# ---- block 1 ----
**config.mk**
```make
export PLATFORM = sky130hd
export DESIGN_NAME = hazard_ctrl
export DESIGN_NICKNAME = d
export VERILOG_FILES = /design/src/rtl/cpu_pkg.sv /design/src/rtl/load_use_detect.sv /design/src/rtl/hazard_ctrl.sv
export SDC_FILE = /design/constraint.sdc
export NUM_CORES = 1
export LEC_CHECK = 0
export CAP_MARGIN = 30
export CORE_MARGIN = 2
export CORE_UTILIZATION = 35
export CTS_BUF_LIST = sky130_fd_sc_hd__clkbuf_4 sky130_fd_sc_hd__clkbuf_8
export DETAILED_ROUTE_END_ITERATION = 8
export PLACE_DENSITY = 0.63
export SYNTH_ARGS = -nofsm -noshare
export SYNTH_HDL_FRONTEND = slang
export SYNTH_SLANG_ARGS = --single-unit
```
**constraint.sdc**
```tcl
create_clock -name clk -period 3.1 [get_ports clk]
set_input_delay 0.775 -clock clk [delete_from_list [all_inputs] [get_ports clk]]
set_output_delay 0.775 -clock clk [all_outputs]
set_load 0.02 [all_outputs]
```
**src/rtl/cpu_pkg.sv**
```systemverilog
// Shared pipeline constants: instruction field positions,
// register-file widths and the hazard FSM state encoding.
package cpu_pkg;

    localparam int INST_W = 16;
    localparam int REG_W  = 4;
    localparam int RS_LSB = 4;
    localparam int RT_LSB = 0;

    localparam logic [REG_W-1:0] REG_ZERO = 4'd0;

    typedef enum logic [1:0] {
        ST_RUN,
        ST_MEM_WAIT,
        ST_TIMEOUT
    } hz_state_e;

    function automatic logic [REG_W-1:0] rs_of(input logic [INST_W-1:0] inst);
        return inst[RS_LSB +: REG_W];
    endfunction

    function automatic logic [REG_W-1:0] rt_of(input logic [INST_W-1:0] inst);
        return inst[RT_LSB +: REG_W];
    endfunction

endpackage

```
**src/rtl/load_use_detect.sv**
```systemverilog
// Flags a load in EX whose destination feeds a source
// register of the instruction sitting in ID.
module load_use_detect
    import cpu_pkg::*;
(
    input  logic [INST_W-1:0] id_inst,
    input  logic              id_uses_rt,
    input  logic              idex_memread,
    input  logic [REG_W-1:0]  idex_rd,
    output logic              hazard
);

    logic rs_hit;
    logic rt_hit;

    assign rs_hit = (idex_rd == rs_of(id_inst));
    assign rt_hit = id_uses_rt && (idex_rd == rt_of(id_inst));

    assign hazard = idex_memread && (idex_rd != REG_ZERO) && (rs_hit || rt_hit);

endmodule

```
**src/rtl/hazard_ctrl.sv**
```systemverilog
// Pipeline hazard controller: load-use stall, branch flush and
// data-memory wait freeze with a timeout trap and stall counter.
module hazard_ctrl
    import cpu_pkg::*;
#(
    parameter int MAX_WAIT = 15,
    parameter int CNT_W    = 16
) (
    input  logic              clk,
    input  logic              rst,
    input  logic [INST_W-1:0] id_inst,
    input  logic              id_uses_rt,
    input  logic              idex_memread,
    input  logic [REG_W-1:0]  idex_rd,
    input  logic              ex_branch_taken,
    input  logic              mem_req,
    input  logic              mem_ready,
    output logic              pc_stall,
    output logic              ifid_stall,
    output logic              ifid_flush,
    output logic              idex_stall,
    output logic              idex_bubble,
    output logic              exmem_stall,
    output logic              memwb_bubble,
    output logic              mem_timeout,
    output logic [CNT_W-1:0]  stall_cycles
);

    localparam int WAIT_W = $clog2(MAX_WAIT + 1);

    hz_state_e         state_q;
    logic [WAIT_W-1:0] wait_q;
    logic [CNT_W-1:0]  stall_q;
    logic [CNT_W-1:0]  stall_d;
    logic              lu_hazard;
    logic              mem_wait;

    load_use_detect u_lud (
        .id_inst      (id_inst),
        .id_uses_rt   (id_uses_rt),
        .idex_memread (idex_memread),
        .idex_rd      (idex_rd),
        .hazard       (lu_hazard)
    );

    assign mem_wait = mem_req && !mem_ready;

    // Frozen-pipeline cases win so deferred branch/load-use wait for EX to move.
    always_comb begin
        pc_stall     = 1'b0;
        ifid_stall   = 1'b0;
        ifid_flush   = 1'b0;
        idex_stall   = 1'b0;
        idex_bubble  = 1'b0;
        exmem_stall  = 1'b0;
        memwb_bubble = 1'b0;
        mem_timeout  = 1'b0;
        if (!rst) begin
            if (state_q == ST_TIMEOUT || mem_wait) begin
                pc_stall     = 1'b1;
                ifid_stall   = 1'b1;
                idex_stall   = 1'b1;
                exmem_stall  = 1'b1;
                memwb_bubble = 1'b1;
                mem_timeout  = (state_q == ST_TIMEOUT);
            end else if (ex_branch_taken) begin
                ifid_flush  = 1'b1;
                idex_bubble = 1'b1;
            end else if (lu_hazard) begin
                pc_stall    = 1'b1;
                ifid_stall  = 1'b1;
                idex_bubble = 1'b1;
            end
        end
    end

    // wait_q holds the number of wait cycles already spent.
    always_ff @(posedge clk) begin
        if (rst) begin
            state_q <= ST_RUN;
            wait_q  <= '0;
        end else begin
            unique case (state_q)
                ST_RUN: begin
                    if (mem_wait) begin
                        state_q <= ST_MEM_WAIT;
                        wait_q  <= WAIT_W'(1);
                    end else begin
                        wait_q <= '0;
                    end
                end
                ST_MEM_WAIT: begin
                    if (!mem_wait) begin
                        state_q <= ST_RUN;
                        wait_q  <= '0;
                    end else if (wait_q == WAIT_W'(MAX_WAIT)) begin
                        state_q <= ST_TIMEOUT;
                    end else begin
                        wait_q <= wait_q + WAIT_W'(1);
                    end
                end
                ST_TIMEOUT: begin
                    state_q <= ST_TIMEOUT;
                end
                default: begin
                    state_q <= ST_RUN;
                    wait_q  <= '0;
                end
            endcase
        end
    end

    assign stall_d = (pc_stall && !(&stall_q)) ? stall_q + CNT_W'(1) : stall_q;

    always_ff @(posedge clk) begin
        if (rst) begin
            stall_q <= '0;
        end else begin
            stall_q <= stall_d;
        end
    end

    assign stall_cycles = stall_q;

endmodule

```
# ---- block 2 ----
[src/rtl/lif_pkg.sv]
// Shared types, parameter defaults and saturation helper for the LIF layer.
// Latency: n/a (declarations only).
// Backpressure: n/a.
package lif_pkg;

    localparam int LIF_N_NEURONS  = 8;
    localparam int LIF_N_INPUTS   = 4;
    localparam int LIF_MEM_W      = 8;
    localparam int LIF_W_W        = 4;
    localparam int LIF_LEAK_SHIFT = 2;
    localparam int LIF_REFRAC     = 2;

    typedef enum logic [1:0] {
        ST_IDLE   = 2'd0,
        ST_UPDATE = 2'd1,
        ST_OUT    = 2'd2
    } lif_state_e;

    // Clamp a wide signed intermediate into the signed range of a mem_w-bit membrane.
    function automatic logic signed [31:0] lif_sat(input logic signed [31:0] v,
                                                   input int unsigned       mem_w);
        logic signed [31:0] hi;
        logic signed [31:0] lo;
        hi = (32'sd1 <<< (mem_w - 1)) - 32'sd1;
        lo = -(32'sd1 <<< (mem_w - 1));
        if (v > hi) begin
            lif_sat = hi;
        end else if (v < lo) begin
            lif_sat = lo;
        end else begin
            lif_sat = v;
        end
    endfunction

endpackage

[src/rtl/lif_weight_mem.sv]
// Weight register file: one write port, one combinational row read (all inputs of one neuron).
// Latency: write commits on the clock edge; row read is combinational from the registers.
// Backpressure: none; writes are accepted whenever we is high.
// Ports: we/waddr/wdata write one weight at index neuron*N_INPUTS+input;
//        raddr selects a neuron, row_dat returns its N_INPUTS weights packed, input 0 in the LSBs.
module lif_weight_mem
    import lif_pkg::*;
#(
    parameter int N_NEURONS = LIF_N_NEURONS,
    parameter int N_INPUTS  = LIF_N_INPUTS,
    parameter int W_W       = LIF_W_W,
    parameter int AW        = $clog2(N_NEURONS * N_INPUTS),
    parameter int IDX_W     = (N_NEURONS > 1) ? $clog2(N_NEURONS) : 1
) (
    input  logic                      clk,
    input  logic                      rst_n,
    input  logic                      we,
    input  logic [AW-1:0]             waddr,
    input  logic [W_W-1:0]            wdata,
    input  logic [IDX_W-1:0]          raddr,
    output logic [N_INPUTS*W_W-1:0]   row_dat
);

    localparam int DEPTH = N_NEURONS * N_INPUTS;

    logic [W_W-1:0] wgt_q [DEPTH];
    logic [W_W-1:0] wgt_d [DEPTH];

    always_comb begin
        wgt_d = wgt_q;
        // Addresses past the last weight (non power-of-two depth) are dropped.
        if (we && (int'(waddr) < DEPTH)) begin
            wgt_d[waddr] = wdata;
        end
    end

    always_comb begin
        row_dat = '0;
        for (int i = 0; i < N_INPUTS; i++) begin
            row_dat[i*W_W +: W_W] = wgt_q[AW'(int'(raddr) * N_INPUTS + i)];
        end
    end

    always_ff @(posedge clk or negedge rst_n) begin
        if (!rst_n) begin
            for (int k = 0; k < DEPTH; k++) begin
                wgt_q[k] <= '0;
            end
        end else begin
            wgt_q <= wgt_d;
        end
    end

endmodule

[src/rtl/lif_layer_seq.sv]
// Sequential layer of leaky integrate-and-fire neurons, one neuron updated per cycle.
// Latency: input accept to out_valid = N_NEURONS+1 cycles (while ena stays high).
// Backpressure: in_ready only in IDLE; out_valid/out_spikes held in OUT until out_ready.
// Ports: ena freezes all state; cfg_we/cfg_addr/cfg_wdata load weights (IDLE only);
//        in_valid/in_ready/in_spikes/thr start a timestep; out_valid/out_ready/out_spikes
//        return it; busy is high outside IDLE.
// Build option: define LIF_REFRACTORY_EN to add per-neuron refractory counters (REFRAC steps).
module lif_layer_seq
    import lif_pkg::*;
#(
    parameter int N_NEURONS  = LIF_N_NEURONS,
    parameter int N_INPUTS   = LIF_N_INPUTS,
    parameter int MEM_W      = LIF_MEM_W,
    parameter int W_W        = LIF_W_W,
    parameter int LEAK_SHIFT = LIF_LEAK_SHIFT,
    parameter int REFRAC     = LIF_REFRAC
) (
    input  logic                                    clk,
    input  logic                                    rst_n,
    input  logic                                    ena,
    input  logic                                    cfg_we,
    input  logic [$clog2(N_NEURONS*N_INPUTS)-1:0]   cfg_addr,
    input  logic signed [W_W-1:0]                   cfg_wdata,
    input  logic signed [MEM_W-1:0]                 thr,
    input  logic                                    in_valid,
    output logic                                    in_ready,
    input  logic [N_INPUTS-1:0]                     in_spikes,
    output logic                                    out_valid,
    input  logic                                    out_ready,
    output logic [N_NEURONS-1:0]                    out_spikes,
    output logic                                    busy
);

    localparam int AW    = $clog2(N_NEURONS * N_INPUTS);
    localparam int IDX_W = (N_NEURONS > 1) ? $clog2(N_NEURONS) : 1;
    // Wide enough that m - leak + (sum of N_INPUTS weights) can never overflow before clamping.
    localparam int SUM_W = MEM_W + $clog2(N_INPUTS) + W_W;

    lif_state_e                 state_q, state_d;
    logic [IDX_W-1:0]           idx_q, idx_d;
    logic [N_INPUTS-1:0]        spk_in_q, spk_in_d;
    logic signed [MEM_W-1:0]    thr_q, thr_d;
    logic [N_NEURONS-1:0]       out_spikes_q, out_spikes_d;
    logic signed [MEM_W-1:0]    memb_q [N_NEURONS];
    logic signed [MEM_W-1:0]    memb_d [N_NEURONS];

`ifdef LIF_REFRACTORY_EN
    localparam int REF_W = (REFRAC > 0) ? $clog2(REFRAC + 1) : 1;
    logic [REF_W-1:0]           ref_q [N_NEURONS];
    logic [REF_W-1:0]           ref_d [N_NEURONS];
`else
    // REFRAC has no effect without refractory counters.
    if (REFRAC < 0) begin : g_refrac_unused
    end
`endif

    logic                       wmem_we;
    logic [N_INPUTS*W_W-1:0]    row_dat;
    logic signed [SUM_W-1:0]    w_sum;
    logic signed [SUM_W-1:0]    m_ext;
    logic signed [SUM_W-1:0]    m_calc;
    logic signed [MEM_W-1:0]    m_sat;
    logic                       fire;

    lif_weight_mem #(
        .N_NEURONS (N_NEURONS),
        .N_INPUTS  (N_INPUTS),
        .W_W       (W_W),
        .AW        (AW),
        .IDX_W     (IDX_W)
    ) u_wmem (
        .clk     (clk),
        .rst_n   (rst_n),
        .we      (wmem_we),
        .waddr   (cfg_addr),
        .wdata   (cfg_wdata),
        .raddr   (idx_q),
        .row_dat (row_dat)
    );

    // Membrane datapath for the neuron at idx_q.
    always_comb begin
        logic signed [W_W-1:0] w_i;
        w_sum = '0;
        w_i   = '0;
        for (int i = 0; i < N_INPUTS; i++) begin
            w_i = row_dat[i*W_W +: W_W];
            if (spk_in_q[i]) begin
                w_sum = w_sum + SUM_W'(w_i);
            end
        end
        m_ext  = SUM_W'(memb_q[idx_q]);
        m_calc = m_ext - (m_ext >>> LEAK_SHIFT) + w_sum;
        m_sat  = MEM_W'(lif_sat(32'(m_calc), MEM_W));
        fire   = (m_sat >= thr_q);
    end

    always_comb begin
        state_d      = state_q;
        idx_d        = idx_q;
        spk_in_d     = spk_in_q;
        thr_d        = thr_q;
        out_spikes_d = out_spikes_q;
        memb_d       = memb_q;
`ifdef LIF_REFRACTORY_EN
        ref_d        = ref_q;
`endif
        wmem_we      = 1'b0;

        case (state_q)
            ST_IDLE: begin
                // A write in the accept cycle lands before neuron 0 reads its row.
                wmem_we = ena & cfg_we;
                if (ena && in_valid) begin
                    spk_in_d     = in_spikes;
                    thr_d        = thr;
                    idx_d        = '0;
                    out_spikes_d = '0;
                    state_d      = ST_UPDATE;
                end
            end
            ST_UPDATE: begin
                if (ena) begin
`ifdef LIF_REFRACTORY_EN
                    if (ref_q[idx_q] != '0) begin
                        memb_d[idx_q]       = '0;
                        out_spikes_d[idx_q] = 1'b0;
                        ref_d[idx_q]        = ref_q[idx_q] - REF_W'(1);
                    end else if (fire) begin
                        memb_d[idx_q]       = '0;
                        out_spikes_d[idx_q] = 1'b1;
                        ref_d[idx_q]        = REF_W'(REFRAC);
                    end else begin
                        memb_d[idx_q]       = m_sat;
                        out_spikes_d[idx_q] = 1'b0;
                    end
`else
                    if (fire) begin
                        memb_d[idx_q]       = '0;
                        out_spikes_d[idx_q] = 1'b1;
                    end else begin
                        memb_d[idx_q]       = m_sat;
                        out_spikes_d[idx_q] = 1'b0;
                    end
`endif
                    if (idx_q == IDX_W'(N_NEURONS - 1)) begin
                        idx_d   = '0;
                        state_d = ST_OUT;
                    end else begin
                        idx_d = idx_q + IDX_W'(1);
                    end
                end
            end
            ST_OUT: begin
                if (ena && out_ready) begin
                    state_d = ST_IDLE;
                end
            end
            default: begin
                state_d = ST_IDLE;
            end
        endcase
    end

    always_ff @(posedge clk or negedge rst_n) begin
        if (!rst_n) begin
            state_q      <= ST_IDLE;
            idx_q        <= '0;
            spk_in_q     <= '0;
            thr_q        <= '0;
            out_spikes_q <= '0;
            for (int n = 0; n < N_NEURONS; n++) begin
                memb_q[n] <= '0;
`ifdef LIF_REFRACTORY_EN
                ref_q[n]  <= '0;
`endif
            end
        end else begin
            state_q      <= state_d;
            idx_q        <= idx_d;
            spk_in_q     <= spk_in_d;
            thr_q        <= thr_d;
            out_spikes_q <= out_spikes_d;
            memb_q       <= memb_d;
`ifdef LIF_REFRACTORY_EN
            ref_q        <= ref_d;
`endif
        end
    end

    assign in_ready   = (state_q == ST_IDLE);
    assign out_valid  = (state_q == ST_OUT);
    assign busy       = (state_q != ST_IDLE);
    assign out_spikes = out_spikes_q;

endmodule

[config.mk]
export PLATFORM = sky130hd
export DESIGN_NAME = lif_layer_seq
export DESIGN_NICKNAME = d
export VERILOG_FILES = /design/src/rtl/lif_pkg.sv /design/src/rtl/lif_weight_mem.sv /design/src/rtl/lif_layer_seq.sv
export SDC_FILE = /design/constraint.sdc
export NUM_CORES = 1
export LEC_CHECK = 0
export CORE_MARGIN = 2
export CORE_UTILIZATION = 25
export CTS_BUF_LIST = sky130_fd_sc_hd__clkbuf_4 sky130_fd_sc_hd__clkbuf_8 sky130_fd_sc_hd__clkbuf_16
export CTS_CLUSTER_DIAMETER = 150
export DETAILED_ROUTE_END_ITERATION = 10
export PLACE_DENSITY_LB_ADDON = 0.2
export SLEW_MARGIN = 30
export SYNTH_ARGS = -nofsm -noshare
export SYNTH_HDL_FRONTEND = slang
export SYNTH_SLANG_ARGS = --single-unit
[constraint.sdc]
create_clock -name clk -period 10 [get_ports clk]
set_input_delay 2 -clock clk [delete_from_list [all_inputs] [get_ports clk]]
set_output_delay 2 -clock clk [all_outputs]
set_load 0.005 [all_outputs]
# ---- block 3 ----
===== config.mk =====
export PLATFORM = sky130hd
export DESIGN_NAME = wfg_pat_sequencer
export DESIGN_NICKNAME = d
export VERILOG_FILES = /design/src/rtl/wfg_pat_sequencer.sv
export SDC_FILE = /design/constraint.sdc
export NUM_CORES = 1
export LEC_CHECK = 0
export CELL_PAD_IN_SITES_DETAIL_PLACEMENT = 1
export CELL_PAD_IN_SITES_GLOBAL_PLACEMENT = 2
export CORE_ASPECT_RATIO = 1.75
export CORE_MARGIN = 4
export CORE_UTILIZATION = 34
export DETAILED_ROUTE_END_ITERATION = 6
export PLACE_DENSITY_LB_ADDON = 0.1
export SYNTH_ARGS = -nofsm -noshare
export SYNTH_HDL_FRONTEND = slang
export SYNTH_SLANG_ARGS = --single-unit
export TNS_END_PERCENT = 50

===== constraint.sdc =====
create_clock -name clk -period 2.65 [get_ports clk]
set_input_delay 0.3975 -clock clk [delete_from_list [all_inputs] [get_ports clk]]
set_output_delay 0.3975 -clock clk [all_outputs]
set_load 0.005 [all_outputs]

===== src/rtl/wfg_pat_sequencer.sv =====
// Pattern cycle sequencer: prescaled subcycle timing, sync pulses,
// continuous or fixed-length burst runs with shadowed configuration.
module wfg_pat_sequencer #(
  parameter int PRESC_WIDTH = 16,
  parameter int FRAME_WIDTH = 16
) (
  input  logic                   clk,
  input  logic                   rst_n,
  input  logic                   ctrl_en_q_i,
  input  logic                   ctrl_mode_q_i,
  input  logic                   start_i,
  input  logic [PRESC_WIDTH-1:0] cfg_presc_q_i,
  input  logic [7:0]             cfg_subcycles_q_i,
  input  logic [FRAME_WIDTH-1:0] cfg_frames_q_i,
  output logic                   pat_sync_o,
  output logic [7:0]             pat_subcycle_cnt_o,
  output logic                   busy_o,
  output logic                   done_o,
  output logic [FRAME_WIDTH-1:0] frame_cnt_o
);

  typedef enum logic [1:0] {
    IDLE,
    RUN,
    DONE
  } state_t;

  localparam logic [PRESC_WIDTH-1:0] PRESC_ONE = 1;
  localparam logic [FRAME_WIDTH-1:0] FRAME_ONE = 1;

  state_t                 state;
  logic [PRESC_WIDTH-1:0] presc_cnt;
  logic [PRESC_WIDTH-1:0] presc_sh;
  logic [7:0]             sub_cnt;
  logic [7:0]             sub_sh;
  logic [FRAME_WIDTH-1:0] frame_cnt;
  logic [FRAME_WIDTH-1:0] frames_sh;
  logic                   mode_q;
  logic                   sync_q;
  logic                   busy_q;
  logic                   done_q;

  logic trigger;
  logic sub_end;
  logic cyc_end;
  logic last;

  // Run trigger and end-of-subcycle / end-of-cycle / end-of-burst decode
  always_comb begin
    trigger = ctrl_en_q_i & (~ctrl_mode_q_i | start_i);
    sub_end = (presc_cnt == presc_sh);
    cyc_end = sub_end & (sub_cnt == sub_sh);
    last    = cyc_end & mode_q & (frame_cnt == frames_sh);
  end

  // Sequencer FSM with all counters and outputs registered
  always_ff @(posedge clk or negedge rst_n) begin
    if (!rst_n) begin
      state     <= IDLE;
      presc_cnt <= '0;
      presc_sh  <= '0;
      sub_cnt   <= '0;
      sub_sh    <= '0;
      frame_cnt <= '0;
      frames_sh <= '0;
      mode_q    <= 1'b0;
      sync_q    <= 1'b0;
      busy_q    <= 1'b0;
      done_q    <= 1'b0;
    end else begin
      sync_q <= 1'b0;
      done_q <= 1'b0;
      unique case (state)
        IDLE: begin
          presc_cnt <= '0;
          sub_cnt   <= '0;
          frame_cnt <= '0;
          busy_q    <= 1'b0;
          if (trigger) begin
            state     <= RUN;
            sync_q    <= 1'b1;
            busy_q    <= 1'b1;
            mode_q    <= ctrl_mode_q_i;
            presc_sh  <= cfg_presc_q_i;
            sub_sh    <= cfg_subcycles_q_i;
            frames_sh <= cfg_frames_q_i;
          end
        end
        RUN: begin
          if (!ctrl_en_q_i) begin
            state     <= IDLE;
            presc_cnt <= '0;
            sub_cnt   <= '0;
            frame_cnt <= '0;
            busy_q    <= 1'b0;
          end else if (cyc_end) begin
            presc_cnt <= '0;
            sub_cnt   <= '0;
            frame_cnt <= frame_cnt + FRAME_ONE;
            if (last) begin
              state  <= DONE;
              busy_q <= 1'b0;
              done_q <= 1'b1;
            end else begin
              sync_q    <= 1'b1;
              presc_sh  <= cfg_presc_q_i;
              sub_sh    <= cfg_subcycles_q_i;
              frames_sh <= cfg_frames_q_i;
            end
          end else if (sub_end) begin
            presc_cnt <= '0;
            sub_cnt   <= sub_cnt + 8'd1;
          end else begin
            presc_cnt <= presc_cnt + PRESC_ONE;
          end
        end
        DONE: begin
          state     <= IDLE;
          busy_q    <= 1'b0;
          frame_cnt <= '0;
        end
        default: begin
          state <= IDLE;
        end
      endcase
    end
  end

  assign pat_sync_o         = sync_q;
  assign pat_subcycle_cnt_o = sub_cnt;
  assign busy_o             = busy_q;
  assign done_o             = done_q;
  assign frame_cnt_o        = frame_cnt;

endmodule


**Block 3: met1 routing**

Supply wires on this layer in grey.
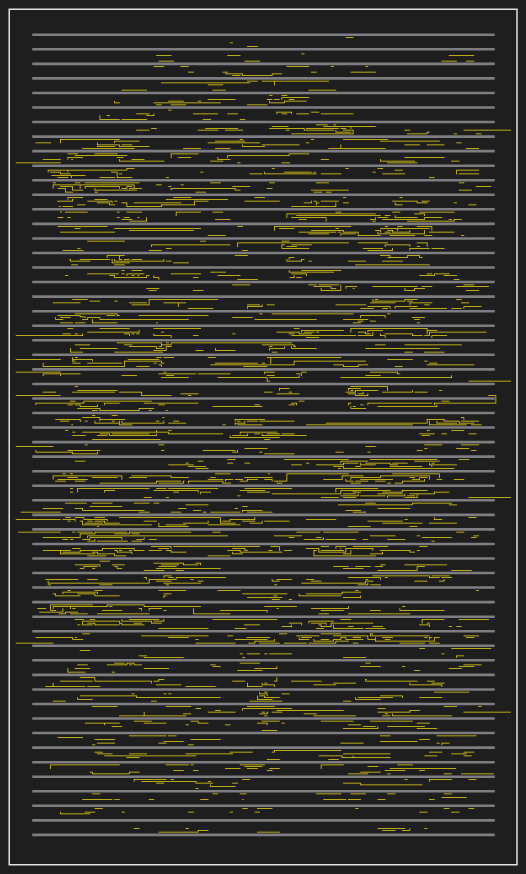
main direction = horizontal
longest straight run = 26.2 um
nets with wire on the layer = 524
share of all routed wire = 36%
wire length on this layer = 4910 um

**Block 3: track usage over the die**

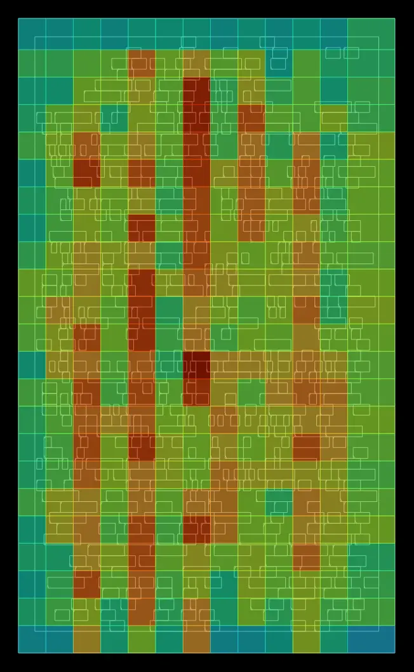
global routing's busiest layer: met2
GR Util met2: 36.78%
GRT met3 Usage: 3.534%

==> flow_metrics.tcl, block 3 <==
# flow metrics
set metrics [dict create \
    hold_slack_ns 0.5244 \
    mux_share_pct 10.55 \
    rsz0062_at_grt "no" \
    drive_above_1_share_pct 16.76 \
    ys_seq_share_pct 48.15 \
    cts_hold_buffers 1 \
    ys_types 38 \
    synth_top_area_share_pct 48.15 \
    clock.fmax_mhz 407.1 \
    crit_cells 7 \
    comb_area_sq_um 2202 \
    post-place-ws_ns 0.04231 \
    status "finished clean" \
    postCtsSetupBuffers 0 \
    finalHoldViolCount 0 \
    gp_congestion 0.8088 \
    post-dp-hpwl_mm 10.24 \
    timing.setup.tns_ns 0 \
    clk_pin_slew_ns 0.07 \
    slew_viol_final 0 \
    adder_share_pct 1.960 \
    n_all_inverters 13 \
    wl_met1_mm 4.912 \
    skew_ns 0.009456 \
    synthCells 426 \
    max_stage_delay_ns 0.51 \
    yosys_warnings 0 \
    cp_slowest_cell "nor4_4" \
    seq_share_pct 36.73 \
    cts_resized 0 \
    grt_pass1_wl_mm 21.77 \
    grt_pass1_vias 4048 \
    yosys-top-cells-area "dfrtp_1, mux2_2, xnor2_1" \
    avgSynthCellArea_sq_um 10.49 \
    dr.first_iter.drc_count 50 \
    critical_path_class "reg2reg" \
    synthAoiAreaFrac_pct 12.43 \
    fp_nets 478 \
    cts_root_buf "clkbuf_16" \
    arrival_ns 2.67 \
    cts_tree "done" \
    buf_share_pct 15.97 \
    numCtsBuffers 9 \
    clock_latency_ns 0.34 \
    fin_crit_ns 2.456 \
    dr_wl_met3_um 304 \
    finalSetupViolations 0 \
    num_vias 3633 \
    ys_cells 426 \
    synth.largest_area_cell "dfrtp_1" \
    io_buffers 71 \
]
**Block 2: cell density map**

The die is cut into 23 by 23 equal tiles; white is low, dark blue is high, 0 to 100% covered.
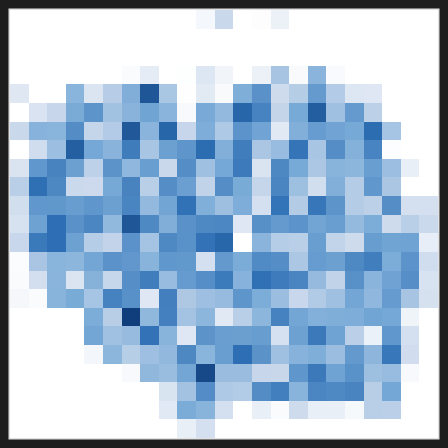
densest ninth of the die = middle
emptiest ninth of the die = bottom left
nearly empty tiles = 31%
mean over tiles = 30%
tiles over 75% full = 2.6%

**Block 2: metal 4**

The bar under the picture is 50 um long. Supply wires on this layer in grey. Cells faint in the background.
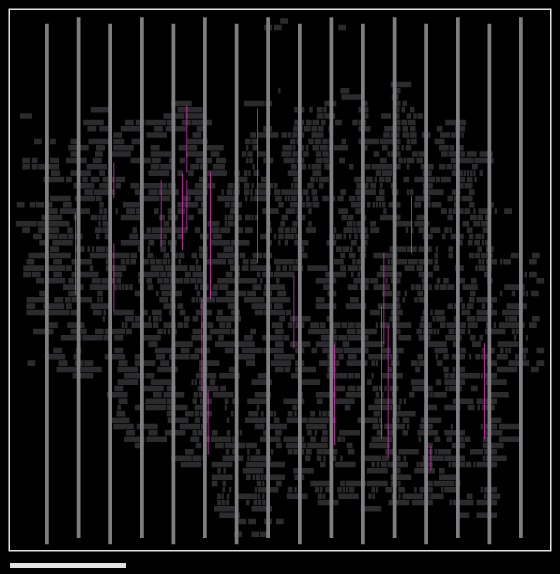
wire length on this layer = 677 um
main direction = vertical
longest straight run = 66.0 um
nets with wire on the layer = 10
share of all routed wire = 1.7%

==> flow_metrics.tcl, block 2 <==
# flow metrics
set metrics [dict create \
    post-place-ws_ns -0.4123 \
    ys_ff 217 \
    mux_share_pct 13.61 \
    flops 217 \
    finalSetupViolations 0 \
    met3_usage_pct 1.977 \
    use_met2_pct 24.10 \
    avgSynthCellArea_sq_um 10.50 \
    whs_path_depth 2 \
    postCtsSetupBuffers 7 \
    largest_reg_flops 128 \
    dr.first_iter.drc_count 651 \
    comb_area_sq_um 7601 \
    clock_tree_area_fraction_pct 5.583 \
    fin_cells 2140 \
    area_growth_pct 31.01 \
    yosys-top-cells-count "dfrtp_1, mux2_2, nand2_1, o21ai_0, nor2_1" \
    track_usage_pct 14.50 \
    crit_required_ns 10.47 \
    path_max_fanout 8 \
    comb_area_share_pct 44.69 \
    reg2reg_depth 50 \
    top_regs "u_wmem.wgt_q (128), memb_q (64)" \
    path_common_cell "a21o_1" \
    hold_slack_ns 0.4786 \
    diodes 0 \
    fillers 5248 \
    max_stage_delay_ns 0.45 \
    crit_path_end_kind "register" \
    die-area_sq_um 53770 \
    drc 0 \
    maxCapViolCount 0 \
    routed.top_layer "met4" \
    io_buffers 37 \
    initCoreUtil_pct 25.31 \
    post-dp-hpwl_mm 28.67 \
    cp_slowest_cell "dfrtp_2" \
    cts_resized 24 \
    finalHoldViolCount 0 \
    routed-wl-met2_mm 18.49 \
    worstHoldPathType "reg2reg" \
    status "finished clean" \
    drive_above_1_share_pct 36.23 \
    clock_latency_ns 0.56 \
    nets 1543 \
    n_tap_cell 680 \
    slew_viol_final 0 \
    synthCells 1236 \
    placed_area_sq_um 15320 \
    ys_types 73 \
    top_cell "dfrtp_1" \
    adder_share_pct 8.173 \
    num_vias 10308 \
    ys_cells 1236 \
    gp_congestion 0.8304 \
    ctsLongestPathBuffers 3 \
    nNonClkBuffers 236 \
    fin_crit_sh_pct 97.29 \
    synthAoiAreaFrac_pct 18.68 \
    drtAntennaViolNets 0 \
    core_area_sq_um 51300 \
    io_pins 38 \
]
**Block 1: track usage over the die**

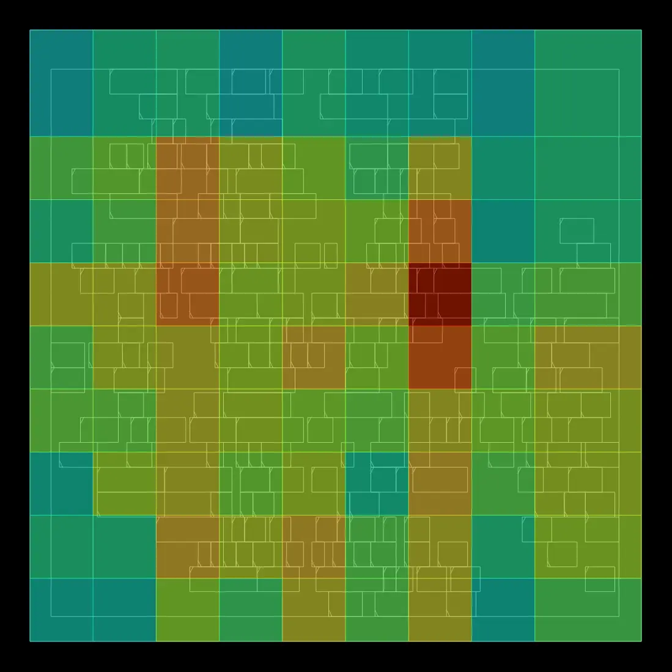
grt met1 use: 17.59%
Layout Utilization: 52.09%
GR Util met2: 29.00%

==> flow_metrics.tcl, block 1 <==
# flow metrics
set metrics [dict create \
    status "finished clean" \
    finalSetupViolations 0 \
    max_slew_margin_pct 72.30 \
    fillers 356 \
    nNonClkBuffers 55 \
    crit_family "buffers and inverters" \
    logic_family "simple AND/OR/NAND/NOR gates" \
    r2r_end "stall_cycles[3]" \
    r2r_slack_ns 0.92 \
    cp-start-kind "input pin" \
    routedWlPerCell_um 13.10 \
    wl_met1_mm 1.455 \
    clk_pin_slew_ns 0.07 \
    clkbuf_count 4 \
    n_all_inverters 4 \
    ys_ff 22 \
    seqCellArea_sq_um 440.4 \
    whs_path_depth 2 \
    slew_viol_final 0 \
    crit_required_ns 2.32 \
    ff_type "dfxtp_1" \
    placed_area_sq_um 1852 \
    tightest_slew_ns 0.4145 \
    post-dp-hpwl_mm 2.551 \
    htreeDepth 1 \
    cp-startpoint "rst" \
    comb_area_share_pct 44.15 \
    cp_slowest_cell "clkdlybuf4s50_1" \
    drive_above_1_share_pct 18.57 \
    cts_hold_buffers 0 \
    netlist_area_sq_um 1383 \
    rows 22 \
    min_to "wait_q[1]" \
    logic_gate_count 125 \
    path_common_cell "clkdlybuf4s50_1" \
    timing.setup.tns_ns 0 \
    buf_share_pct 26.37 \
    warnings 34 \
    dr.pass1.iters 4 \
    ys_seq_share_pct 31.86 \
]

==> gallery <==
Cells coloured by class.
image #1
The bar under the picture is 20 um long. Fill, decap, tap and diode cells in grey.
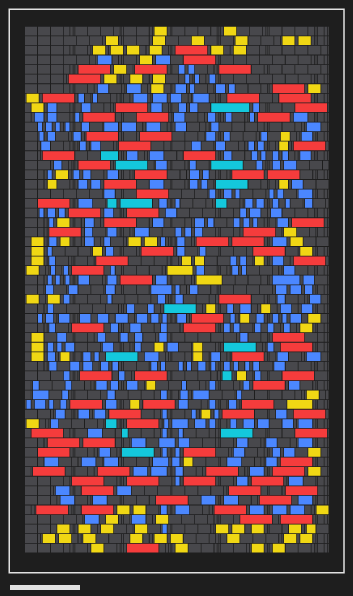
image #2
The bar under the picture is 50 um long. Fill, decap, tap and diode cells in grey.
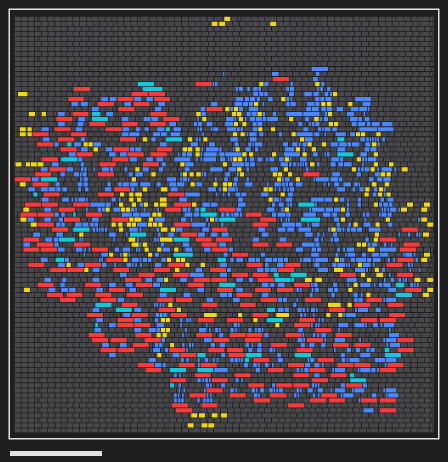
image #3
The bar under the picture is 20 um long. Fill, decap, tap and diode cells in grey.
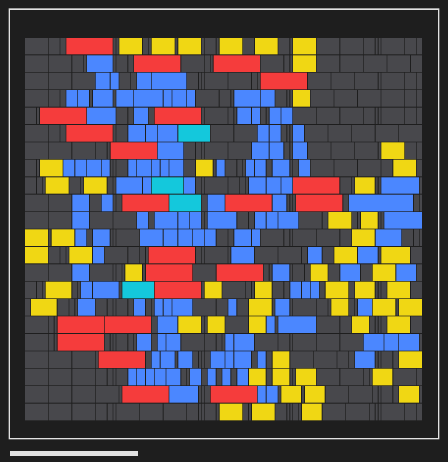
image #1: block 3
image #2: block 2
image #3: block 1
Of these, smallest die: image #3
Of these, fewest cells: image #3


# ---- block 4 ----
**Block 4: wires at chosen ports, followed through buffers**

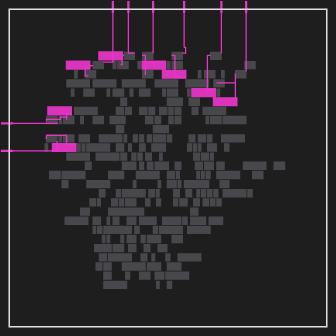

File: config.mk
export PLATFORM = sky130hd
export DESIGN_NAME = rs_receiver
export DESIGN_NICKNAME = d
export VERILOG_FILES = /design/src/rtl/rs_receiver_pkg.sv /design/src/rtl/rs_rx_sync.sv /design/src/rtl/rs_receiver.sv
export SDC_FILE = /design/constraint.sdc
export NUM_CORES = 1
export LEC_CHECK = 0
export CAP_MARGIN = 40
export CORE_MARGIN = 10
export CORE_UTILIZATION = 33
export CTS_CLUSTER_DIAMETER = 120
export DETAILED_ROUTE_END_ITERATION = 12
export GPL_TIMING_DRIVEN = 0
export SLEW_MARGIN = 20
export SYNTH_ARGS = -nofsm -noshare
export SYNTH_HDL_FRONTEND = slang
export SYNTH_SLANG_ARGS = --single-unit
File: constraint.sdc
create_clock -name CLK_50MHZ -period 2 [get_ports CLK_50MHZ]
set_input_delay 0.4 -clock CLK_50MHZ [delete_from_list [all_inputs] [get_ports CLK_50MHZ]]
set_output_delay 0.4 -clock CLK_50MHZ [all_outputs]
set_load 0.02 [all_outputs]
File: src/rtl/rs_receiver_pkg.sv
// Shared constants and state encoding for the RS-232 8N1 receiver.
package rs_receiver_pkg;

    localparam int unsigned CLKS_PER_BIT_DEF = 434;
    localparam int unsigned HALF_BIT_DEF     = 217;
    localparam int unsigned DATA_BITS        = 8;
    localparam int unsigned BIT_IDX_W        = $clog2(DATA_BITS);

    typedef enum logic [2:0] {
        ST_WAIT_IDLE = 3'd0,
        ST_IDLE      = 3'd1,
        ST_START     = 3'd2,
        ST_DATA      = 3'd3,
        ST_STOP      = 3'd4
    } rx_state_t;

endpackage

File: src/rtl/rs_rx_sync.sv
// Two-flop synchronizer for an asynchronous level input; both stages reset to 1.
module rs_rx_sync (
    input  logic clk,
    input  logic rst,
    input  logic d,
    output logic q
);

    logic meta_q;
    logic meta_d;
    logic sync_q;
    logic sync_d;

    always_comb begin
        meta_d = d;
        sync_d = meta_q;
    end

    always_ff @(posedge clk) begin
        if (rst) begin
            meta_q <= 1'b1;
            sync_q <= 1'b1;
        end else begin
            meta_q <= meta_d;
            sync_q <= sync_d;
        end
    end

    assign q = sync_q;

endmodule

File: src/rtl/rs_receiver.sv
// RS-232 8N1 receiver: oversamples RX, assembles one byte per frame and
// reports completion with RS_DONE or a bad stop bit with FRAME_ERR.
module rs_receiver
    import rs_receiver_pkg::*;
#(
    parameter int unsigned CLKS_PER_BIT = CLKS_PER_BIT_DEF,
    parameter int unsigned HALF_BIT     = HALF_BIT_DEF
) (
    input  logic       CLK_50MHZ,
    input  logic       RST,
    input  logic       RX,
    output logic [7:0] DATA,
    output logic       RS_DONE,
    output logic       FRAME_ERR,
    output logic       BUSY
);

    localparam int unsigned CNT_W = $clog2(CLKS_PER_BIT);
    localparam logic [CNT_W-1:0] BIT_END  = CNT_W'(CLKS_PER_BIT - 1);
    localparam logic [CNT_W-1:0] HALF_END = CNT_W'(HALF_BIT - 1);
    localparam logic [CNT_W-1:0] CNT_MAX  = '1;
    localparam logic [BIT_IDX_W-1:0] LAST_IDX = BIT_IDX_W'(DATA_BITS - 1);

    logic                 rx_s;
    rx_state_t            state_q, state_d;
    logic [CNT_W-1:0]     cnt_q, cnt_d;
    logic [BIT_IDX_W-1:0] idx_q, idx_d;
    logic [DATA_BITS-1:0] shift_q, shift_d;
    logic [DATA_BITS-1:0] data_q, data_d;
    logic                 done_q, done_d;
    logic                 ferr_q, ferr_d;
    logic                 busy_q, busy_d;

    rs_rx_sync u_rx_sync (
        .clk (CLK_50MHZ),
        .rst (RST),
        .d   (RX),
        .q   (rx_s)
    );

    always_ff @(posedge CLK_50MHZ) begin
        if (RST) begin
            state_q <= ST_WAIT_IDLE;
            cnt_q   <= '0;
            idx_q   <= '0;
            shift_q <= '0;
            data_q  <= '0;
            done_q  <= 1'b0;
            ferr_q  <= 1'b0;
            busy_q  <= 1'b0;
        end else begin
            state_q <= state_d;
            cnt_q   <= cnt_d;
            idx_q   <= idx_d;
            shift_q <= shift_d;
            data_q  <= data_d;
            done_q  <= done_d;
            ferr_q  <= ferr_d;
            busy_q  <= busy_d;
        end
    end

    always_comb begin
        state_d = state_q;
        cnt_d   = (cnt_q == CNT_MAX) ? cnt_q : cnt_q + 1'b1;
        idx_d   = idx_q;
        shift_d = shift_q;
        data_d  = data_q;
        done_d  = 1'b0;
        ferr_d  = 1'b0;

        case (state_q)
            // Line must be continuously high for a full bit before we trust an edge.
            ST_WAIT_IDLE: begin
                if (!rx_s) begin
                    cnt_d = '0;
                end else if (cnt_q == BIT_END) begin
                    state_d = ST_IDLE;
                    cnt_d   = '0;
                end
            end
            ST_IDLE: begin
                cnt_d = '0;
                if (!rx_s) begin
                    state_d = ST_START;
                end
            end
            ST_START: begin
                if (cnt_q == HALF_END) begin
                    cnt_d = '0;
                    if (rx_s) begin
                        state_d = ST_IDLE;
                    end else begin
                        state_d = ST_DATA;
                        idx_d   = '0;
                    end
                end
            end
            ST_DATA: begin
                if (cnt_q == BIT_END) begin
                    cnt_d          = '0;
                    shift_d[idx_q] = rx_s;
                    if (idx_q == LAST_IDX) begin
                        state_d = ST_STOP;
                    end else begin
                        idx_d = idx_q + 1'b1;
                    end
                end
            end
            // Leaving at stop mid-bit gives half a bit of slack for a back-to-back start.
            ST_STOP: begin
                if (cnt_q == BIT_END) begin
                    cnt_d = '0;
                    if (rx_s) begin
                        data_d  = shift_q;
                        done_d  = 1'b1;
                        state_d = ST_IDLE;
                    end else begin
                        ferr_d  = 1'b1;
                        state_d = ST_WAIT_IDLE;
                    end
                end
            end
            default: begin
                state_d = ST_WAIT_IDLE;
                cnt_d   = '0;
            end
        endcase

        busy_d = (state_d == ST_START) || (state_d == ST_DATA) || (state_d == ST_STOP);
    end

    assign DATA      = data_q;
    assign RS_DONE   = done_q;
    assign FRAME_ERR = ferr_q;
    assign BUSY      = busy_q;

endmodule

# ---- block 5 ----
`src/rtl/tdm_demux.sv`:
```
// TDM frame demultiplexer: collects N serial beats into one parallel frame.
// Optional framing checks enabled by defining TDM_DEMUX_SYNC_CHECK_EN.
module tdm_demux #(
  parameter int N = 4,
  parameter int W = 8
) (
  input  logic                 clk,
  input  logic                 rst,
  input  logic [W-1:0]         din,
  input  logic                 din_vld,
  input  logic                 sof,
  output logic [N*W-1:0]       dout,
  output logic                 dout_vld,
  output logic [$clog2(N)-1:0] sel,
  output logic                 locked,
  output logic                 sync_err
);

  // state | meaning
  // HUNT  | waiting for a beat with sof to align on channel 0
  // LOCK  | aligned; beats are stored positionally by sel
  typedef enum logic {HUNT = 1'b0, LOCK = 1'b1} state_t;

  localparam int SW = $clog2(N);

  state_t         state_q, state_d;
  logic [SW-1:0]  sel_q, sel_d;
  logic [W-1:0]   shadow_q [N-1];
  logic [W-1:0]   shadow_d [N-1];
  logic [N*W-1:0] dout_q, dout_d;
  logic           dout_vld_q, dout_vld_d;
  logic           sync_err_q, sync_err_d;
  logic           take_beat;

  always_comb begin
    state_d    = state_q;
    sel_d      = sel_q;
    shadow_d   = shadow_q;
    dout_d     = dout_q;
    dout_vld_d = 1'b0;
    sync_err_d = 1'b0;
    take_beat  = 1'b0;

    if (din_vld) begin
      case (state_q)
        HUNT: begin
          if (sof) begin
            shadow_d[0] = din;
            sel_d       = SW'(1);
            state_d     = LOCK;
          end
        end
        LOCK: begin
`ifdef TDM_DEMUX_SYNC_CHECK_EN
          if (sof && (sel_q != '0)) begin
            // resync on the early sof: restart the frame from this beat
            sync_err_d  = 1'b1;
            shadow_d[0] = din;
            sel_d       = SW'(1);
          end else if (!sof && (sel_q == '0)) begin
            sync_err_d = 1'b1;
            state_d    = HUNT;
          end else begin
            take_beat = 1'b1;
          end
`else
          take_beat = 1'b1;
`endif
        end
        default: state_d = HUNT;
      endcase
    end

    if (take_beat) begin
      if (sel_q == SW'(N-1)) begin
        for (int k = 0; k < N-1; k++) begin
          dout_d[k*W +: W] = shadow_q[k];
        end
        dout_d[(N-1)*W +: W] = din;
        dout_vld_d           = 1'b1;
        sel_d                = '0;
      end else begin
        for (int k = 0; k < N-1; k++) begin
          if (sel_q == SW'(k)) shadow_d[k] = din;
        end
        sel_d = sel_q + SW'(1);
      end
    end
  end

  always_ff @(posedge clk) begin
    if (rst) begin
      state_q    <= HUNT;
      sel_q      <= '0;
      dout_q     <= '0;
      dout_vld_q <= 1'b0;
      sync_err_q <= 1'b0;
      for (int k = 0; k < N-1; k++) shadow_q[k] <= '0;
    end else begin
      state_q    <= state_d;
      sel_q      <= sel_d;
      dout_q     <= dout_d;
      dout_vld_q <= dout_vld_d;
      sync_err_q <= sync_err_d;
      for (int k = 0; k < N-1; k++) shadow_q[k] <= shadow_d[k];
    end
  end

  assign dout     = dout_q;
  assign dout_vld = dout_vld_q;
  assign sel      = sel_q;
  assign locked   = (state_q == LOCK);
  assign sync_err = sync_err_q;

endmodule

```
`config.mk`:
```
export PLATFORM = sky130hd
export DESIGN_NAME = tdm_demux
export DESIGN_NICKNAME = d
export VERILOG_FILES = /design/src/rtl/tdm_demux.sv
export SDC_FILE = /design/constraint.sdc
export NUM_CORES = 1
export LEC_CHECK = 0
export CAP_MARGIN = 20
export CORE_UTILIZATION = 30
export CTS_CLUSTER_SIZE = 14
export DETAILED_ROUTE_END_ITERATION = 7
export MAX_ROUTING_LAYER = met4
export SYNTH_ARGS = -nofsm -noshare
export SYNTH_HDL_FRONTEND = slang
export SYNTH_SLANG_ARGS = --single-unit
```
`constraint.sdc`:
```
create_clock -name clk -period 1.5 [get_ports clk]
set_input_delay 0.225 -clock clk [delete_from_list [all_inputs] [get_ports clk]]
set_output_delay 0.225 -clock clk [all_outputs]
set_load 0.05 [all_outputs]
```
**Block 4: cells coloured by class**

The bar under the picture is 20 um long. Fill, decap, tap and diode cells in grey.
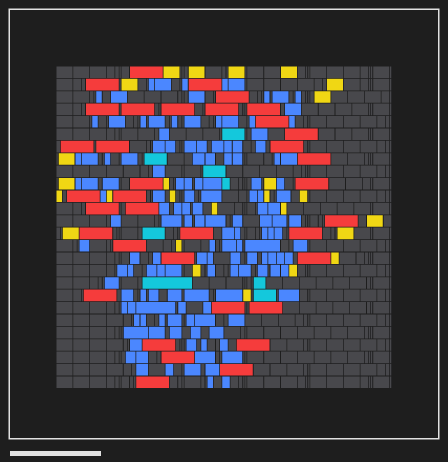
remaining logic cells -> blue  # cells 145, share of their area 50%
remaining buffers and delay cells -> yellow  # cells 26, share of their area 9.0%
clock drivers and dummy loads -> cyan  # cells 8, share of their area 5.5%
sequential cells -> red  # cells 36, share of their area 35%

**Block 4: cell density map**

The die is cut into 9 by 9 equal tiles; white is low, dark blue is high, 0 to 100% covered.
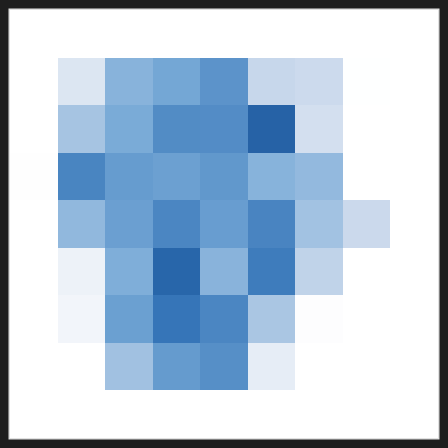
emptiest ninth of the die = bottom right
densest ninth of the die = middle
fullest tile = 80%
tiles over 75% full = 2.5%

Notes on 'wires at chosen ports, followed through buffers' of block 4 above:
`DATA` -> magenta  # bits 8, direction output, edge 6 top, 2 left, end cells 8, wire 201 um

==> flow_metrics.tcl, block 4 <==
# flow metrics
set metrics [dict create \
    drtAntennaViolNets 0 \
    fin_cells 285 \
    crit_family "simple AND/OR/NAND/NOR gates" \
    mux_share_pct 9.444 \
    synth.largest_area_cell "dfxtp_1" \
    crit_path_end_kind "register" \
    r2r-start "cnt_q[1]" \
    antenna_found_initial 0 \
    io_buffers 12 \
    cp-start-kind "register" \
    tightest_slew_ns 0.8081 \
    final_layout_top_logic_cells "dfxtp_1, nor2_1, mux2i_1" \
    p_int_uw 1112 \
    final_area_sq_um 2121 \
    cts_num_sinks 36 \
    adder_share_pct 3.472 \
    worstHoldPathType "reg2reg" \
    synth_top_area_share_pct 40.00 \
    nets 222 \
    die-area_sq_um 8815 \
    initCoreUtil_pct 34.62 \
    yosys_warnings 0 \
    routed_wl_mm 3.830 \
    clock_tree_area_fraction_pct 5.251 \
    met3_usage_pct 2.718 \
    worstHoldStart "u_rx_sync.meta_q" \
    fp_nets 203 \
    n_tap_cell 70 \
    comb_area_share_pct 47.32 \
    dr.first_iter.drc_count 118 \
    seq_share_pct 33.98 \
    worstSetupEndpoint "cnt_q[6]" \
    edf_count 0 \
    max_slew_margin_pct 46.02 \
    viasPerCell 5.123 \
    final_core_util_pct 40.75 \
    whs_path_depth 1 \
    num_vias 1460 \
    ys_ff 36 \
    crit_cells 7 \
    largest_reg_flops 9 \
    cts_tree "done" \
    grt_overflow 0 \
    grt_pass1_wl_mm 6.831 \
    use_met2_pct 14.23 \
    cp_slowest_cell "dfxtp_1" \
    final_common_cell "dfxtp_1" \
    logic_gate_count 141 \
    max_stage_delay_ns 0.35 \
    finalSetupViolations 0 \
    numCtsBuffers 5 \
    routed-wl-met2_mm 1.709 \
    ys_cells 195 \
    cts_hold_buffers 0 \
    status "finished clean" \
    arrival_ns 1.93 \
    slew_viol_final 0 \
    clk_pin_slew_ns 0.08 \
    ys_seq_share_pct 40.00 \
    gp_congestion 0.7911 \
    r2r_slack_ns 0.21 \
    die_width_um 93.89 \
    rsz0062_at_grt "no" \
    synthCells 195 \
    post-dp-hpwl_mm 2.667 \
    placed_area_sq_um 2009 \
    htreeDepth 2 \
    grt_pass1_vias 1461 \
    ff_type "dfxtp_1" \
    ys_types 44 \
]
**Block 5: cells coloured by class**

The bar under the picture is 20 um long. Fill, decap, tap and diode cells in grey.
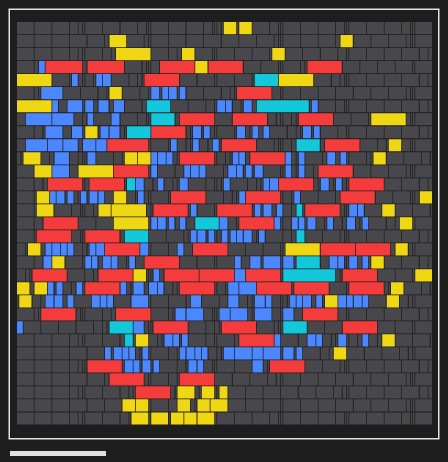
remaining logic cells -> blue  # cells 196, share of their area 33%
sequential cells -> red  # cells 60, share of their area 41%
remaining buffers and delay cells -> yellow  # cells 59, share of their area 19%
clock drivers and dummy loads -> cyan  # cells 16, share of their area 7.3%

**Block 5: met1 routing**

Supply wires on this layer in grey.
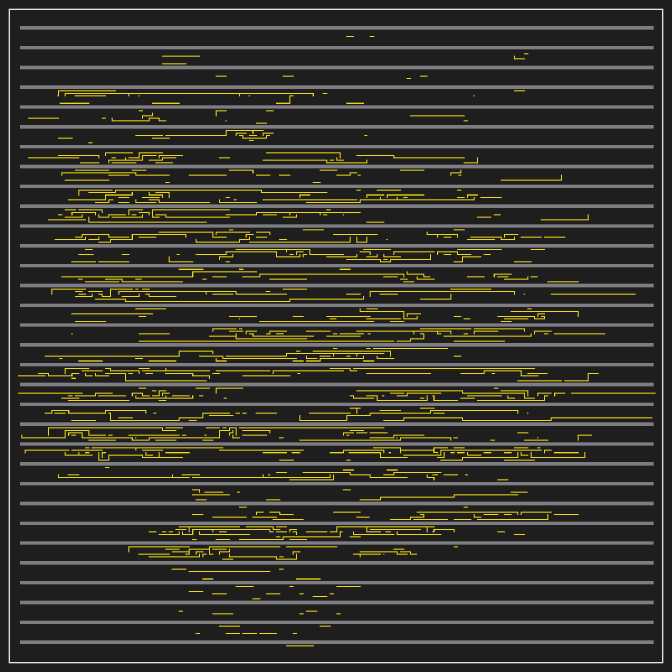
share of all routed wire = 49%
longest straight run = 35.0 um

==> flow_metrics.tcl, block 5 <==
# flow metrics
set metrics [dict create \
    largest_reg_flops 32 \
    seqPwrFrac_pct 47.8 \
    cts_tree "done" \
    dr_wl_met3_um 224 \
    io_buffers 47 \
    power_uw 3434 \
    synthAoiAreaFrac_pct 11.99 \
    numCtsBuffers 9 \
    die_h_um 89.48 \
    viasPerCell 4.493 \
    cts_num_sinks 60 \
    final_area_sq_um 3104 \
    ys_types 25 \
    crit_buf_inv 0 \
    power_combinational_uw 217 \
    clock.fmax_mhz 732.7 \
    grt-busiest-layer "met2" \
    yosys_warnings 0 \
    grt_pass1_wl_mm 8.121 \
    mux_share_pct 3.488 \
    slew_viol_final 0 \
    netSwitchingFraction_pct 21.61 \
    yosys-top-cells-area "dfxtp_1, nand2_1, a21oi_1" \
    arrival_ns 1.63 \
    worstHoldStart "rst" \
    drc 0 \
    routed.top_layer "met4" \
    postCtsSetupBuffers 0 \
    placed_area_sq_um 2883 \
    io_pins 49 \
    crit_required_ns 1.76 \
    max-vdd-ir-drop_mv 0.5634 \
    warnings 29 \
    yosys_area_sq_um 2296 \
    drive_above_1_share_pct 21.15 \
    routedWlPerCell_um 12.08 \
    wl_met1_mm 2.543 \
    num_vias 1932 \
    rows 31 \
    skew_ns 0.006551 \
    status "finished clean" \
]

# ---- block 6 ----
**Block 6: track usage over the die**

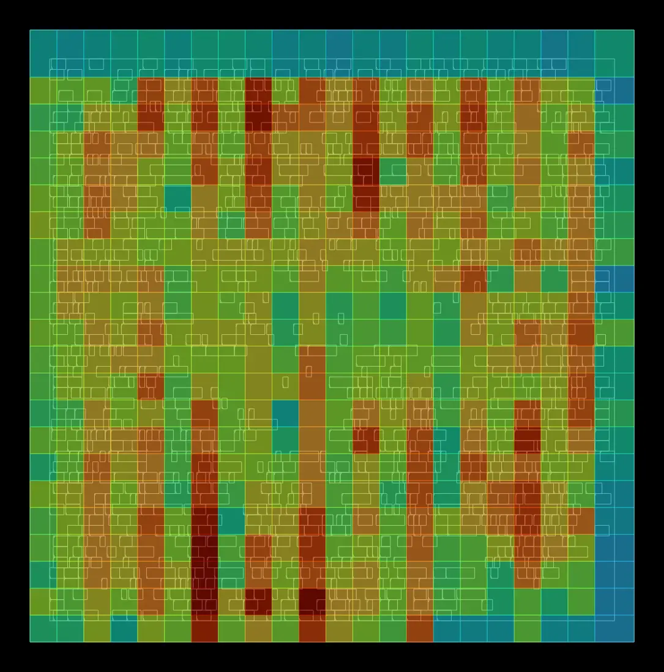

==> config.mk <==
export PLATFORM = sky130hd
export DESIGN_NAME = piso_sched
export DESIGN_NICKNAME = d
export VERILOG_FILES = /design/src/rtl/piso_sched_pkg.sv /design/src/rtl/rr_arbiter.sv /design/src/rtl/piso_sched.sv
export SDC_FILE = /design/constraint.sdc
export NUM_CORES = 1
export LEC_CHECK = 0
export CORE_AREA = 5 5 150 152
export CTS_BUF_LIST = sky130_fd_sc_hd__clkbuf_2
export CTS_CLUSTER_DIAMETER = 150
export DETAILED_ROUTE_END_ITERATION = 8
export DIE_AREA = 0 0 155 157
export GPL_TIMING_DRIVEN = 0
export HOLD_SLACK_MARGIN = 0.02
export PLACE_DENSITY_LB_ADDON = 0.1
export RECOVER_POWER = 100
export SYNTH_ARGS = -nofsm -noshare
export SYNTH_HDL_FRONTEND = slang
export SYNTH_SLANG_ARGS = --single-unit
==> constraint.sdc <==
create_clock -name clk -period 4.6 [get_ports clk]
set_clock_uncertainty 0.05 [all_clocks]
set_input_delay 0.92 -clock clk [delete_from_list [all_inputs] [get_ports clk]]
set_output_delay 0.92 -clock clk [all_outputs]
set_load 0.05 [all_outputs]
==> src/rtl/piso_sched_pkg.sv <==
// Shared definitions for the result scheduler: FSM encoding, default sizes
// and a small wrap helper used by the round-robin search.
package piso_sched_pkg;

    // Width of one result word / one serial frame in bits.
    localparam int PISO_W_DEFAULT    = 75;
    // Number of result requesters.
    localparam int PISO_NREQ_DEFAULT = 4;

    // The FSM has exactly two states: waiting for work, or owning a frame.
    typedef enum logic {
        ST_IDLE  = 1'b0,
        ST_SHIFT = 1'b1
    } piso_state_e;

    // Fold v into 0..n-1, assuming v < 2*n.
    function automatic int rr_wrap(input int v, input int n);
        return (v >= n) ? (v - n) : v;
    endfunction

endpackage

==> src/rtl/rr_arbiter.sv <==
// Round-robin selector: searches req starting one past last_grant and
// wrapping, returns the first hit as a one-hot grant plus its index.
module rr_arbiter
    import piso_sched_pkg::*;
#(
    parameter int N  = 4,
    parameter int IW = 2
) (
    input  logic [N-1:0]  req,
    input  logic [IW-1:0] last_grant,
    output logic [N-1:0]  grant,
    output logic [IW-1:0] index,
    output logic          any
);

    logic [IW-1:0] cand_s;
    logic          hit_s;

    // Rotating priority search; the first requester found after last_grant wins.
    always_comb begin
        grant  = {N{1'b0}};
        index  = {IW{1'b0}};
        any    = 1'b0;
        cand_s = {IW{1'b0}};
        hit_s  = 1'b0;
        for (int i = 1; i <= N; i++) begin
            cand_s        = IW'(rr_wrap(int'(last_grant) + i, N));
            hit_s         = !any && req[cand_s];
            grant[cand_s] = grant[cand_s] | hit_s;
            index         = hit_s ? cand_s : index;
            any           = any | hit_s;
        end
    end

endmodule

==> src/rtl/piso_sched.sv <==
// Result scheduler: picks one ready requester round-robin, latches its word
// for a serializer and drives the shift enable for exactly W shifting cycles
// per frame. A downstream hold freezes the frame; frames chain back-to-back.
module piso_sched
    import piso_sched_pkg::*;
#(
    parameter  int N_REQ = PISO_NREQ_DEFAULT,
    parameter  int W     = PISO_W_DEFAULT,
    localparam int SW    = $clog2(N_REQ),
    localparam int CW    = $clog2(W)
) (
    input  logic               clk,
    input  logic               rst,
    input  logic [N_REQ-1:0]   req_valid,
    input  logic [N_REQ*W-1:0] req_data,
    output logic [N_REQ-1:0]   req_ready,
    input  logic               hold,
    output logic [W-1:0]       piso_din,
    output logic               piso_en,
    output logic [SW-1:0]      src,
    output logic               frame_last,
    output logic               busy
);

    piso_state_e   state_r;
    logic [CW-1:0] bit_cnt_r;
    logic [SW-1:0] last_grant_r;
    logic [W-1:0]  piso_din_r;
    logic [SW-1:0] src_r;

    logic [N_REQ-1:0] arb_grant_s;
    logic [SW-1:0]    arb_index_s;
    logic             arb_any_s;

    logic          shifting_s;
    logic          last_bit_s;
    logic          slot_s;
    logic          fire_s;
    logic [W-1:0]  word_s;

    rr_arbiter #(
        .N  (N_REQ),
        .IW (SW)
    ) u_arb (
        .req        (req_valid),
        .last_grant (last_grant_r),
        .grant      (arb_grant_s),
        .index      (arb_index_s),
        .any        (arb_any_s)
    );

    // Grant window: IDLE or the final shifting cycle, never under hold or reset.
    always_comb begin
        shifting_s = 1'b0;
        last_bit_s = 1'b0;
        slot_s     = 1'b0;
        shifting_s = !rst && (state_r == ST_SHIFT);
        last_bit_s = shifting_s && !hold && (bit_cnt_r == {CW{1'b0}});
        if (rst || hold) begin
            slot_s = 1'b0;
        end else if (state_r == ST_IDLE) begin
            slot_s = 1'b1;
        end else begin
            slot_s = last_bit_s;
        end
        fire_s = slot_s && arb_any_s;
    end

    // Select the winning requester's word with constant part-selects.
    always_comb begin
        word_s = {W{1'b0}};
        for (int k = 0; k < N_REQ; k++) begin
            word_s = (arb_index_s == SW'(k)) ? req_data[k*W +: W] : word_s;
        end
    end

    // Grant pulse and shift controls follow the current cycle's decision.
    always_comb begin
        req_ready  = fire_s ? arb_grant_s : {N_REQ{1'b0}};
        piso_en    = shifting_s && !hold;
        frame_last = last_bit_s;
        busy       = shifting_s;
        piso_din   = piso_din_r;
        src        = src_r;
    end

    // FSM, bit counter and frame data registers.
    always_ff @(posedge clk) begin
        if (rst) begin
            state_r      <= ST_IDLE;
            bit_cnt_r    <= {CW{1'b0}};
            last_grant_r <= SW'(N_REQ - 1);
            piso_din_r   <= {W{1'b0}};
            src_r        <= {SW{1'b0}};
        end else begin
            case (state_r)
                ST_IDLE: begin
                    if (fire_s) begin
                        state_r      <= ST_SHIFT;
                        bit_cnt_r    <= CW'(W - 1);
                        piso_din_r   <= word_s;
                        src_r        <= arb_index_s;
                        last_grant_r <= arb_index_s;
                    end else begin
                        state_r <= ST_IDLE;
                    end
                end
                ST_SHIFT: begin
                    if (hold) begin
                        state_r <= ST_SHIFT;
                    end else if (bit_cnt_r == {CW{1'b0}}) begin
                        if (fire_s) begin
                            state_r      <= ST_SHIFT;
                            bit_cnt_r    <= CW'(W - 1);
                            piso_din_r   <= word_s;
                            src_r        <= arb_index_s;
                            last_grant_r <= arb_index_s;
                        end else begin
                            state_r <= ST_IDLE;
                        end
                    end else begin
                        bit_cnt_r <= bit_cnt_r - CW'(1);
                    end
                end
                default: begin
                    state_r   <= ST_IDLE;
                    bit_cnt_r <= {CW{1'b0}};
                end
            endcase
        end
    end

endmodule

# ---- block 7 ----
## src/rtl/debounce_edge.sv

```systemverilog
// -----------------------------------------------------------------------------
// debounce_edge
//
// Per-channel debounce filter with registered rise/fall edge pulses.
// Each of WIDTH channels watches its synchronized input and only moves its
// debounced level after the input has differed from that level for Neff
// consecutive clock edges. Neff = thresh, with thresh == 0 treated as 1.
// Any edge at which the input matches the level clears that channel's count,
// so disturbances shorter than Neff cycles never reach the output.
//
// Parameters:
//   WIDTH   - number of independent channels
//   CNT_W   - width of each stability counter and of thresh
//   RST_VAL - reset value of level, one bit per channel
//
// Ports:
//   clk    - core clock, all state updates on its rising edge
//   rst_n  - asynchronous active-low reset
//   din    - synchronized raw inputs (from the upstream synchronizer)
//   thresh - required stable cycle count, shared by all channels
//   level  - debounced level per channel (registered)
//   rise   - one-cycle pulse when level goes 0->1 (registered)
//   fall   - one-cycle pulse when level goes 1->0 (registered)
// -----------------------------------------------------------------------------
module debounce_edge #(
   parameter int unsigned      WIDTH   = 1,
   parameter int unsigned      CNT_W   = 16,
   parameter logic [WIDTH-1:0] RST_VAL = '0
) (
   input  logic             clk,
   input  logic             rst_n,
   input  logic [WIDTH-1:0] din,
   input  logic [CNT_W-1:0] thresh,
   output logic [WIDTH-1:0] level,
   output logic [WIDTH-1:0] rise,
   output logic [WIDTH-1:0] fall
);

   logic [CNT_W-1:0] cnt     [WIDTH];
   logic [CNT_W-1:0] cnt_nxt [WIDTH];
   logic [WIDTH-1:0] level_nxt;
   logic [WIDTH-1:0] rise_nxt;
   logic [WIDTH-1:0] fall_nxt;
   logic [CNT_W-1:0] limit;

   // Accept threshold is Neff-1; thresh == 0 behaves like thresh == 1.
   // Using >= rather than == lets a lowered thresh accept on the next
   // differing edge instead of counting up to a wrap.
   always_comb begin
      limit = '0;
      if (thresh != '0) begin
         limit = thresh - CNT_W'(1);
      end
   end

   always_comb begin
      level_nxt = level;
      rise_nxt  = '0;
      fall_nxt  = '0;
      for (int unsigned i = 0; i < WIDTH; i++) begin
         cnt_nxt[i] = '0;
         if (din[i] != level[i]) begin
            if (cnt[i] >= limit) begin
               level_nxt[i] = din[i];
               rise_nxt[i]  = din[i];
               fall_nxt[i]  = ~din[i];
            end else begin
               cnt_nxt[i] = cnt[i] + CNT_W'(1);
            end
         end
      end
   end

   always_ff @(posedge clk or negedge rst_n) begin
      if (!rst_n) begin
         level <= RST_VAL;
         rise  <= '0;
         fall  <= '0;
         for (int unsigned i = 0; i < WIDTH; i++) begin
            cnt[i] <= '0;
         end
      end else begin
         level <= level_nxt;
         rise  <= rise_nxt;
         fall  <= fall_nxt;
         for (int unsigned i = 0; i < WIDTH; i++) begin
            cnt[i] <= cnt_nxt[i];
         end
      end
   end

endmodule

```

## config.mk

```make
export PLATFORM = sky130hd
export DESIGN_NAME = debounce_edge
export DESIGN_NICKNAME = d
export VERILOG_FILES = /design/src/rtl/debounce_edge.sv
export SDC_FILE = /design/constraint.sdc
export NUM_CORES = 1
export LEC_CHECK = 0
export CAP_MARGIN = 20
export CORE_MARGIN = 2
export CORE_UTILIZATION = 49
export DETAILED_ROUTE_END_ITERATION = 8
export PLACE_DENSITY_LB_ADDON = 0.1
export SLEW_MARGIN = 20
export SYNTH_ARGS = -nofsm -noshare
export SYNTH_HDL_FRONTEND = slang
export SYNTH_SLANG_ARGS = --single-unit
```

## constraint.sdc

```tcl
create_clock -name clk -period 4.5 [get_ports clk]
set_input_delay 0.45 -clock clk [delete_from_list [all_inputs] [get_ports clk]]
set_output_delay 0.45 -clock clk [all_outputs]
set_load 0.02 [all_outputs]
```

# ---- block 8 ----
--- src/rtl/decode_stage.sv ---
// Registered MIPS-style decode stage: combinational decode of the incoming word into a
// one-entry valid/ready output register, with load-use hazard stall, flush and stall counting.
module decode_stage #(
  parameter int XLEN   = 32,
  parameter int REG_AW = 5,
  parameter int CNT_W  = 16
) (
  input  logic              clk,
  input  logic              rst_n,
  input  logic              in_valid,
  output logic              in_ready,
  input  logic [31:0]       in_inst,
  input  logic              flush,
  input  logic              ex_mem_read,
  input  logic [REG_AW-1:0] ex_rt,
  output logic              out_valid,
  input  logic              out_ready,
  output logic [3:0]        out_alu_ctr,
  output logic              out_reg_wrt,
  output logic              out_mem_read,
  output logic              out_mem_wrt,
  output logic              out_mem_reg,
  output logic              out_alu_src,
  output logic              out_beq,
  output logic              out_bne,
  output logic              out_jump,
  output logic [REG_AW-1:0] out_rs,
  output logic [REG_AW-1:0] out_rt,
  output logic [REG_AW-1:0] out_wr_addr,
  output logic [4:0]        out_shamt,
  output logic [XLEN-1:0]   out_imm,
  output logic              out_illegal,
  output logic [CNT_W-1:0]  stall_cnt
);

  localparam logic [5:0] OP_R    = 6'b000000;
  localparam logic [5:0] OP_LW   = 6'b100011;
  localparam logic [5:0] OP_SW   = 6'b101011;
  localparam logic [5:0] OP_BEQ  = 6'b000100;
  localparam logic [5:0] OP_BNE  = 6'b000101;
  localparam logic [5:0] OP_J    = 6'b000010;
  localparam logic [5:0] OP_ADDI = 6'b001000;
  localparam logic [5:0] OP_SLTI = 6'b001010;
  localparam logic [5:0] OP_ANDI = 6'b001100;
  localparam logic [5:0] OP_ORI  = 6'b001101;
  localparam logic [5:0] OP_LUI  = 6'b001111;

  localparam logic [3:0] ALU_AND = 4'b0000;
  localparam logic [3:0] ALU_OR  = 4'b0001;
  localparam logic [3:0] ALU_ADD = 4'b0010;
  localparam logic [3:0] ALU_SUB = 4'b0110;
  localparam logic [3:0] ALU_SLT = 4'b0111;
  localparam logic [3:0] ALU_SLL = 4'b1000;
  localparam logic [3:0] ALU_SRL = 4'b1001;
  localparam logic [3:0] ALU_LUI = 4'b1010;

  typedef struct packed {
    logic [3:0]        alu;
    logic              reg_wrt;
    logic              mem_read;
    logic              mem_wrt;
    logic              mem_reg;
    logic              alu_src;
    logic              beq;
    logic              bne;
    logic              jump;
    logic              illegal;
    logic [REG_AW-1:0] rs;
    logic [REG_AW-1:0] rt;
    logic [REG_AW-1:0] wr;
    logic [4:0]        shamt;
    logic [XLEN-1:0]   imm;
  } dec_t;

  logic [5:0]        w_op, w_funct;
  logic [REG_AW-1:0] w_rs, w_rt, w_rd;
  logic [XLEN-1:0]   w_sext, w_zext;
  logic              w_rt_src, w_haz, w_accept;
  dec_t              w_dec, r_dec;
  logic              r_valid;
  logic [CNT_W-1:0]  r_stall;

  assign w_op    = in_inst[31:26];
  assign w_funct = in_inst[5:0];
  assign w_rs    = REG_AW'(in_inst[25:21]);
  assign w_rt    = REG_AW'(in_inst[20:16]);
  assign w_rd    = REG_AW'(in_inst[15:11]);
  assign w_sext  = {{(XLEN-16){in_inst[15]}}, in_inst[15:0]};
  assign w_zext  = XLEN'(in_inst[15:0]);

  always_comb begin
    w_dec         = '0;
    w_dec.rs      = w_rs;
    w_dec.rt      = w_rt;
    w_dec.wr      = w_rt;
    w_dec.shamt   = in_inst[10:6];
    w_dec.imm     = w_sext;
    case (w_op)
      OP_R: begin
        w_dec.wr      = w_rd;
        w_dec.reg_wrt = 1'b1;
        case (w_funct)
          6'b100000: w_dec.alu = ALU_ADD;
          6'b100010: w_dec.alu = ALU_SUB;
          6'b100100: w_dec.alu = ALU_AND;
          6'b100101: w_dec.alu = ALU_OR;
          6'b101010: w_dec.alu = ALU_SLT;
          6'b000000: w_dec.alu = ALU_SLL;
          6'b000010: w_dec.alu = ALU_SRL;
          default:   w_dec.illegal = 1'b1;
        endcase
      end
      OP_LW: begin
        w_dec.alu      = ALU_ADD;
        w_dec.alu_src  = 1'b1;
        w_dec.reg_wrt  = 1'b1;
        w_dec.mem_read = 1'b1;
        w_dec.mem_reg  = 1'b1;
      end
      OP_SW: begin
        w_dec.alu     = ALU_ADD;
        w_dec.alu_src = 1'b1;
        w_dec.mem_wrt = 1'b1;
      end
      OP_BEQ: begin
        w_dec.alu = ALU_SUB;
        w_dec.beq = 1'b1;
      end
      OP_BNE: begin
        w_dec.alu = ALU_SUB;
        w_dec.bne = 1'b1;
      end
      OP_J: begin
        w_dec.jump = 1'b1;
        w_dec.imm  = XLEN'(in_inst[25:0]);
      end
      OP_ADDI, OP_SLTI, OP_ANDI, OP_ORI, OP_LUI: begin
        w_dec.alu_src = 1'b1;
        w_dec.reg_wrt = 1'b1;
        case (w_op)
          OP_ADDI: w_dec.alu = ALU_ADD;
          OP_SLTI: w_dec.alu = ALU_SLT;
          OP_ANDI: begin w_dec.alu = ALU_AND; w_dec.imm = w_zext; end
          OP_ORI:  begin w_dec.alu = ALU_OR;  w_dec.imm = w_zext; end
          default: begin w_dec.alu = ALU_LUI; w_dec.imm = XLEN'({in_inst[15:0], 16'h0000}); end
        endcase
      end
      default: w_dec.illegal = 1'b1;
    endcase
    // an illegal word must never write, touch memory or redirect the PC
    if (w_dec.illegal) begin
      w_dec.alu      = ALU_AND;
      w_dec.reg_wrt  = 1'b0;
      w_dec.mem_read = 1'b0;
      w_dec.mem_wrt  = 1'b0;
      w_dec.mem_reg  = 1'b0;
      w_dec.alu_src  = 1'b0;
      w_dec.beq      = 1'b0;
      w_dec.bne      = 1'b0;
      w_dec.jump     = 1'b0;
    end
  end

  assign w_rt_src = (w_op == OP_R) | (w_op == OP_SW) | (w_op == OP_BEQ) | (w_op == OP_BNE);
  assign w_haz    = in_valid & ex_mem_read & (ex_rt != '0) &
                    ((ex_rt == w_rs) | ((ex_rt == w_rt) & w_rt_src));
  assign in_ready = rst_n & ~flush & ~w_haz & (~r_valid | out_ready);
  assign w_accept = in_valid & in_ready;

  always_ff @(posedge clk) begin
    if (!rst_n) begin
      r_valid <= 1'b0;
      r_dec   <= '0;
      r_stall <= '0;
    end else begin
      if (flush)              r_valid <= 1'b0;
      else if (w_accept) begin
        r_valid <= 1'b1;
        r_dec   <= w_dec;
      end else if (out_ready) r_valid <= 1'b0;
      if (w_haz && !flush && (r_stall != '1))
        r_stall <= r_stall + CNT_W'(1);
    end
  end

  assign out_valid    = r_valid;
  assign out_alu_ctr  = r_dec.alu;
  assign out_reg_wrt  = r_dec.reg_wrt;
  assign out_mem_read = r_dec.mem_read;
  assign out_mem_wrt  = r_dec.mem_wrt;
  assign out_mem_reg  = r_dec.mem_reg;
  assign out_alu_src  = r_dec.alu_src;
  assign out_beq      = r_dec.beq;
  assign out_bne      = r_dec.bne;
  assign out_jump     = r_dec.jump;
  assign out_illegal  = r_dec.illegal;
  assign out_rs       = r_dec.rs;
  assign out_rt       = r_dec.rt;
  assign out_wr_addr  = r_dec.wr;
  assign out_shamt    = r_dec.shamt;
  assign out_imm      = r_dec.imm;
  assign stall_cnt    = r_stall;

endmodule

--- config.mk ---
export PLATFORM = sky130hd
export DESIGN_NAME = decode_stage
export DESIGN_NICKNAME = d
export VERILOG_FILES = /design/src/rtl/decode_stage.sv
export SDC_FILE = /design/constraint.sdc
export NUM_CORES = 1
export LEC_CHECK = 0
export CORE_UTILIZATION = 42
export DETAILED_ROUTE_END_ITERATION = 10
export PLACE_DENSITY_LB_ADDON = 0.05
export SYNTH_ARGS = -nofsm -noshare
export SYNTH_HDL_FRONTEND = slang
export SYNTH_SLANG_ARGS = --single-unit
--- constraint.sdc ---
create_clock -name clk -period 2.1 [get_ports clk]
set_input_delay 0.42 -clock clk [delete_from_list [all_inputs] [get_ports clk]]
set_output_delay 0.42 -clock clk [all_outputs]
set_load 0.01 [all_outputs]
# ---- block 9 ----
`src/rtl/ncl_dr_tx.sv`:
```
// Clocked single-rail to dual-rail NCL transmitter: emits each accepted word as a DATA wavefront
// followed by NULL, paced by the synchronized receiver acknowledge ki.
module ncl_dr_tx #(
  parameter int unsigned WIDTH   = 8,
  parameter int unsigned TIMEOUT = 1024
) (
  input  logic             clk,
  input  logic             rst_n,
  input  logic             in_valid,
  output logic             in_ready,
  input  logic [WIDTH-1:0] in_data,
  input  logic             ki,
  output logic [WIDTH-1:0] out_t,
  output logic [WIDTH-1:0] out_f,
  output logic             busy,
  output logic             err,
  output logic [15:0]      word_cnt
);

  localparam int unsigned TmoW = $clog2(TIMEOUT);
  localparam logic [TmoW-1:0] TmoMax = TmoW'(TIMEOUT - 1);

  typedef enum logic [1:0] {
    StIdle,
    StSendData,
    StSendNull
  } state_e;

  state_e            state_q, state_d;
  logic              ki_meta_q, ki_s_q;
  logic [WIDTH-1:0]  data_q, data_d;
  logic [WIDTH-1:0]  out_t_q, out_t_d;
  logic [WIDTH-1:0]  out_f_q, out_f_d;
  logic              busy_q, busy_d;
  logic              err_q, err_d;
  logic [15:0]       word_cnt_q, word_cnt_d;
  logic [TmoW-1:0]   tmo_q, tmo_d;

  // Only registered state feeds in_ready, so there is no path from in_valid.
  assign in_ready = (state_q == StIdle) && ki_s_q;

  always_comb begin
    state_d    = state_q;
    data_d     = data_q;
    word_cnt_d = word_cnt_q;
    tmo_d      = tmo_q;
    err_d      = err_q;

    case (state_q)
      StIdle: begin
        if (in_valid && in_ready) begin
          data_d  = in_data;
          state_d = StSendData;
        end
      end
      StSendData: begin
        if (!ki_s_q) state_d = StSendNull;
      end
      StSendNull: begin
        if (ki_s_q) begin
          state_d    = StIdle;
          word_cnt_d = word_cnt_q + 16'd1;
        end
      end
      default: state_d = StIdle;
    endcase

    // Handshake watchdog: restarts on every state entry, saturates, and only flags.
    if (state_d != state_q) begin
      tmo_d = '0;
    end else if (state_q != StIdle) begin
      if (tmo_q != TmoMax) tmo_d = tmo_q + TmoW'(1);
      if (tmo_d == TmoMax) err_d = 1'b1;
    end

    // Rails derive from the next state so DATA lands on the same edge as the accept.
    out_t_d = (state_d == StSendData) ? data_d  : '0;
    out_f_d = (state_d == StSendData) ? ~data_d : '0;
    busy_d  = (state_d != StIdle);
  end

  always_ff @(posedge clk) begin
    if (!rst_n) begin
      ki_meta_q  <= 1'b0;
      ki_s_q     <= 1'b0;
      state_q    <= StIdle;
      data_q     <= '0;
      out_t_q    <= '0;
      out_f_q    <= '0;
      busy_q     <= 1'b0;
      err_q      <= 1'b0;
      word_cnt_q <= '0;
      tmo_q      <= '0;
    end else begin
      ki_meta_q  <= ki;
      ki_s_q     <= ki_meta_q;
      state_q    <= state_d;
      data_q     <= data_d;
      out_t_q    <= out_t_d;
      out_f_q    <= out_f_d;
      busy_q     <= busy_d;
      err_q      <= err_d;
      word_cnt_q <= word_cnt_d;
      tmo_q      <= tmo_d;
    end
  end

  assign out_t    = out_t_q;
  assign out_f    = out_f_q;
  assign busy     = busy_q;
  assign err      = err_q;
  assign word_cnt = word_cnt_q;

endmodule

```
`config.mk`:
```
export PLATFORM = sky130hd
export DESIGN_NAME = ncl_dr_tx
export DESIGN_NICKNAME = d
export VERILOG_FILES = /design/src/rtl/ncl_dr_tx.sv
export SDC_FILE = /design/constraint.sdc
export NUM_CORES = 1
export LEC_CHECK = 0
export CORE_ASPECT_RATIO = 0.7
export CORE_UTILIZATION = 25
export DETAILED_ROUTE_END_ITERATION = 8
export GPL_ROUTABILITY_DRIVEN = 0
export HOLD_SLACK_MARGIN = 0.03
export PLACE_DENSITY = 0.55
export SLEW_MARGIN = 20
export SYNTH_ARGS = -nofsm -noshare
export SYNTH_HDL_FRONTEND = slang
export SYNTH_SLANG_ARGS = --single-unit
```
`constraint.sdc`:
```
create_clock -name clk -period 2.01 [get_ports clk]
set_input_delay 0.402 -clock clk [delete_from_list [all_inputs] [get_ports clk]]
set_output_delay 0.402 -clock clk [all_outputs]
set_load 0.01 [all_outputs]
```
# ---- block 10 ----
## src/rtl/seg_scan_pkg.sv

```systemverilog
// Shared segment encodings for the multiplexed seven-segment scanner.
// Cathodes are active-low, bit 0 = segment a ... bit 6 = segment g.
package seg_scan_pkg;

    localparam logic [6:0] SEG_BLANK = 7'h7F;

    localparam logic [6:0] SEG_0 = 7'h40;
    localparam logic [6:0] SEG_1 = 7'h79;
    localparam logic [6:0] SEG_2 = 7'h24;
    localparam logic [6:0] SEG_3 = 7'h30;
    localparam logic [6:0] SEG_4 = 7'h19;
    localparam logic [6:0] SEG_5 = 7'h12;
    localparam logic [6:0] SEG_6 = 7'h02;
    localparam logic [6:0] SEG_7 = 7'h78;
    localparam logic [6:0] SEG_8 = 7'h00;
    localparam logic [6:0] SEG_9 = 7'h10;
    localparam logic [6:0] SEG_A = 7'h08;
    localparam logic [6:0] SEG_B = 7'h03;
    localparam logic [6:0] SEG_C = 7'h46;
    localparam logic [6:0] SEG_D = 7'h21;
    localparam logic [6:0] SEG_E = 7'h06;
    localparam logic [6:0] SEG_F = 7'h0E;

    function automatic logic [6:0] hex_to_seg(input logic [3:0] nib);
        case (nib)
            4'h0:    return SEG_0;
            4'h1:    return SEG_1;
            4'h2:    return SEG_2;
            4'h3:    return SEG_3;
            4'h4:    return SEG_4;
            4'h5:    return SEG_5;
            4'h6:    return SEG_6;
            4'h7:    return SEG_7;
            4'h8:    return SEG_8;
            4'h9:    return SEG_9;
            4'hA:    return SEG_A;
            4'hB:    return SEG_B;
            4'hC:    return SEG_C;
            4'hD:    return SEG_D;
            4'hE:    return SEG_E;
            default: return SEG_F;
        endcase
    endfunction

endpackage

```

## src/rtl/seg_scan_timer.sv

```systemverilog
// Scan timing: phase sub-counter, brightness phase index and digit index.
// boundary is high in the cycle whose edge wraps the digit index back to 0.
module seg_scan_timer #(
    parameter int NUM_DIGITS = 8,
    parameter int PHASE_DIV  = 12500,
    parameter int BRIGHT_W   = 4,
    localparam int DIGIT_W   = $clog2(NUM_DIGITS)
) (
    input  logic                clk,
    input  logic                rst,
    output logic [DIGIT_W-1:0]  digit,
    output logic [BRIGHT_W-1:0] phase,
    output logic                boundary
);

    localparam int SUB_W = (PHASE_DIV > 1) ? $clog2(PHASE_DIV) : 1;

    logic [SUB_W-1:0] sub;
    logic             sub_wrap;
    logic             phase_wrap;

    assign sub_wrap   = (sub == SUB_W'(PHASE_DIV - 1));
    assign phase_wrap = sub_wrap && (phase == '1);
    assign boundary   = phase_wrap && (digit == DIGIT_W'(NUM_DIGITS - 1));

    // Phase index spans a full power of two, so it wraps on its own.
    always_ff @(posedge clk) begin
        if (rst) begin
            sub   <= '0;
            phase <= '0;
            digit <= '0;
        end else begin
            sub <= sub_wrap ? '0 : sub + 1'b1;
            if (sub_wrap)
                phase <= phase + 1'b1;
            if (phase_wrap)
                digit <= boundary ? '0 : digit + 1'b1;
        end
    end

endmodule

```

## src/rtl/seg_scan_display.sv

```systemverilog
// N-digit common-anode scanner with double-buffered digit banks, per-digit
// enables, leading-zero suppression and PWM brightness; all outputs registered.
module seg_scan_display
    import seg_scan_pkg::*;
#(
    parameter int NUM_DIGITS = 8,
    parameter int PHASE_DIV  = 12500,
    parameter int BRIGHT_W   = 4
) (
    input  logic                    clk,
    input  logic                    rst,
    input  logic [4*NUM_DIGITS-1:0] digits,
    input  logic [NUM_DIGITS-1:0]   dp,
    input  logic [NUM_DIGITS-1:0]   digit_en,
    input  logic                    lz_blank,
    input  logic [BRIGHT_W-1:0]     brightness,
    input  logic                    load,
    output logic [NUM_DIGITS-1:0]   AN,
    output logic [6:0]              CA,
    output logic                    DP,
    output logic                    frame_done
);

    localparam int DIGIT_W = $clog2(NUM_DIGITS);

    logic [DIGIT_W-1:0]  digit;
    logic [BRIGHT_W-1:0] phase;
    logic                boundary;

    seg_scan_timer #(
        .NUM_DIGITS (NUM_DIGITS),
        .PHASE_DIV  (PHASE_DIV),
        .BRIGHT_W   (BRIGHT_W)
    ) u_timer (
        .clk      (clk),
        .rst      (rst),
        .digit    (digit),
        .phase    (phase),
        .boundary (boundary)
    );

    logic [4*NUM_DIGITS-1:0] pend_digits, act_digits;
    logic [NUM_DIGITS-1:0]   pend_dp, act_dp;
    logic [NUM_DIGITS-1:0]   pend_en, act_en;
    logic                    pend_lz, act_lz;
    logic [BRIGHT_W-1:0]     pend_bright, act_bright;

    // A load landing on the boundary bypasses the pending bank.
    always_ff @(posedge clk) begin
        if (rst) begin
            pend_digits <= '0;
            pend_dp     <= '0;
            pend_en     <= '0;
            pend_lz     <= 1'b0;
            pend_bright <= '0;
            act_digits  <= '0;
            act_dp      <= '0;
            act_en      <= '0;
            act_lz      <= 1'b0;
            act_bright  <= '0;
        end else begin
            if (load) begin
                pend_digits <= digits;
                pend_dp     <= dp;
                pend_en     <= digit_en;
                pend_lz     <= lz_blank;
                pend_bright <= brightness;
            end
            if (boundary) begin
                act_digits <= load ? digits     : pend_digits;
                act_dp     <= load ? dp         : pend_dp;
                act_en     <= load ? digit_en   : pend_en;
                act_lz     <= load ? lz_blank   : pend_lz;
                act_bright <= load ? brightness : pend_bright;
            end
        end
    end

    // chain stays high while every enabled digit above j is suppressed.
    logic [NUM_DIGITS-1:0] sup;
    always_comb begin
        logic chain;
        chain = 1'b1;
        sup   = '0;
        for (int j = NUM_DIGITS - 1; j >= 0; j--) begin
            sup[j] = act_lz && (j != 0) && (act_digits[4*j +: 4] == 4'h0)
                     && !act_dp[j] && chain;
            chain  = chain && (!act_en[j] || sup[j]);
        end
    end

    logic [3:0]            nib;
    logic                  lit;
    logic [NUM_DIGITS-1:0] an_next;

    assign nib = act_digits[{digit, 2'b00} +: 4];
    assign lit = act_en[digit] && !sup[digit] && (phase < act_bright);

    always_comb begin
        an_next        = '1;
        an_next[digit] = 1'b0;
    end

    always_ff @(posedge clk) begin
        if (rst) begin
            AN         <= '1;
            CA         <= SEG_BLANK;
            DP         <= 1'b1;
            frame_done <= 1'b0;
        end else begin
            frame_done <= boundary;
            if (lit) begin
                AN <= an_next;
                CA <= hex_to_seg(nib);
                DP <= ~act_dp[digit];
            end else begin
                AN <= '1;
                CA <= SEG_BLANK;
                DP <= 1'b1;
            end
        end
    end

endmodule
```

## config.mk

```make
export PLATFORM = sky130hd
export DESIGN_NAME = seg_scan_display
export DESIGN_NICKNAME = d
export VERILOG_FILES = /design/src/rtl/seg_scan_pkg.sv /design/src/rtl/seg_scan_timer.sv /design/src/rtl/seg_scan_display.sv
export SDC_FILE = /design/constraint.sdc
export NUM_CORES = 1
export LEC_CHECK = 0
export ABC_AREA = 0
export CORE_MARGIN = 2
export CORE_UTILIZATION = 45
export DETAILED_ROUTE_END_ITERATION = 10
export PLACE_DENSITY = 0.78
export SLEW_MARGIN = 40
export SYNTH_ARGS = -nofsm -noshare
export SYNTH_HDL_FRONTEND = slang
export SYNTH_SLANG_ARGS = --single-unit
```

## constraint.sdc

```tcl
create_clock -name clk -period 2.45 [get_ports clk]
set_input_delay 0.3675 -clock clk [delete_from_list [all_inputs] [get_ports clk]]
set_output_delay 0.3675 -clock clk [all_outputs]
set_load 0.02 [all_outputs]
```

**Block 9: track usage over the die**

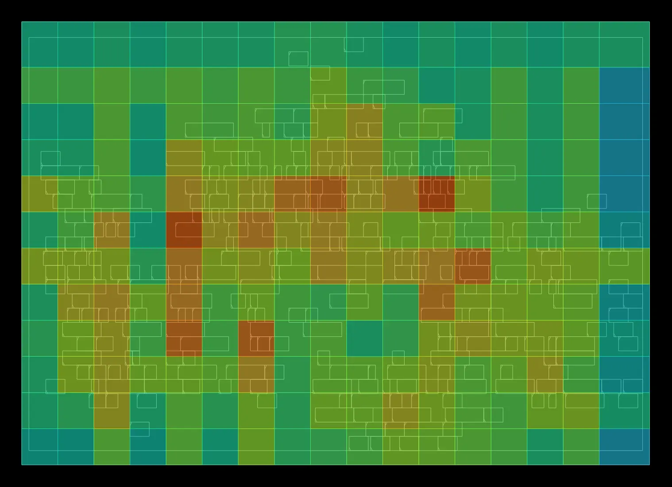
grt met1 use: 16.23%
Layout Utilization: 34.82%
DR WL/cell: 12.62 um
GRT Util Overall: 11.51%

==> flow_metrics.tcl, block 9 <==
# flow metrics
set metrics [dict create \
    status "finished clean" \
    antenna_found_initial 0 \
    clock_tree_area_fraction_pct 4.738 \
    drtAntennaViolNets 0 \
    mux_share_pct 4.723 \
    clkbuf_count 5 \
    placed_area_sq_um 3065 \
    netlist_area_sq_um 2437 \
    cts_resized 1 \
    seq_share_pct 34.91 \
    max_slew_margin_pct 71.85 \
    yosys-top-cells-area "dfxtp_1, and2_1, xnor2_1" \
    crit_family "buffers and inverters" \
    yosys_area_sq_um 2437 \
    power_density_nw_per_um2 662.8 \
    grt_max_degree 20 \
    xor_share_pct 6.828 \
    cts_root_buf "clkbuf_16" \
    ys_types 51 \
    rsz0062_at_grt "no" \
    grt_pass1_wl_mm 9.087 \
    slew_viol_final 0 \
    max_stage_delay_ns 0.53 \
    ctsLongestPathBuffers 2 \
    cts_tree "done" \
    cp-start-kind "register" \
    powerSeq_uw 1130 \
    hold_slack_ns 0.4405 \
    fillers 956 \
    clk_pin_slew_ns 0.07 \
    edf_count 0 \
    r2r-start "tmo_q[0]" \
    post-place-ws_ns 0.2110 \
    adder_share_pct 1.027 \
    worstSetupEndpoint "in_ready" \
    ff_type "dfxtp_1" \
    arrival_ns 1.49 \
    crit_cells 3 \
    avgSynthCellArea_sq_um 9.908 \
    dr.first_iter.drc_count 84 \
    viasPerCell 4.351 \
    grt_pass1_vias 1835 \
    seqPwrFrac_pct 52.9 \
    seqCellArea_sq_um 1125 \
    crit_path_end_kind "primary output" \
    fin_crit_sh_pct 94.04 \
    final_common_cell "dfxtp_1" \
    numCtsBuffers 5 \
    ys_ff 56 \
    num_vias 1849 \
    synth-async-reset-ratio_pct 0 \
    simple_gate_area_share_pct 29.31 \
    reg2reg_depth 7 \
    routed_wl_mm 5.365 \
    finalSetupViolations 0 \
    met3_usage_pct 3.397 \
    postCtsSetupBuffers 0 \
    nets 314 \
    cts_hold_buffers 0 \
    core_area_sq_um 9253 \
    p_int_uw 1651 \
    drive_above_1_share_pct 13.29 \
    max-vdd-ir-drop_mv 0.2635 \
    maxCapViolCount 0 \
]
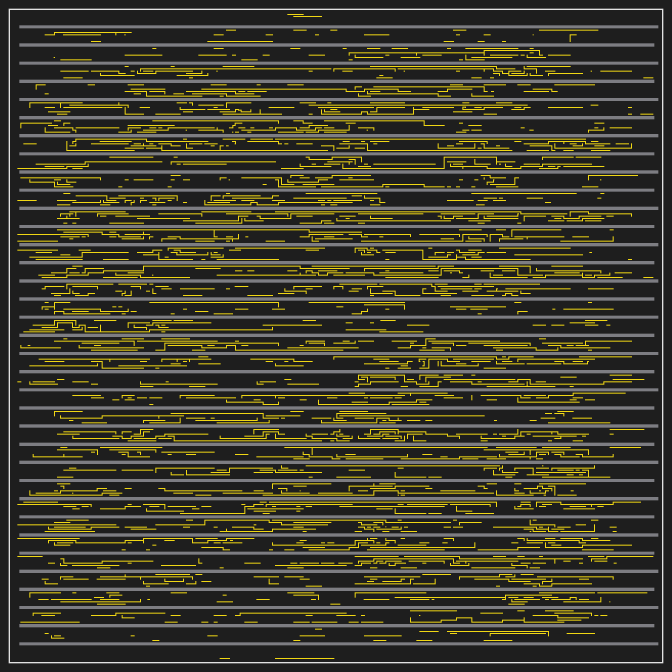
**Above:** block 8 (met1 routing).
Supply wires on this layer in grey.
nets with wire on the layer = 641
wire length on this layer = 5700 um
longest straight run = 46.5 um

**Block 8: cells coloured by class**

The bar under the picture is 20 um long. Fill, decap, tap and diode cells in grey.
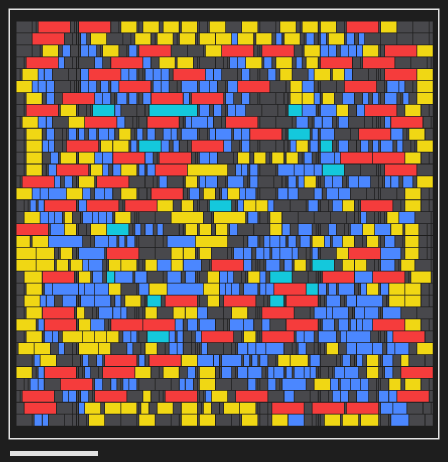
remaining buffers and delay cells -> yellow  # cells 202, share of their area 32%
clock drivers and dummy loads -> cyan  # cells 16, share of their area 3.4%
remaining logic cells -> blue  # cells 379, share of their area 37%
sequential cells -> red  # cells 81, share of their area 27%

==> flow_metrics.tcl, block 8 <==
# flow metrics
set metrics [dict create \
    status "finished with violations" \
    violations "DRC, setup timing" \
    rsz0062_at_grt "yes" \
    path_max_fanout 3 \
    critical_path_class "in2out" \
    drc 12 \
    clock_tree_area_fraction_pct 3.311 \
    cts_num_sinks 81 \
    mux_share_pct 2.081 \
    clk_pin_slew_ns 0.08 \
    io_pins 126 \
    use_met1_pct 35.24 \
    clkbuf_count 9 \
    p_int_uw 2496 \
    crit_required_ns 1.68 \
    top_cell "nand2_1" \
    finalSetupViolations 1 \
    n_tap_cell 108 \
    drive_above_1_share_pct 20.65 \
    die_h_um 97.73 \
    yosys-top-cells-area "dfxtp_1, o21ai_0, nand2_1" \
    finalHoldViolCount 0 \
    fin_crit_ns 2.217 \
    hold_slack_ns 0.3836 \
    post-place-ws_ns -0.9302 \
    met3_usage_pct 6.619 \
    ys_cells 497 \
    cp-start-kind "input pin" \
    fin_ws_ns -0.1167 \
    dp_cells 763 \
    arrival_ns 1.80 \
    synth_top_area_share_pct 42.13 \
]
**Block 7: met1 routing**

Supply wires on this layer in grey.
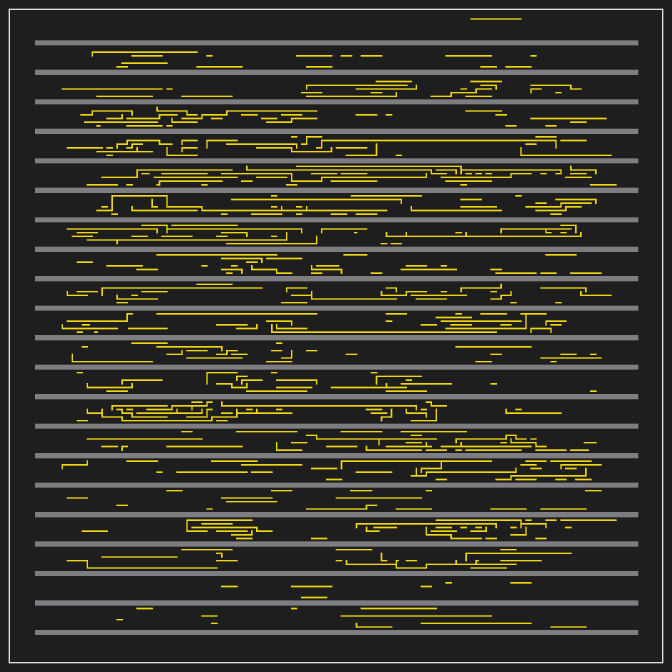
main direction = horizontal
longest straight run = 21.6 um
share of all routed wire = 47%

==> flow_metrics.tcl, block 7 <==
# flow metrics
set metrics [dict create \
    max-vdd-ir-drop_mv 0.1978 \
    final_common_cell "nor2_1" \
    drc 0 \
    max_slew_margin_pct 44.49 \
    arrival_ns 4.56 \
    num_vias 1323 \
    synth.largest_area_cell "dfrtp_1" \
    post-dp-hpwl_mm 2.657 \
    power_uw 413.7 \
    power_combinational_uw 128 \
    use_met2_pct 34.16 \
    largest_reg_flops 16 \
    grt_pass1_wl_mm 5.575 \
    comb_area_sq_um 1030 \
    synthAoiAreaFrac_pct 5.992 \
    ys_types 37 \
    clkbuf_count 4 \
    cts_resized 0 \
    netlist_area_sq_um 1545 \
    rsz0062_at_grt "no" \
    mux_share_pct 1.377 \
    seq_share_pct 24.52 \
    dr.pass1.iters 3 \
    cts_tree "done" \
    final_core_util_pct 64.05 \
    track_usage_pct 20.48 \
    clk_pin_slew_ns 0.10 \
    min_to "rise" \
    diodes 0 \
    path_max_fanout 12 \
    cp_slowest_cell "or4b_2" \
    numCtsBuffers 3 \
    clock_latency_ns 0.30 \
    ys_seq_share_pct 30.77 \
    adder_share_pct 15.38 \
    die_h_um 60.16 \
    top_cell "nor2_1" \
    logic_gate_count 151 \
    clock_tree_area_fraction_pct 1.355 \
    nNonClkBuffers 37 \
    clkPwrFrac_pct 20.5 \
    n_tap_cell 44 \
    final_layout_top_logic_cells "nor2_1, nand2_1, clkdlybuf4s50_1" \
    status "finished clean" \
    grt_max_degree 20 \
]
**Block 10: metal 4**

The bar under the picture is 20 um long. Supply wires on this layer in grey. Cells faint in the background.
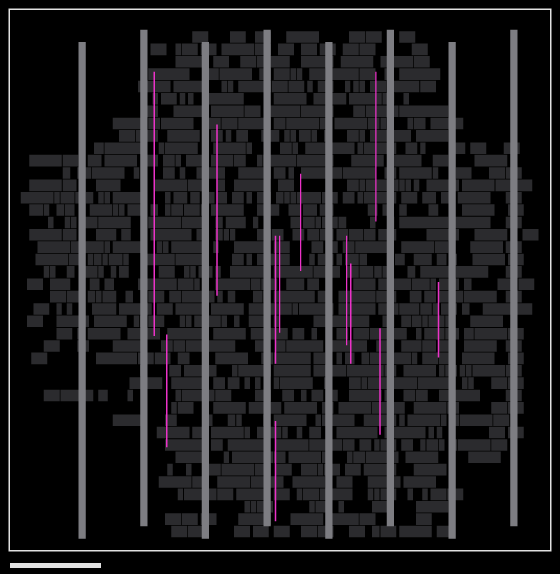
wire length on this layer = 329 um
longest straight run = 57.8 um
share of all routed wire = 2.6%

==> flow_metrics.tcl, block 10 <==
# flow metrics
set metrics [dict create \
    final_core_util_pct 58.80 \
    hold_slack_ns 0.4211 \
    pwr-share-comb_pct 4.8 \
    core_area_sq_um 12720 \
    grt_max_degree 108 \
    die_h_um 118.8 \
    cts_num_sinks 144 \
    crit_family "multiplexers" \
    routed_wl_mm 12.91 \
    synthAoiAreaFrac_pct 9.637 \
    nNonClkBuffers 88 \
    cts_hold_buffers 0 \
    clkPwrFrac_pct 51.1 \
    routedWlPerCell_um 15.19 \
    drive_above_1_share_pct 10.32 \
    numCtsBuffers 17 \
    clock.fmax_mhz 443.0 \
    synth-async-reset-ratio_pct 0 \
    synth_top_area_share_pct 48.59 \
    path_max_fanout 9 \
    crit_required_ns 2.75 \
    synth.largest_area_cell "dfxtp_1" \
    logic_family "simple AND/OR/NAND/NOR gates" \
    mux_share_pct 15.75 \
    biggestCellCategory "flip-flops and latches" \
    ys_ff 144 \
    max-vdd-ir-drop_mv 0.4232 \
    final_common_cell "dfxtp_1" \
    max_stage_delay_ns 0.54 \
    path_cells "buf_4 -> mux4_2 -> mux2i_4 -> mux2_2 -> mux2i_1 -> nand3_1" \
    powerSeq_uw 2410 \
    r2r-start "u_timer.digit[0]" \
    yosys-top-cells-area "dfxtp_1, mux2i_1, nor2_1" \
    critical_path_class "reg2reg" \
    diodes 0 \
    post-place-ws_ns 0.08951 \
    die_width_um 118.8 \
    status "finished clean" \
    power_uw 5478 \
    dp_cells 817 \
    drtAntennaViolNets 0 \
    ff_type "dfxtp_1" \
]
**Block 6: cell density map**

The die is cut into 16 by 16 equal tiles; white is low, dark blue is high, 0 to 100% covered.
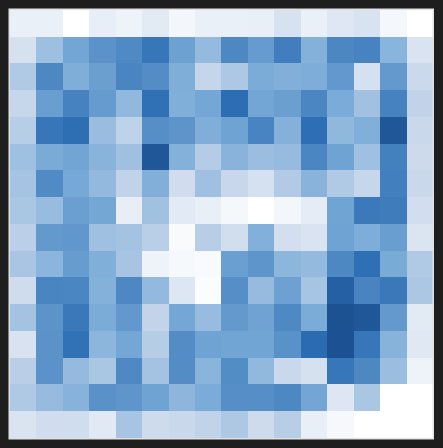
mean over tiles = 41%
tiles over 75% full = 3.5%
fullest tile = 87%
nearly empty tiles = 3.5%
emptiest ninth of the die = middle

About 'track usage over the die' of block 6:
DR WL/cell: 20.41 um
grt met1 use: 26.31%
GR Util met2: 40.51%
global routing's busiest layer: met2
GRT met3 Usage: 7.121%

==> flow_metrics.tcl, block 6 <==
# flow metrics
set metrics [dict create \
    fin_crit_sh_pct 97.89 \
    routed_wl_mm 29.88 \
    powerClk_uw 473 \
    io_pins 391 \
    cts_hold_buffers 0 \
    crit_path_end_kind "primary output" \
    path_cells "clkdlybuf4s50_1 -> buf_4 -> mux4_2 -> mux2_4 -> a2111oi_4 -> nor3_1 -> o32a_1 -> o21ai_4 -> o21ai_1 -> buf_6" \
    final_layout_top_logic_cells "clkdlybuf4s50_1, nand2_1, dfxtp_1" \
    whs_path_depth 2 \
    post-place-ws_ns -1.157 \
    crit_required_ns 3.63 \
    clock_latency_ns 0.58 \
    viasPerCell 5.050 \
    crit_cells 10 \
    routed-wl-met2_mm 15.24 \
    status "finished clean" \
]

# ---- block 11 ----
==> src/rtl/alu_writeback_pkg.sv <==
// Shared definitions for the ALU writeback stage: P bit positions,
// destination codes and the computed-flag bundle.
package alu_writeback_pkg;

  localparam int unsigned CARRY  = 0;
  localparam int unsigned ZERO   = 1;
  localparam int unsigned IRQ    = 2;
  localparam int unsigned DEC    = 3;
  localparam int unsigned BRK    = 4;
  localparam int unsigned UNUSED = 5;
  localparam int unsigned OVF    = 6;
  localparam int unsigned NEG    = 7;

  typedef enum logic [1:0] {
    DEST_A    = 2'd0,
    DEST_X    = 2'd1,
    DEST_Y    = 2'd2,
    DEST_NONE = 2'd3
  } dest_t;

  typedef struct packed {
    logic n;
    logic v;
    logic z;
    logic c;
  } flags_t;

  // P bits an ALU result is allowed to update.
  localparam logic [7:0] ALU_FLAG_BITS = 8'b1100_0011;

endpackage

==> src/rtl/alu_writeback_flag_calc.sv <==
// Combinational N/V/Z/C derivation from an ALU result and its operand MSBs.
module wb_flag_calc
  import alu_writeback_pkg::*;
(
  input  logic [7:0] alu_y,
  input  logic       carry,
  input  logic       ai_msb,
  input  logic       bi_msb,
  output flags_t     flags
);

  always_comb begin
    flags   = '0;
    flags.n = alu_y[7];
    flags.z = (alu_y == 8'h00);
    flags.c = carry;
    // Signed overflow: both operands disagree in sign with the result.
    flags.v = (ai_msb ^ alu_y[7]) & (bi_msb ^ alu_y[7]);
  end

endmodule

==> src/rtl/alu_writeback.sv <==
// Commits ALU results into A/X/Y and owns every write path into P
// (ALU flags, explicit flag ops, PLP and interrupt entry).
module alu_writeback
  import alu_writeback_pkg::*;
#(
  parameter logic [7:0] P_RESET   = 8'h24,
  parameter logic [7:0] REG_RESET = 8'h00
) (
  input  logic       clk,
  input  logic       rst_n,
  input  logic       wb_valid,
  output logic       wb_ready,
  input  logic [1:0] wb_dest,
  input  logic [7:0] wb_flag_mask,
  input  logic [7:0] alu_Y,
  input  logic [7:0] alu_flags,
  input  logic       op_ai_msb,
  input  logic       op_bi_msb,
  input  logic       flag_op_valid,
  input  logic [7:0] flag_op_mask,
  input  logic       flag_op_val,
  input  logic       plp_valid,
  input  logic [7:0] plp_data,
  input  logic       irq_entry,
  input  logic       brk_push,
  output logic [7:0] reg_a,
  output logic [7:0] reg_x,
  output logic [7:0] reg_y,
  output logic [7:0] p_reg,
  output logic [7:0] p_push,
  output logic       commit_valid
);

  flags_t     calc;
  logic [7:0] calc_p;
  logic [7:0] alu_mask;
  logic [7:0] p_next;
  logic       accept;

  wb_flag_calc u_flag_calc (
    .alu_y  (alu_Y),
    .carry  (alu_flags[CARRY]),
    .ai_msb (op_ai_msb),
    .bi_msb (op_bi_msb),
    .flags  (calc)
  );

  assign wb_ready = !plp_valid;
  assign accept   = wb_valid && wb_ready;

  always_comb begin
    calc_p         = '0;
    calc_p[CARRY]  = calc.c;
    calc_p[ZERO]   = calc.z;
    calc_p[OVF]    = calc.v;
    calc_p[NEG]    = calc.n;
    alu_mask       = wb_flag_mask & ALU_FLAG_BITS;

    p_next = p_reg;
    if (plp_valid) begin
      p_next = plp_data;
    end else begin
      // Later writers overwrite earlier ones: ALU, then flag op, then IRQ.
      if (accept)
        p_next = (p_next & ~alu_mask) | (calc_p & alu_mask);
      if (flag_op_valid)
        p_next = (p_next & ~flag_op_mask) | ({8{flag_op_val}} & flag_op_mask);
      if (irq_entry)
        p_next[IRQ] = 1'b1;
    end
    p_next[UNUSED] = 1'b1;
    p_next[BRK]    = 1'b0;
  end

  always_comb begin
    p_push         = p_reg;
    p_push[UNUSED] = 1'b1;
    p_push[BRK]    = brk_push;
  end

  always_ff @(posedge clk) begin
    if (!rst_n) begin
      reg_a        <= REG_RESET;
      reg_x        <= REG_RESET;
      reg_y        <= REG_RESET;
      p_reg        <= P_RESET;
      commit_valid <= 1'b0;
    end else begin
      p_reg        <= p_next;
      commit_valid <= accept;
      if (accept) begin
        case (dest_t'(wb_dest))
          DEST_A:    reg_a <= alu_Y;
          DEST_X:    reg_x <= alu_Y;
          DEST_Y:    reg_y <= alu_Y;
          default:   ;
        endcase
      end
    end
  end

endmodule

==> config.mk <==
export PLATFORM = sky130hd
export DESIGN_NAME = alu_writeback
export DESIGN_NICKNAME = d
export VERILOG_FILES = /design/src/rtl/alu_writeback_pkg.sv /design/src/rtl/alu_writeback_flag_calc.sv /design/src/rtl/alu_writeback.sv
export SDC_FILE = /design/constraint.sdc
export NUM_CORES = 1
export LEC_CHECK = 0
export CAP_MARGIN = 10
export CELL_PAD_IN_SITES_DETAIL_PLACEMENT = 1
export CELL_PAD_IN_SITES_GLOBAL_PLACEMENT = 1
export CORE_MARGIN = 1
export CORE_UTILIZATION = 25
export DETAILED_ROUTE_END_ITERATION = 12
export HOLD_SLACK_MARGIN = 0.05
export PLACE_DENSITY_LB_ADDON = 0.12
export SYNTH_ARGS = -nofsm -noshare
export SYNTH_HDL_FRONTEND = slang
export SYNTH_HIERARCHICAL = 1
export SYNTH_SLANG_ARGS = --single-unit
==> constraint.sdc <==
create_clock -name clk -period 1.6 [get_ports clk]
set_input_delay 0.32 -clock clk [delete_from_list [all_inputs] [get_ports clk]]
set_output_delay 0.32 -clock clk [all_outputs]
set_load 0.005 [all_outputs]
# ---- block 12 ----
### config.mk
export PLATFORM = sky130hd
export DESIGN_NAME = rf_wb_arbiter
export DESIGN_NICKNAME = d
export VERILOG_FILES = /design/src/rtl/rf_pkg.sv /design/src/rtl/rr_arbiter.sv /design/src/rtl/rf_wb_arbiter.sv
export SDC_FILE = /design/constraint.sdc
export NUM_CORES = 1
export LEC_CHECK = 0
export CAP_MARGIN = 40
export CORE_AREA = 5 5 121 123
export DETAILED_ROUTE_END_ITERATION = 16
export DIE_AREA = 0 0 126 128
export DONT_BUFFER_PORTS = 1
export GPL_ROUTABILITY_DRIVEN = 0
export GPL_TIMING_DRIVEN = 0
export PLACE_DENSITY = 0.7
export SYNTH_ARGS = -nofsm -noshare
export SYNTH_HDL_FRONTEND = slang
export SYNTH_HIERARCHICAL = 1
export SYNTH_SLANG_ARGS = --single-unit
### constraint.sdc
create_clock -name i_clk -period 2.7 [get_ports i_clk]
set_input_delay 0.81 -clock i_clk [delete_from_list [all_inputs] [get_ports i_clk]]
set_output_delay 0.81 -clock i_clk [all_outputs]
set_load 0.01 [all_outputs]
### src/rtl/rf_pkg.sv
// rtl/rf_pkg.sv - shared register-file widths and write-request type
package rf_pkg;

  localparam int ADDR_W = 5;
  localparam int DATA_W = 32;
  localparam int NREG   = 32;

  typedef struct packed {
    logic [ADDR_W-1:0] addr;
    logic [DATA_W-1:0] data;
  } wreq_t;

endpackage

### src/rtl/rr_arbiter.sv
// rtl/rr_arbiter.sv - combinational round-robin pick: first request at or after ptr, wrapping
module rr_arbiter #(
  parameter int NREQ  = 3,
  parameter int IDX_W = $clog2(NREQ)
) (
  input  logic [NREQ-1:0]  req,
  input  logic [IDX_W-1:0] ptr,
  output logic [NREQ-1:0]  grant,
  output logic [IDX_W-1:0] winner
);

  logic found;

  always_comb begin
    grant  = '0;
    winner = '0;
    found  = 1'b0;
    for (int k = 0; k < NREQ; k++) begin
      if (!found && req[k] && (IDX_W'(k) >= ptr)) begin
        found    = 1'b1;
        grant[k] = 1'b1;
        winner   = IDX_W'(k);
      end
    end
    // Nothing at or above ptr: wrap around to the lowest requesting index.
    for (int k = 0; k < NREQ; k++) begin
      if (!found && req[k]) begin
        found    = 1'b1;
        grant[k] = 1'b1;
        winner   = IDX_W'(k);
      end
    end
  end

endmodule

### src/rtl/rf_wb_arbiter.sv
// rtl/rf_wb_arbiter.sv - round-robin write-back arbiter for the register file write port
module rf_wb_arbiter #(
  parameter int NREQ   = 3,
  parameter int ADDR_W = rf_pkg::ADDR_W,
  parameter int DATA_W = rf_pkg::DATA_W
) (
  input  logic                     i_clk,
  input  logic                     i_rst,
  input  logic [NREQ-1:0]          i_req_valid,
  output logic [NREQ-1:0]          o_req_ready,
  input  logic [NREQ*ADDR_W-1:0]   i_req_addr,
  input  logic [NREQ*DATA_W-1:0]   i_req_data,
  output logic                     o_we,
  output logic [ADDR_W-1:0]        o_waddr,
  output logic [DATA_W-1:0]        o_wdata,
  output logic [2**ADDR_W-1:0]     o_pending
);

  localparam int IDX_W = $clog2(NREQ);

  logic [NREQ-1:0]   hold_v;
  logic [ADDR_W-1:0] hold_addr [NREQ];
  logic [DATA_W-1:0] hold_data [NREQ];
  logic [IDX_W-1:0]  rr_ptr;

  logic [NREQ-1:0]   grant;
  logic [IDX_W-1:0]  winner;
  logic              any_grant;
  logic [NREQ-1:0]   accept;
  logic [ADDR_W-1:0] win_addr;
  logic [DATA_W-1:0] win_data;

  rr_arbiter #(
    .NREQ  (NREQ),
    .IDX_W (IDX_W)
  ) u_rr (
    .req    (hold_v),
    .ptr    (rr_ptr),
    .grant  (grant),
    .winner (winner)
  );

  // A slot being granted this cycle frees up on the same edge, so it can reload without a bubble.
  assign o_req_ready = ~hold_v | grant;
  assign accept      = i_req_valid & o_req_ready;
  assign any_grant   = |grant;

  always_comb begin
    win_addr = '0;
    win_data = '0;
    for (int k = 0; k < NREQ; k++) begin
      if (grant[k]) begin
        win_addr = hold_addr[k];
        win_data = hold_data[k];
      end
    end
  end

  always_ff @(posedge i_clk) begin
    if (i_rst) begin
      hold_v  <= '0;
      rr_ptr  <= '0;
      o_we    <= 1'b0;
      o_waddr <= '0;
      o_wdata <= '0;
    end else begin
      for (int k = 0; k < NREQ; k++) begin
        if (accept[k]) begin
          hold_v[k] <= 1'b1;
        end else if (grant[k]) begin
          hold_v[k] <= 1'b0;
        end
      end
      if (any_grant) begin
        rr_ptr  <= (winner == IDX_W'(NREQ-1)) ? '0 : winner + IDX_W'(1);
        o_waddr <= win_addr;
        o_wdata <= win_data;
      end
      // Writes to register 0 are consumed but never reach the register file.
      o_we <= any_grant && (win_addr != '0);
    end
  end

  always_ff @(posedge i_clk) begin
    for (int k = 0; k < NREQ; k++) begin
      if (accept[k]) begin
        hold_addr[k] <= i_req_addr[k*ADDR_W +: ADDR_W];
        hold_data[k] <= i_req_data[k*DATA_W +: DATA_W];
      end
    end
  end

  always_comb begin
    o_pending = '0;
    for (int k = 0; k < NREQ; k++) begin
      if (hold_v[k]) begin
        o_pending[hold_addr[k]] = 1'b1;
      end
    end
    if (o_we) begin
      o_pending[o_waddr] = 1'b1;
    end
    o_pending[0] = 1'b0;
  end

endmodule


==> screenshots <==
Met1 routing.
Supply wires on this layer in grey.
panel A
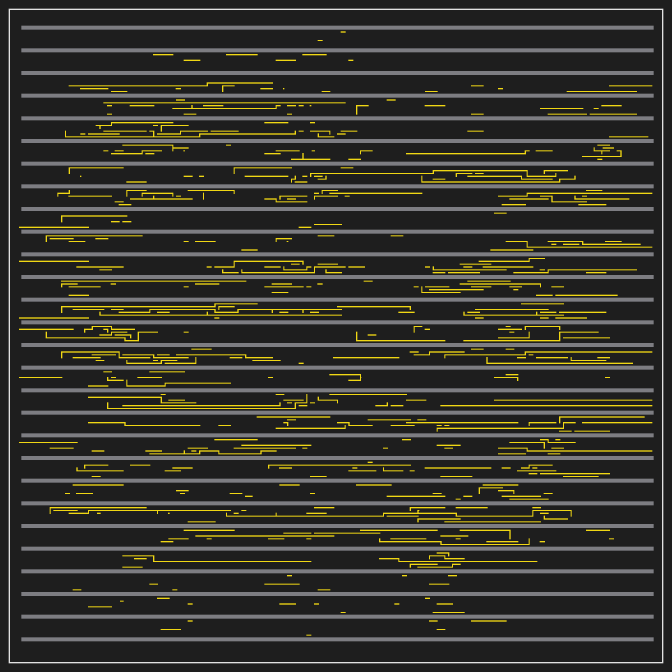
panel B
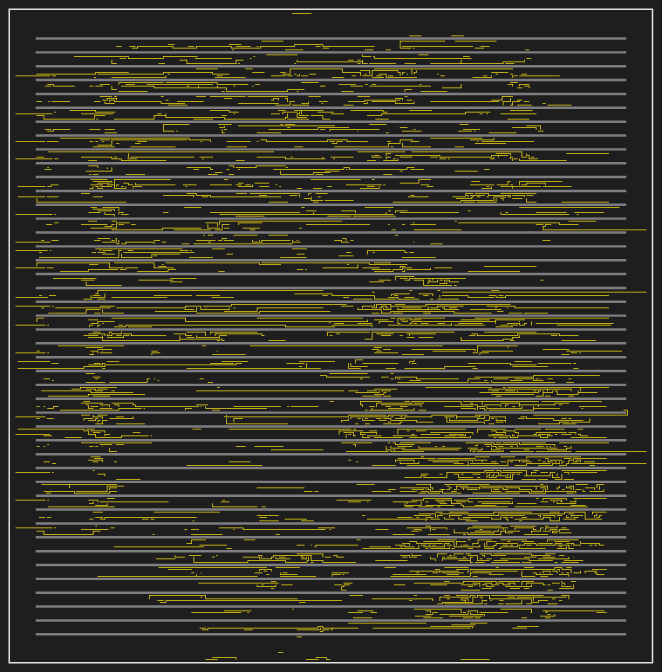
Panel A is block 11.
Panel B is block 12.

**Block 11: wires at chosen ports, followed through buffers**

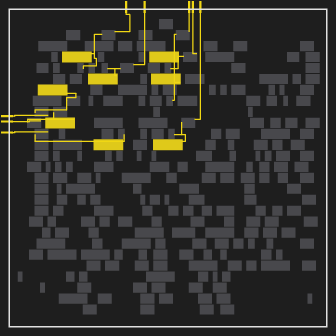
`reg_a` -> yellow  # bits 8, direction output, edge 5 top, 3 left, end cells 8, wire 205 um

==> flow_metrics.tcl, block 11 <==
# flow metrics
set metrics [dict create \
    rows 27 \
    logic_family "simple AND/OR/NAND/NOR gates" \
    r2r_end "p_reg[2]" \
    synth_top_area_share_pct 42.65 \
    logic_gate_count 102 \
    flops 31 \
    final_common_cell "clkdlybuf4s50_1" \
    use_met2_pct 30.18 \
    whs_path_depth 2 \
    pwr-share-comb_pct 17.9 \
    power_switching_uw 451.6 \
    clock_latency_ns 0.28 \
    final_layout_top_logic_cells "clkdlybuf4s50_1, dfxtp_1, buf_4" \
    numCtsBuffers 5 \
    top_cell "dfxtp_1" \
    crit_required_ns 1.80 \
    min_to "reg_a[7]" \
    core_area_sq_um 5574 \
    status "finished clean" \
    io_pins 94 \
    yosys_area_sq_um 1455 \
    crit_buf_inv 1 \
    synth-async-reset-ratio_pct 0 \
    post-place-ws_ns -0.3021 \
    dr.pass1.iters 5 \
    cp_slowest_cell "or4_1" \
]
**Block 12: cells coloured by class**

The bar under the picture is 50 um long. Fill, decap, tap and diode cells in grey.
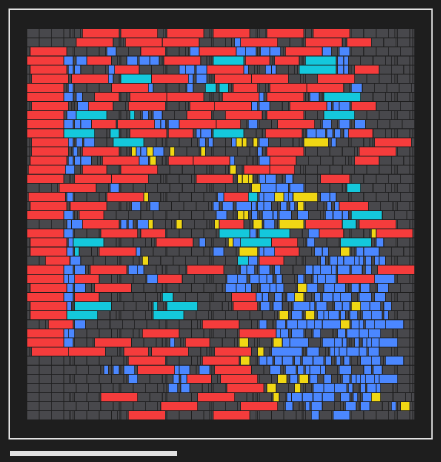
remaining buffers and delay cells -> yellow  # cells 47, share of their area 4.3%
remaining logic cells -> blue  # cells 338, share of their area 31%
sequential cells -> red  # cells 154, share of their area 57%
clock drivers and dummy loads -> cyan  # cells 31, share of their area 8.1%

==> flow_metrics.tcl, block 12 <==
# flow metrics
set metrics [dict create \
    biggestCellCategory "flip-flops and latches" \
    worstHoldStart "i_rst" \
    ys_cells 532 \
    dr.first_iter.drc_count 725 \
    crit_cells 5 \
    n_tap_cell 180 \
    status "finished clean" \
    die-area_sq_um 16130 \
    routed-wl-met2_mm 8.847 \
    wl_met1_mm 7.129 \
    fp_nets 648 \
    cp_slowest_cell "nor4bb_4" \
    ff_type "edfxtp_1" \
    diodes 0 \
    crit_path_end_kind "primary output" \
    viasPerCell 6.480 \
    dr.pass1.iters 5 \
    area_growth_pct 16.71 \
    seqPwrFrac_pct 48.9 \
    drc 0 \
    grt-busiest-layer "met2" \
    simple_gate_area_share_pct 11.52 \
    yosys-top-cells-area "edfxtp_1, dfxtp_1, a22o_1" \
    logic_gate_count 332 \
    clk_pin_slew_ns 0.06 \
    final_area_sq_um 7630 \
    maxCapViolCount 0 \
    max_stage_delay_ns 0.42 \
    r2r_end "hold_data[0][50]" \
    routed.top_layer "met4" \
    crit_buf_inv 1 \
    power_uw 5926 \
    cp-startpoint "hold_addr[0][8]" \
    cts_hold_buffers 0 \
    post-dp-hpwl_mm 12.63 \
    initCoreUtil_pct 48.22 \
    warnings 27 \
    cts_tree "done" \
    fillers 1121 \
    track_usage_pct 22.10 \
    worstSetupEndpoint "o_pending[28]" \
    buf_share_pct 4.182 \
]


==> gallery <==
Cells coloured by class.
shot_01.png
The bar under the picture is 20 um long. Fill, decap, tap and diode cells in grey.
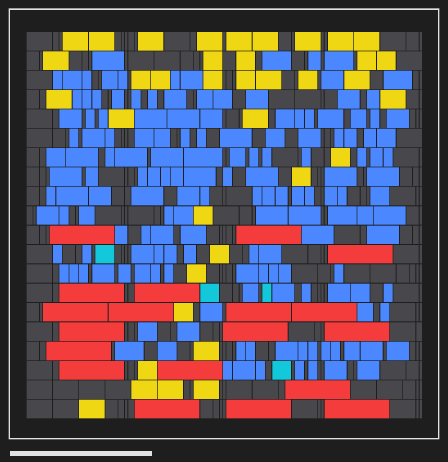
shot_02.png
The bar under the picture is 20 um long. Fill, decap, tap and diode cells in grey.
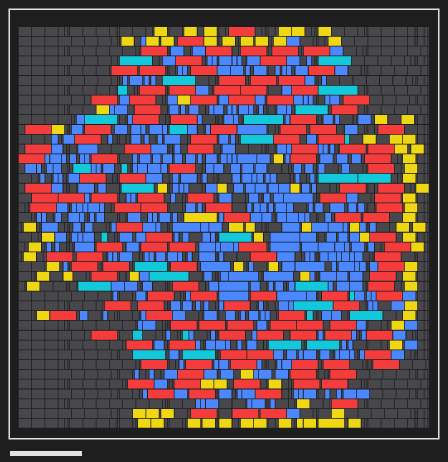
shot_03.png
The bar under the picture is 20 um long. Fill, decap, tap and diode cells in grey.
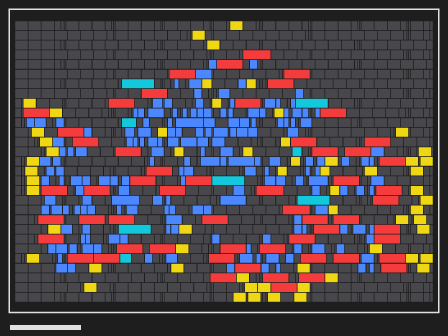
shot_04.png
The bar under the picture is 50 um long. Fill, decap, tap and diode cells in grey.
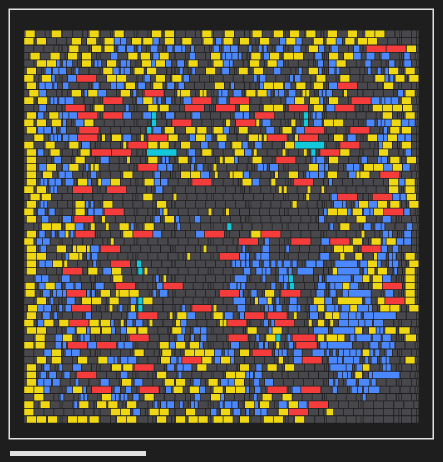
shot_05.png
The bar under the picture is 20 um long. Fill, decap, tap and diode cells in grey.
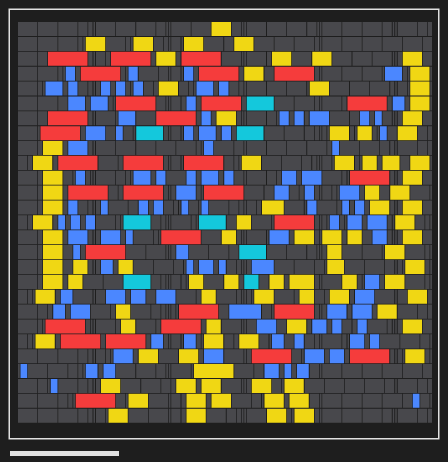
- lowest utilization: shot_03.png
- fewest sequential cells: shot_01.png
shot_03.png: block 9
shot_02.png: block 10
shot_01.png: block 7
shot_05.png: block 11
shot_04.png: block 6

Key to shot_01.png:
remaining logic cells -> blue  # cells 157, share of their area 56%
sequential cells -> red  # cells 19, share of their area 25%
remaining buffers and delay cells -> yellow  # cells 37, share of their area 18%
clock drivers and dummy loads -> cyan  # cells 4, share of their area 1.4%


==> layout pictures side by side <==
Wires at chosen ports, followed through buffers.
Plate I
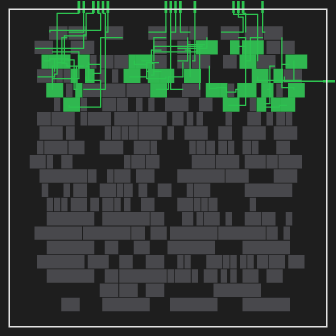
Plate II
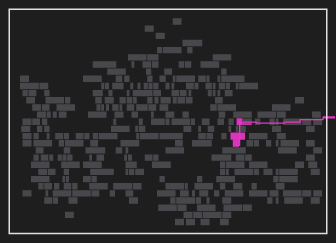
Plate III
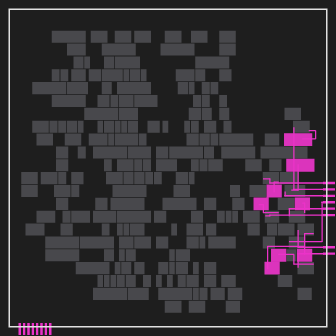
Plate IV
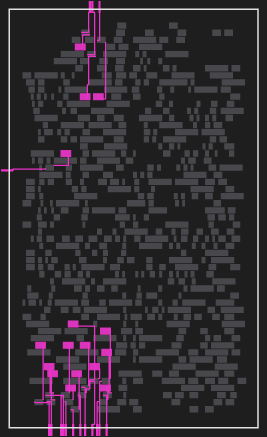
Plate V
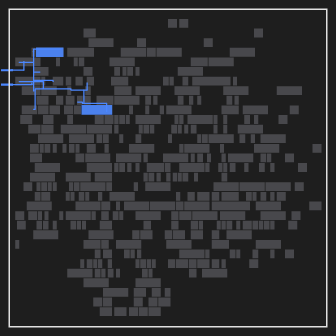
Plate II -> block 9
Plate V -> block 5
Plate III -> block 1
Plate I -> block 7
Plate IV -> block 3

Power and IR drop assume default switching activity.
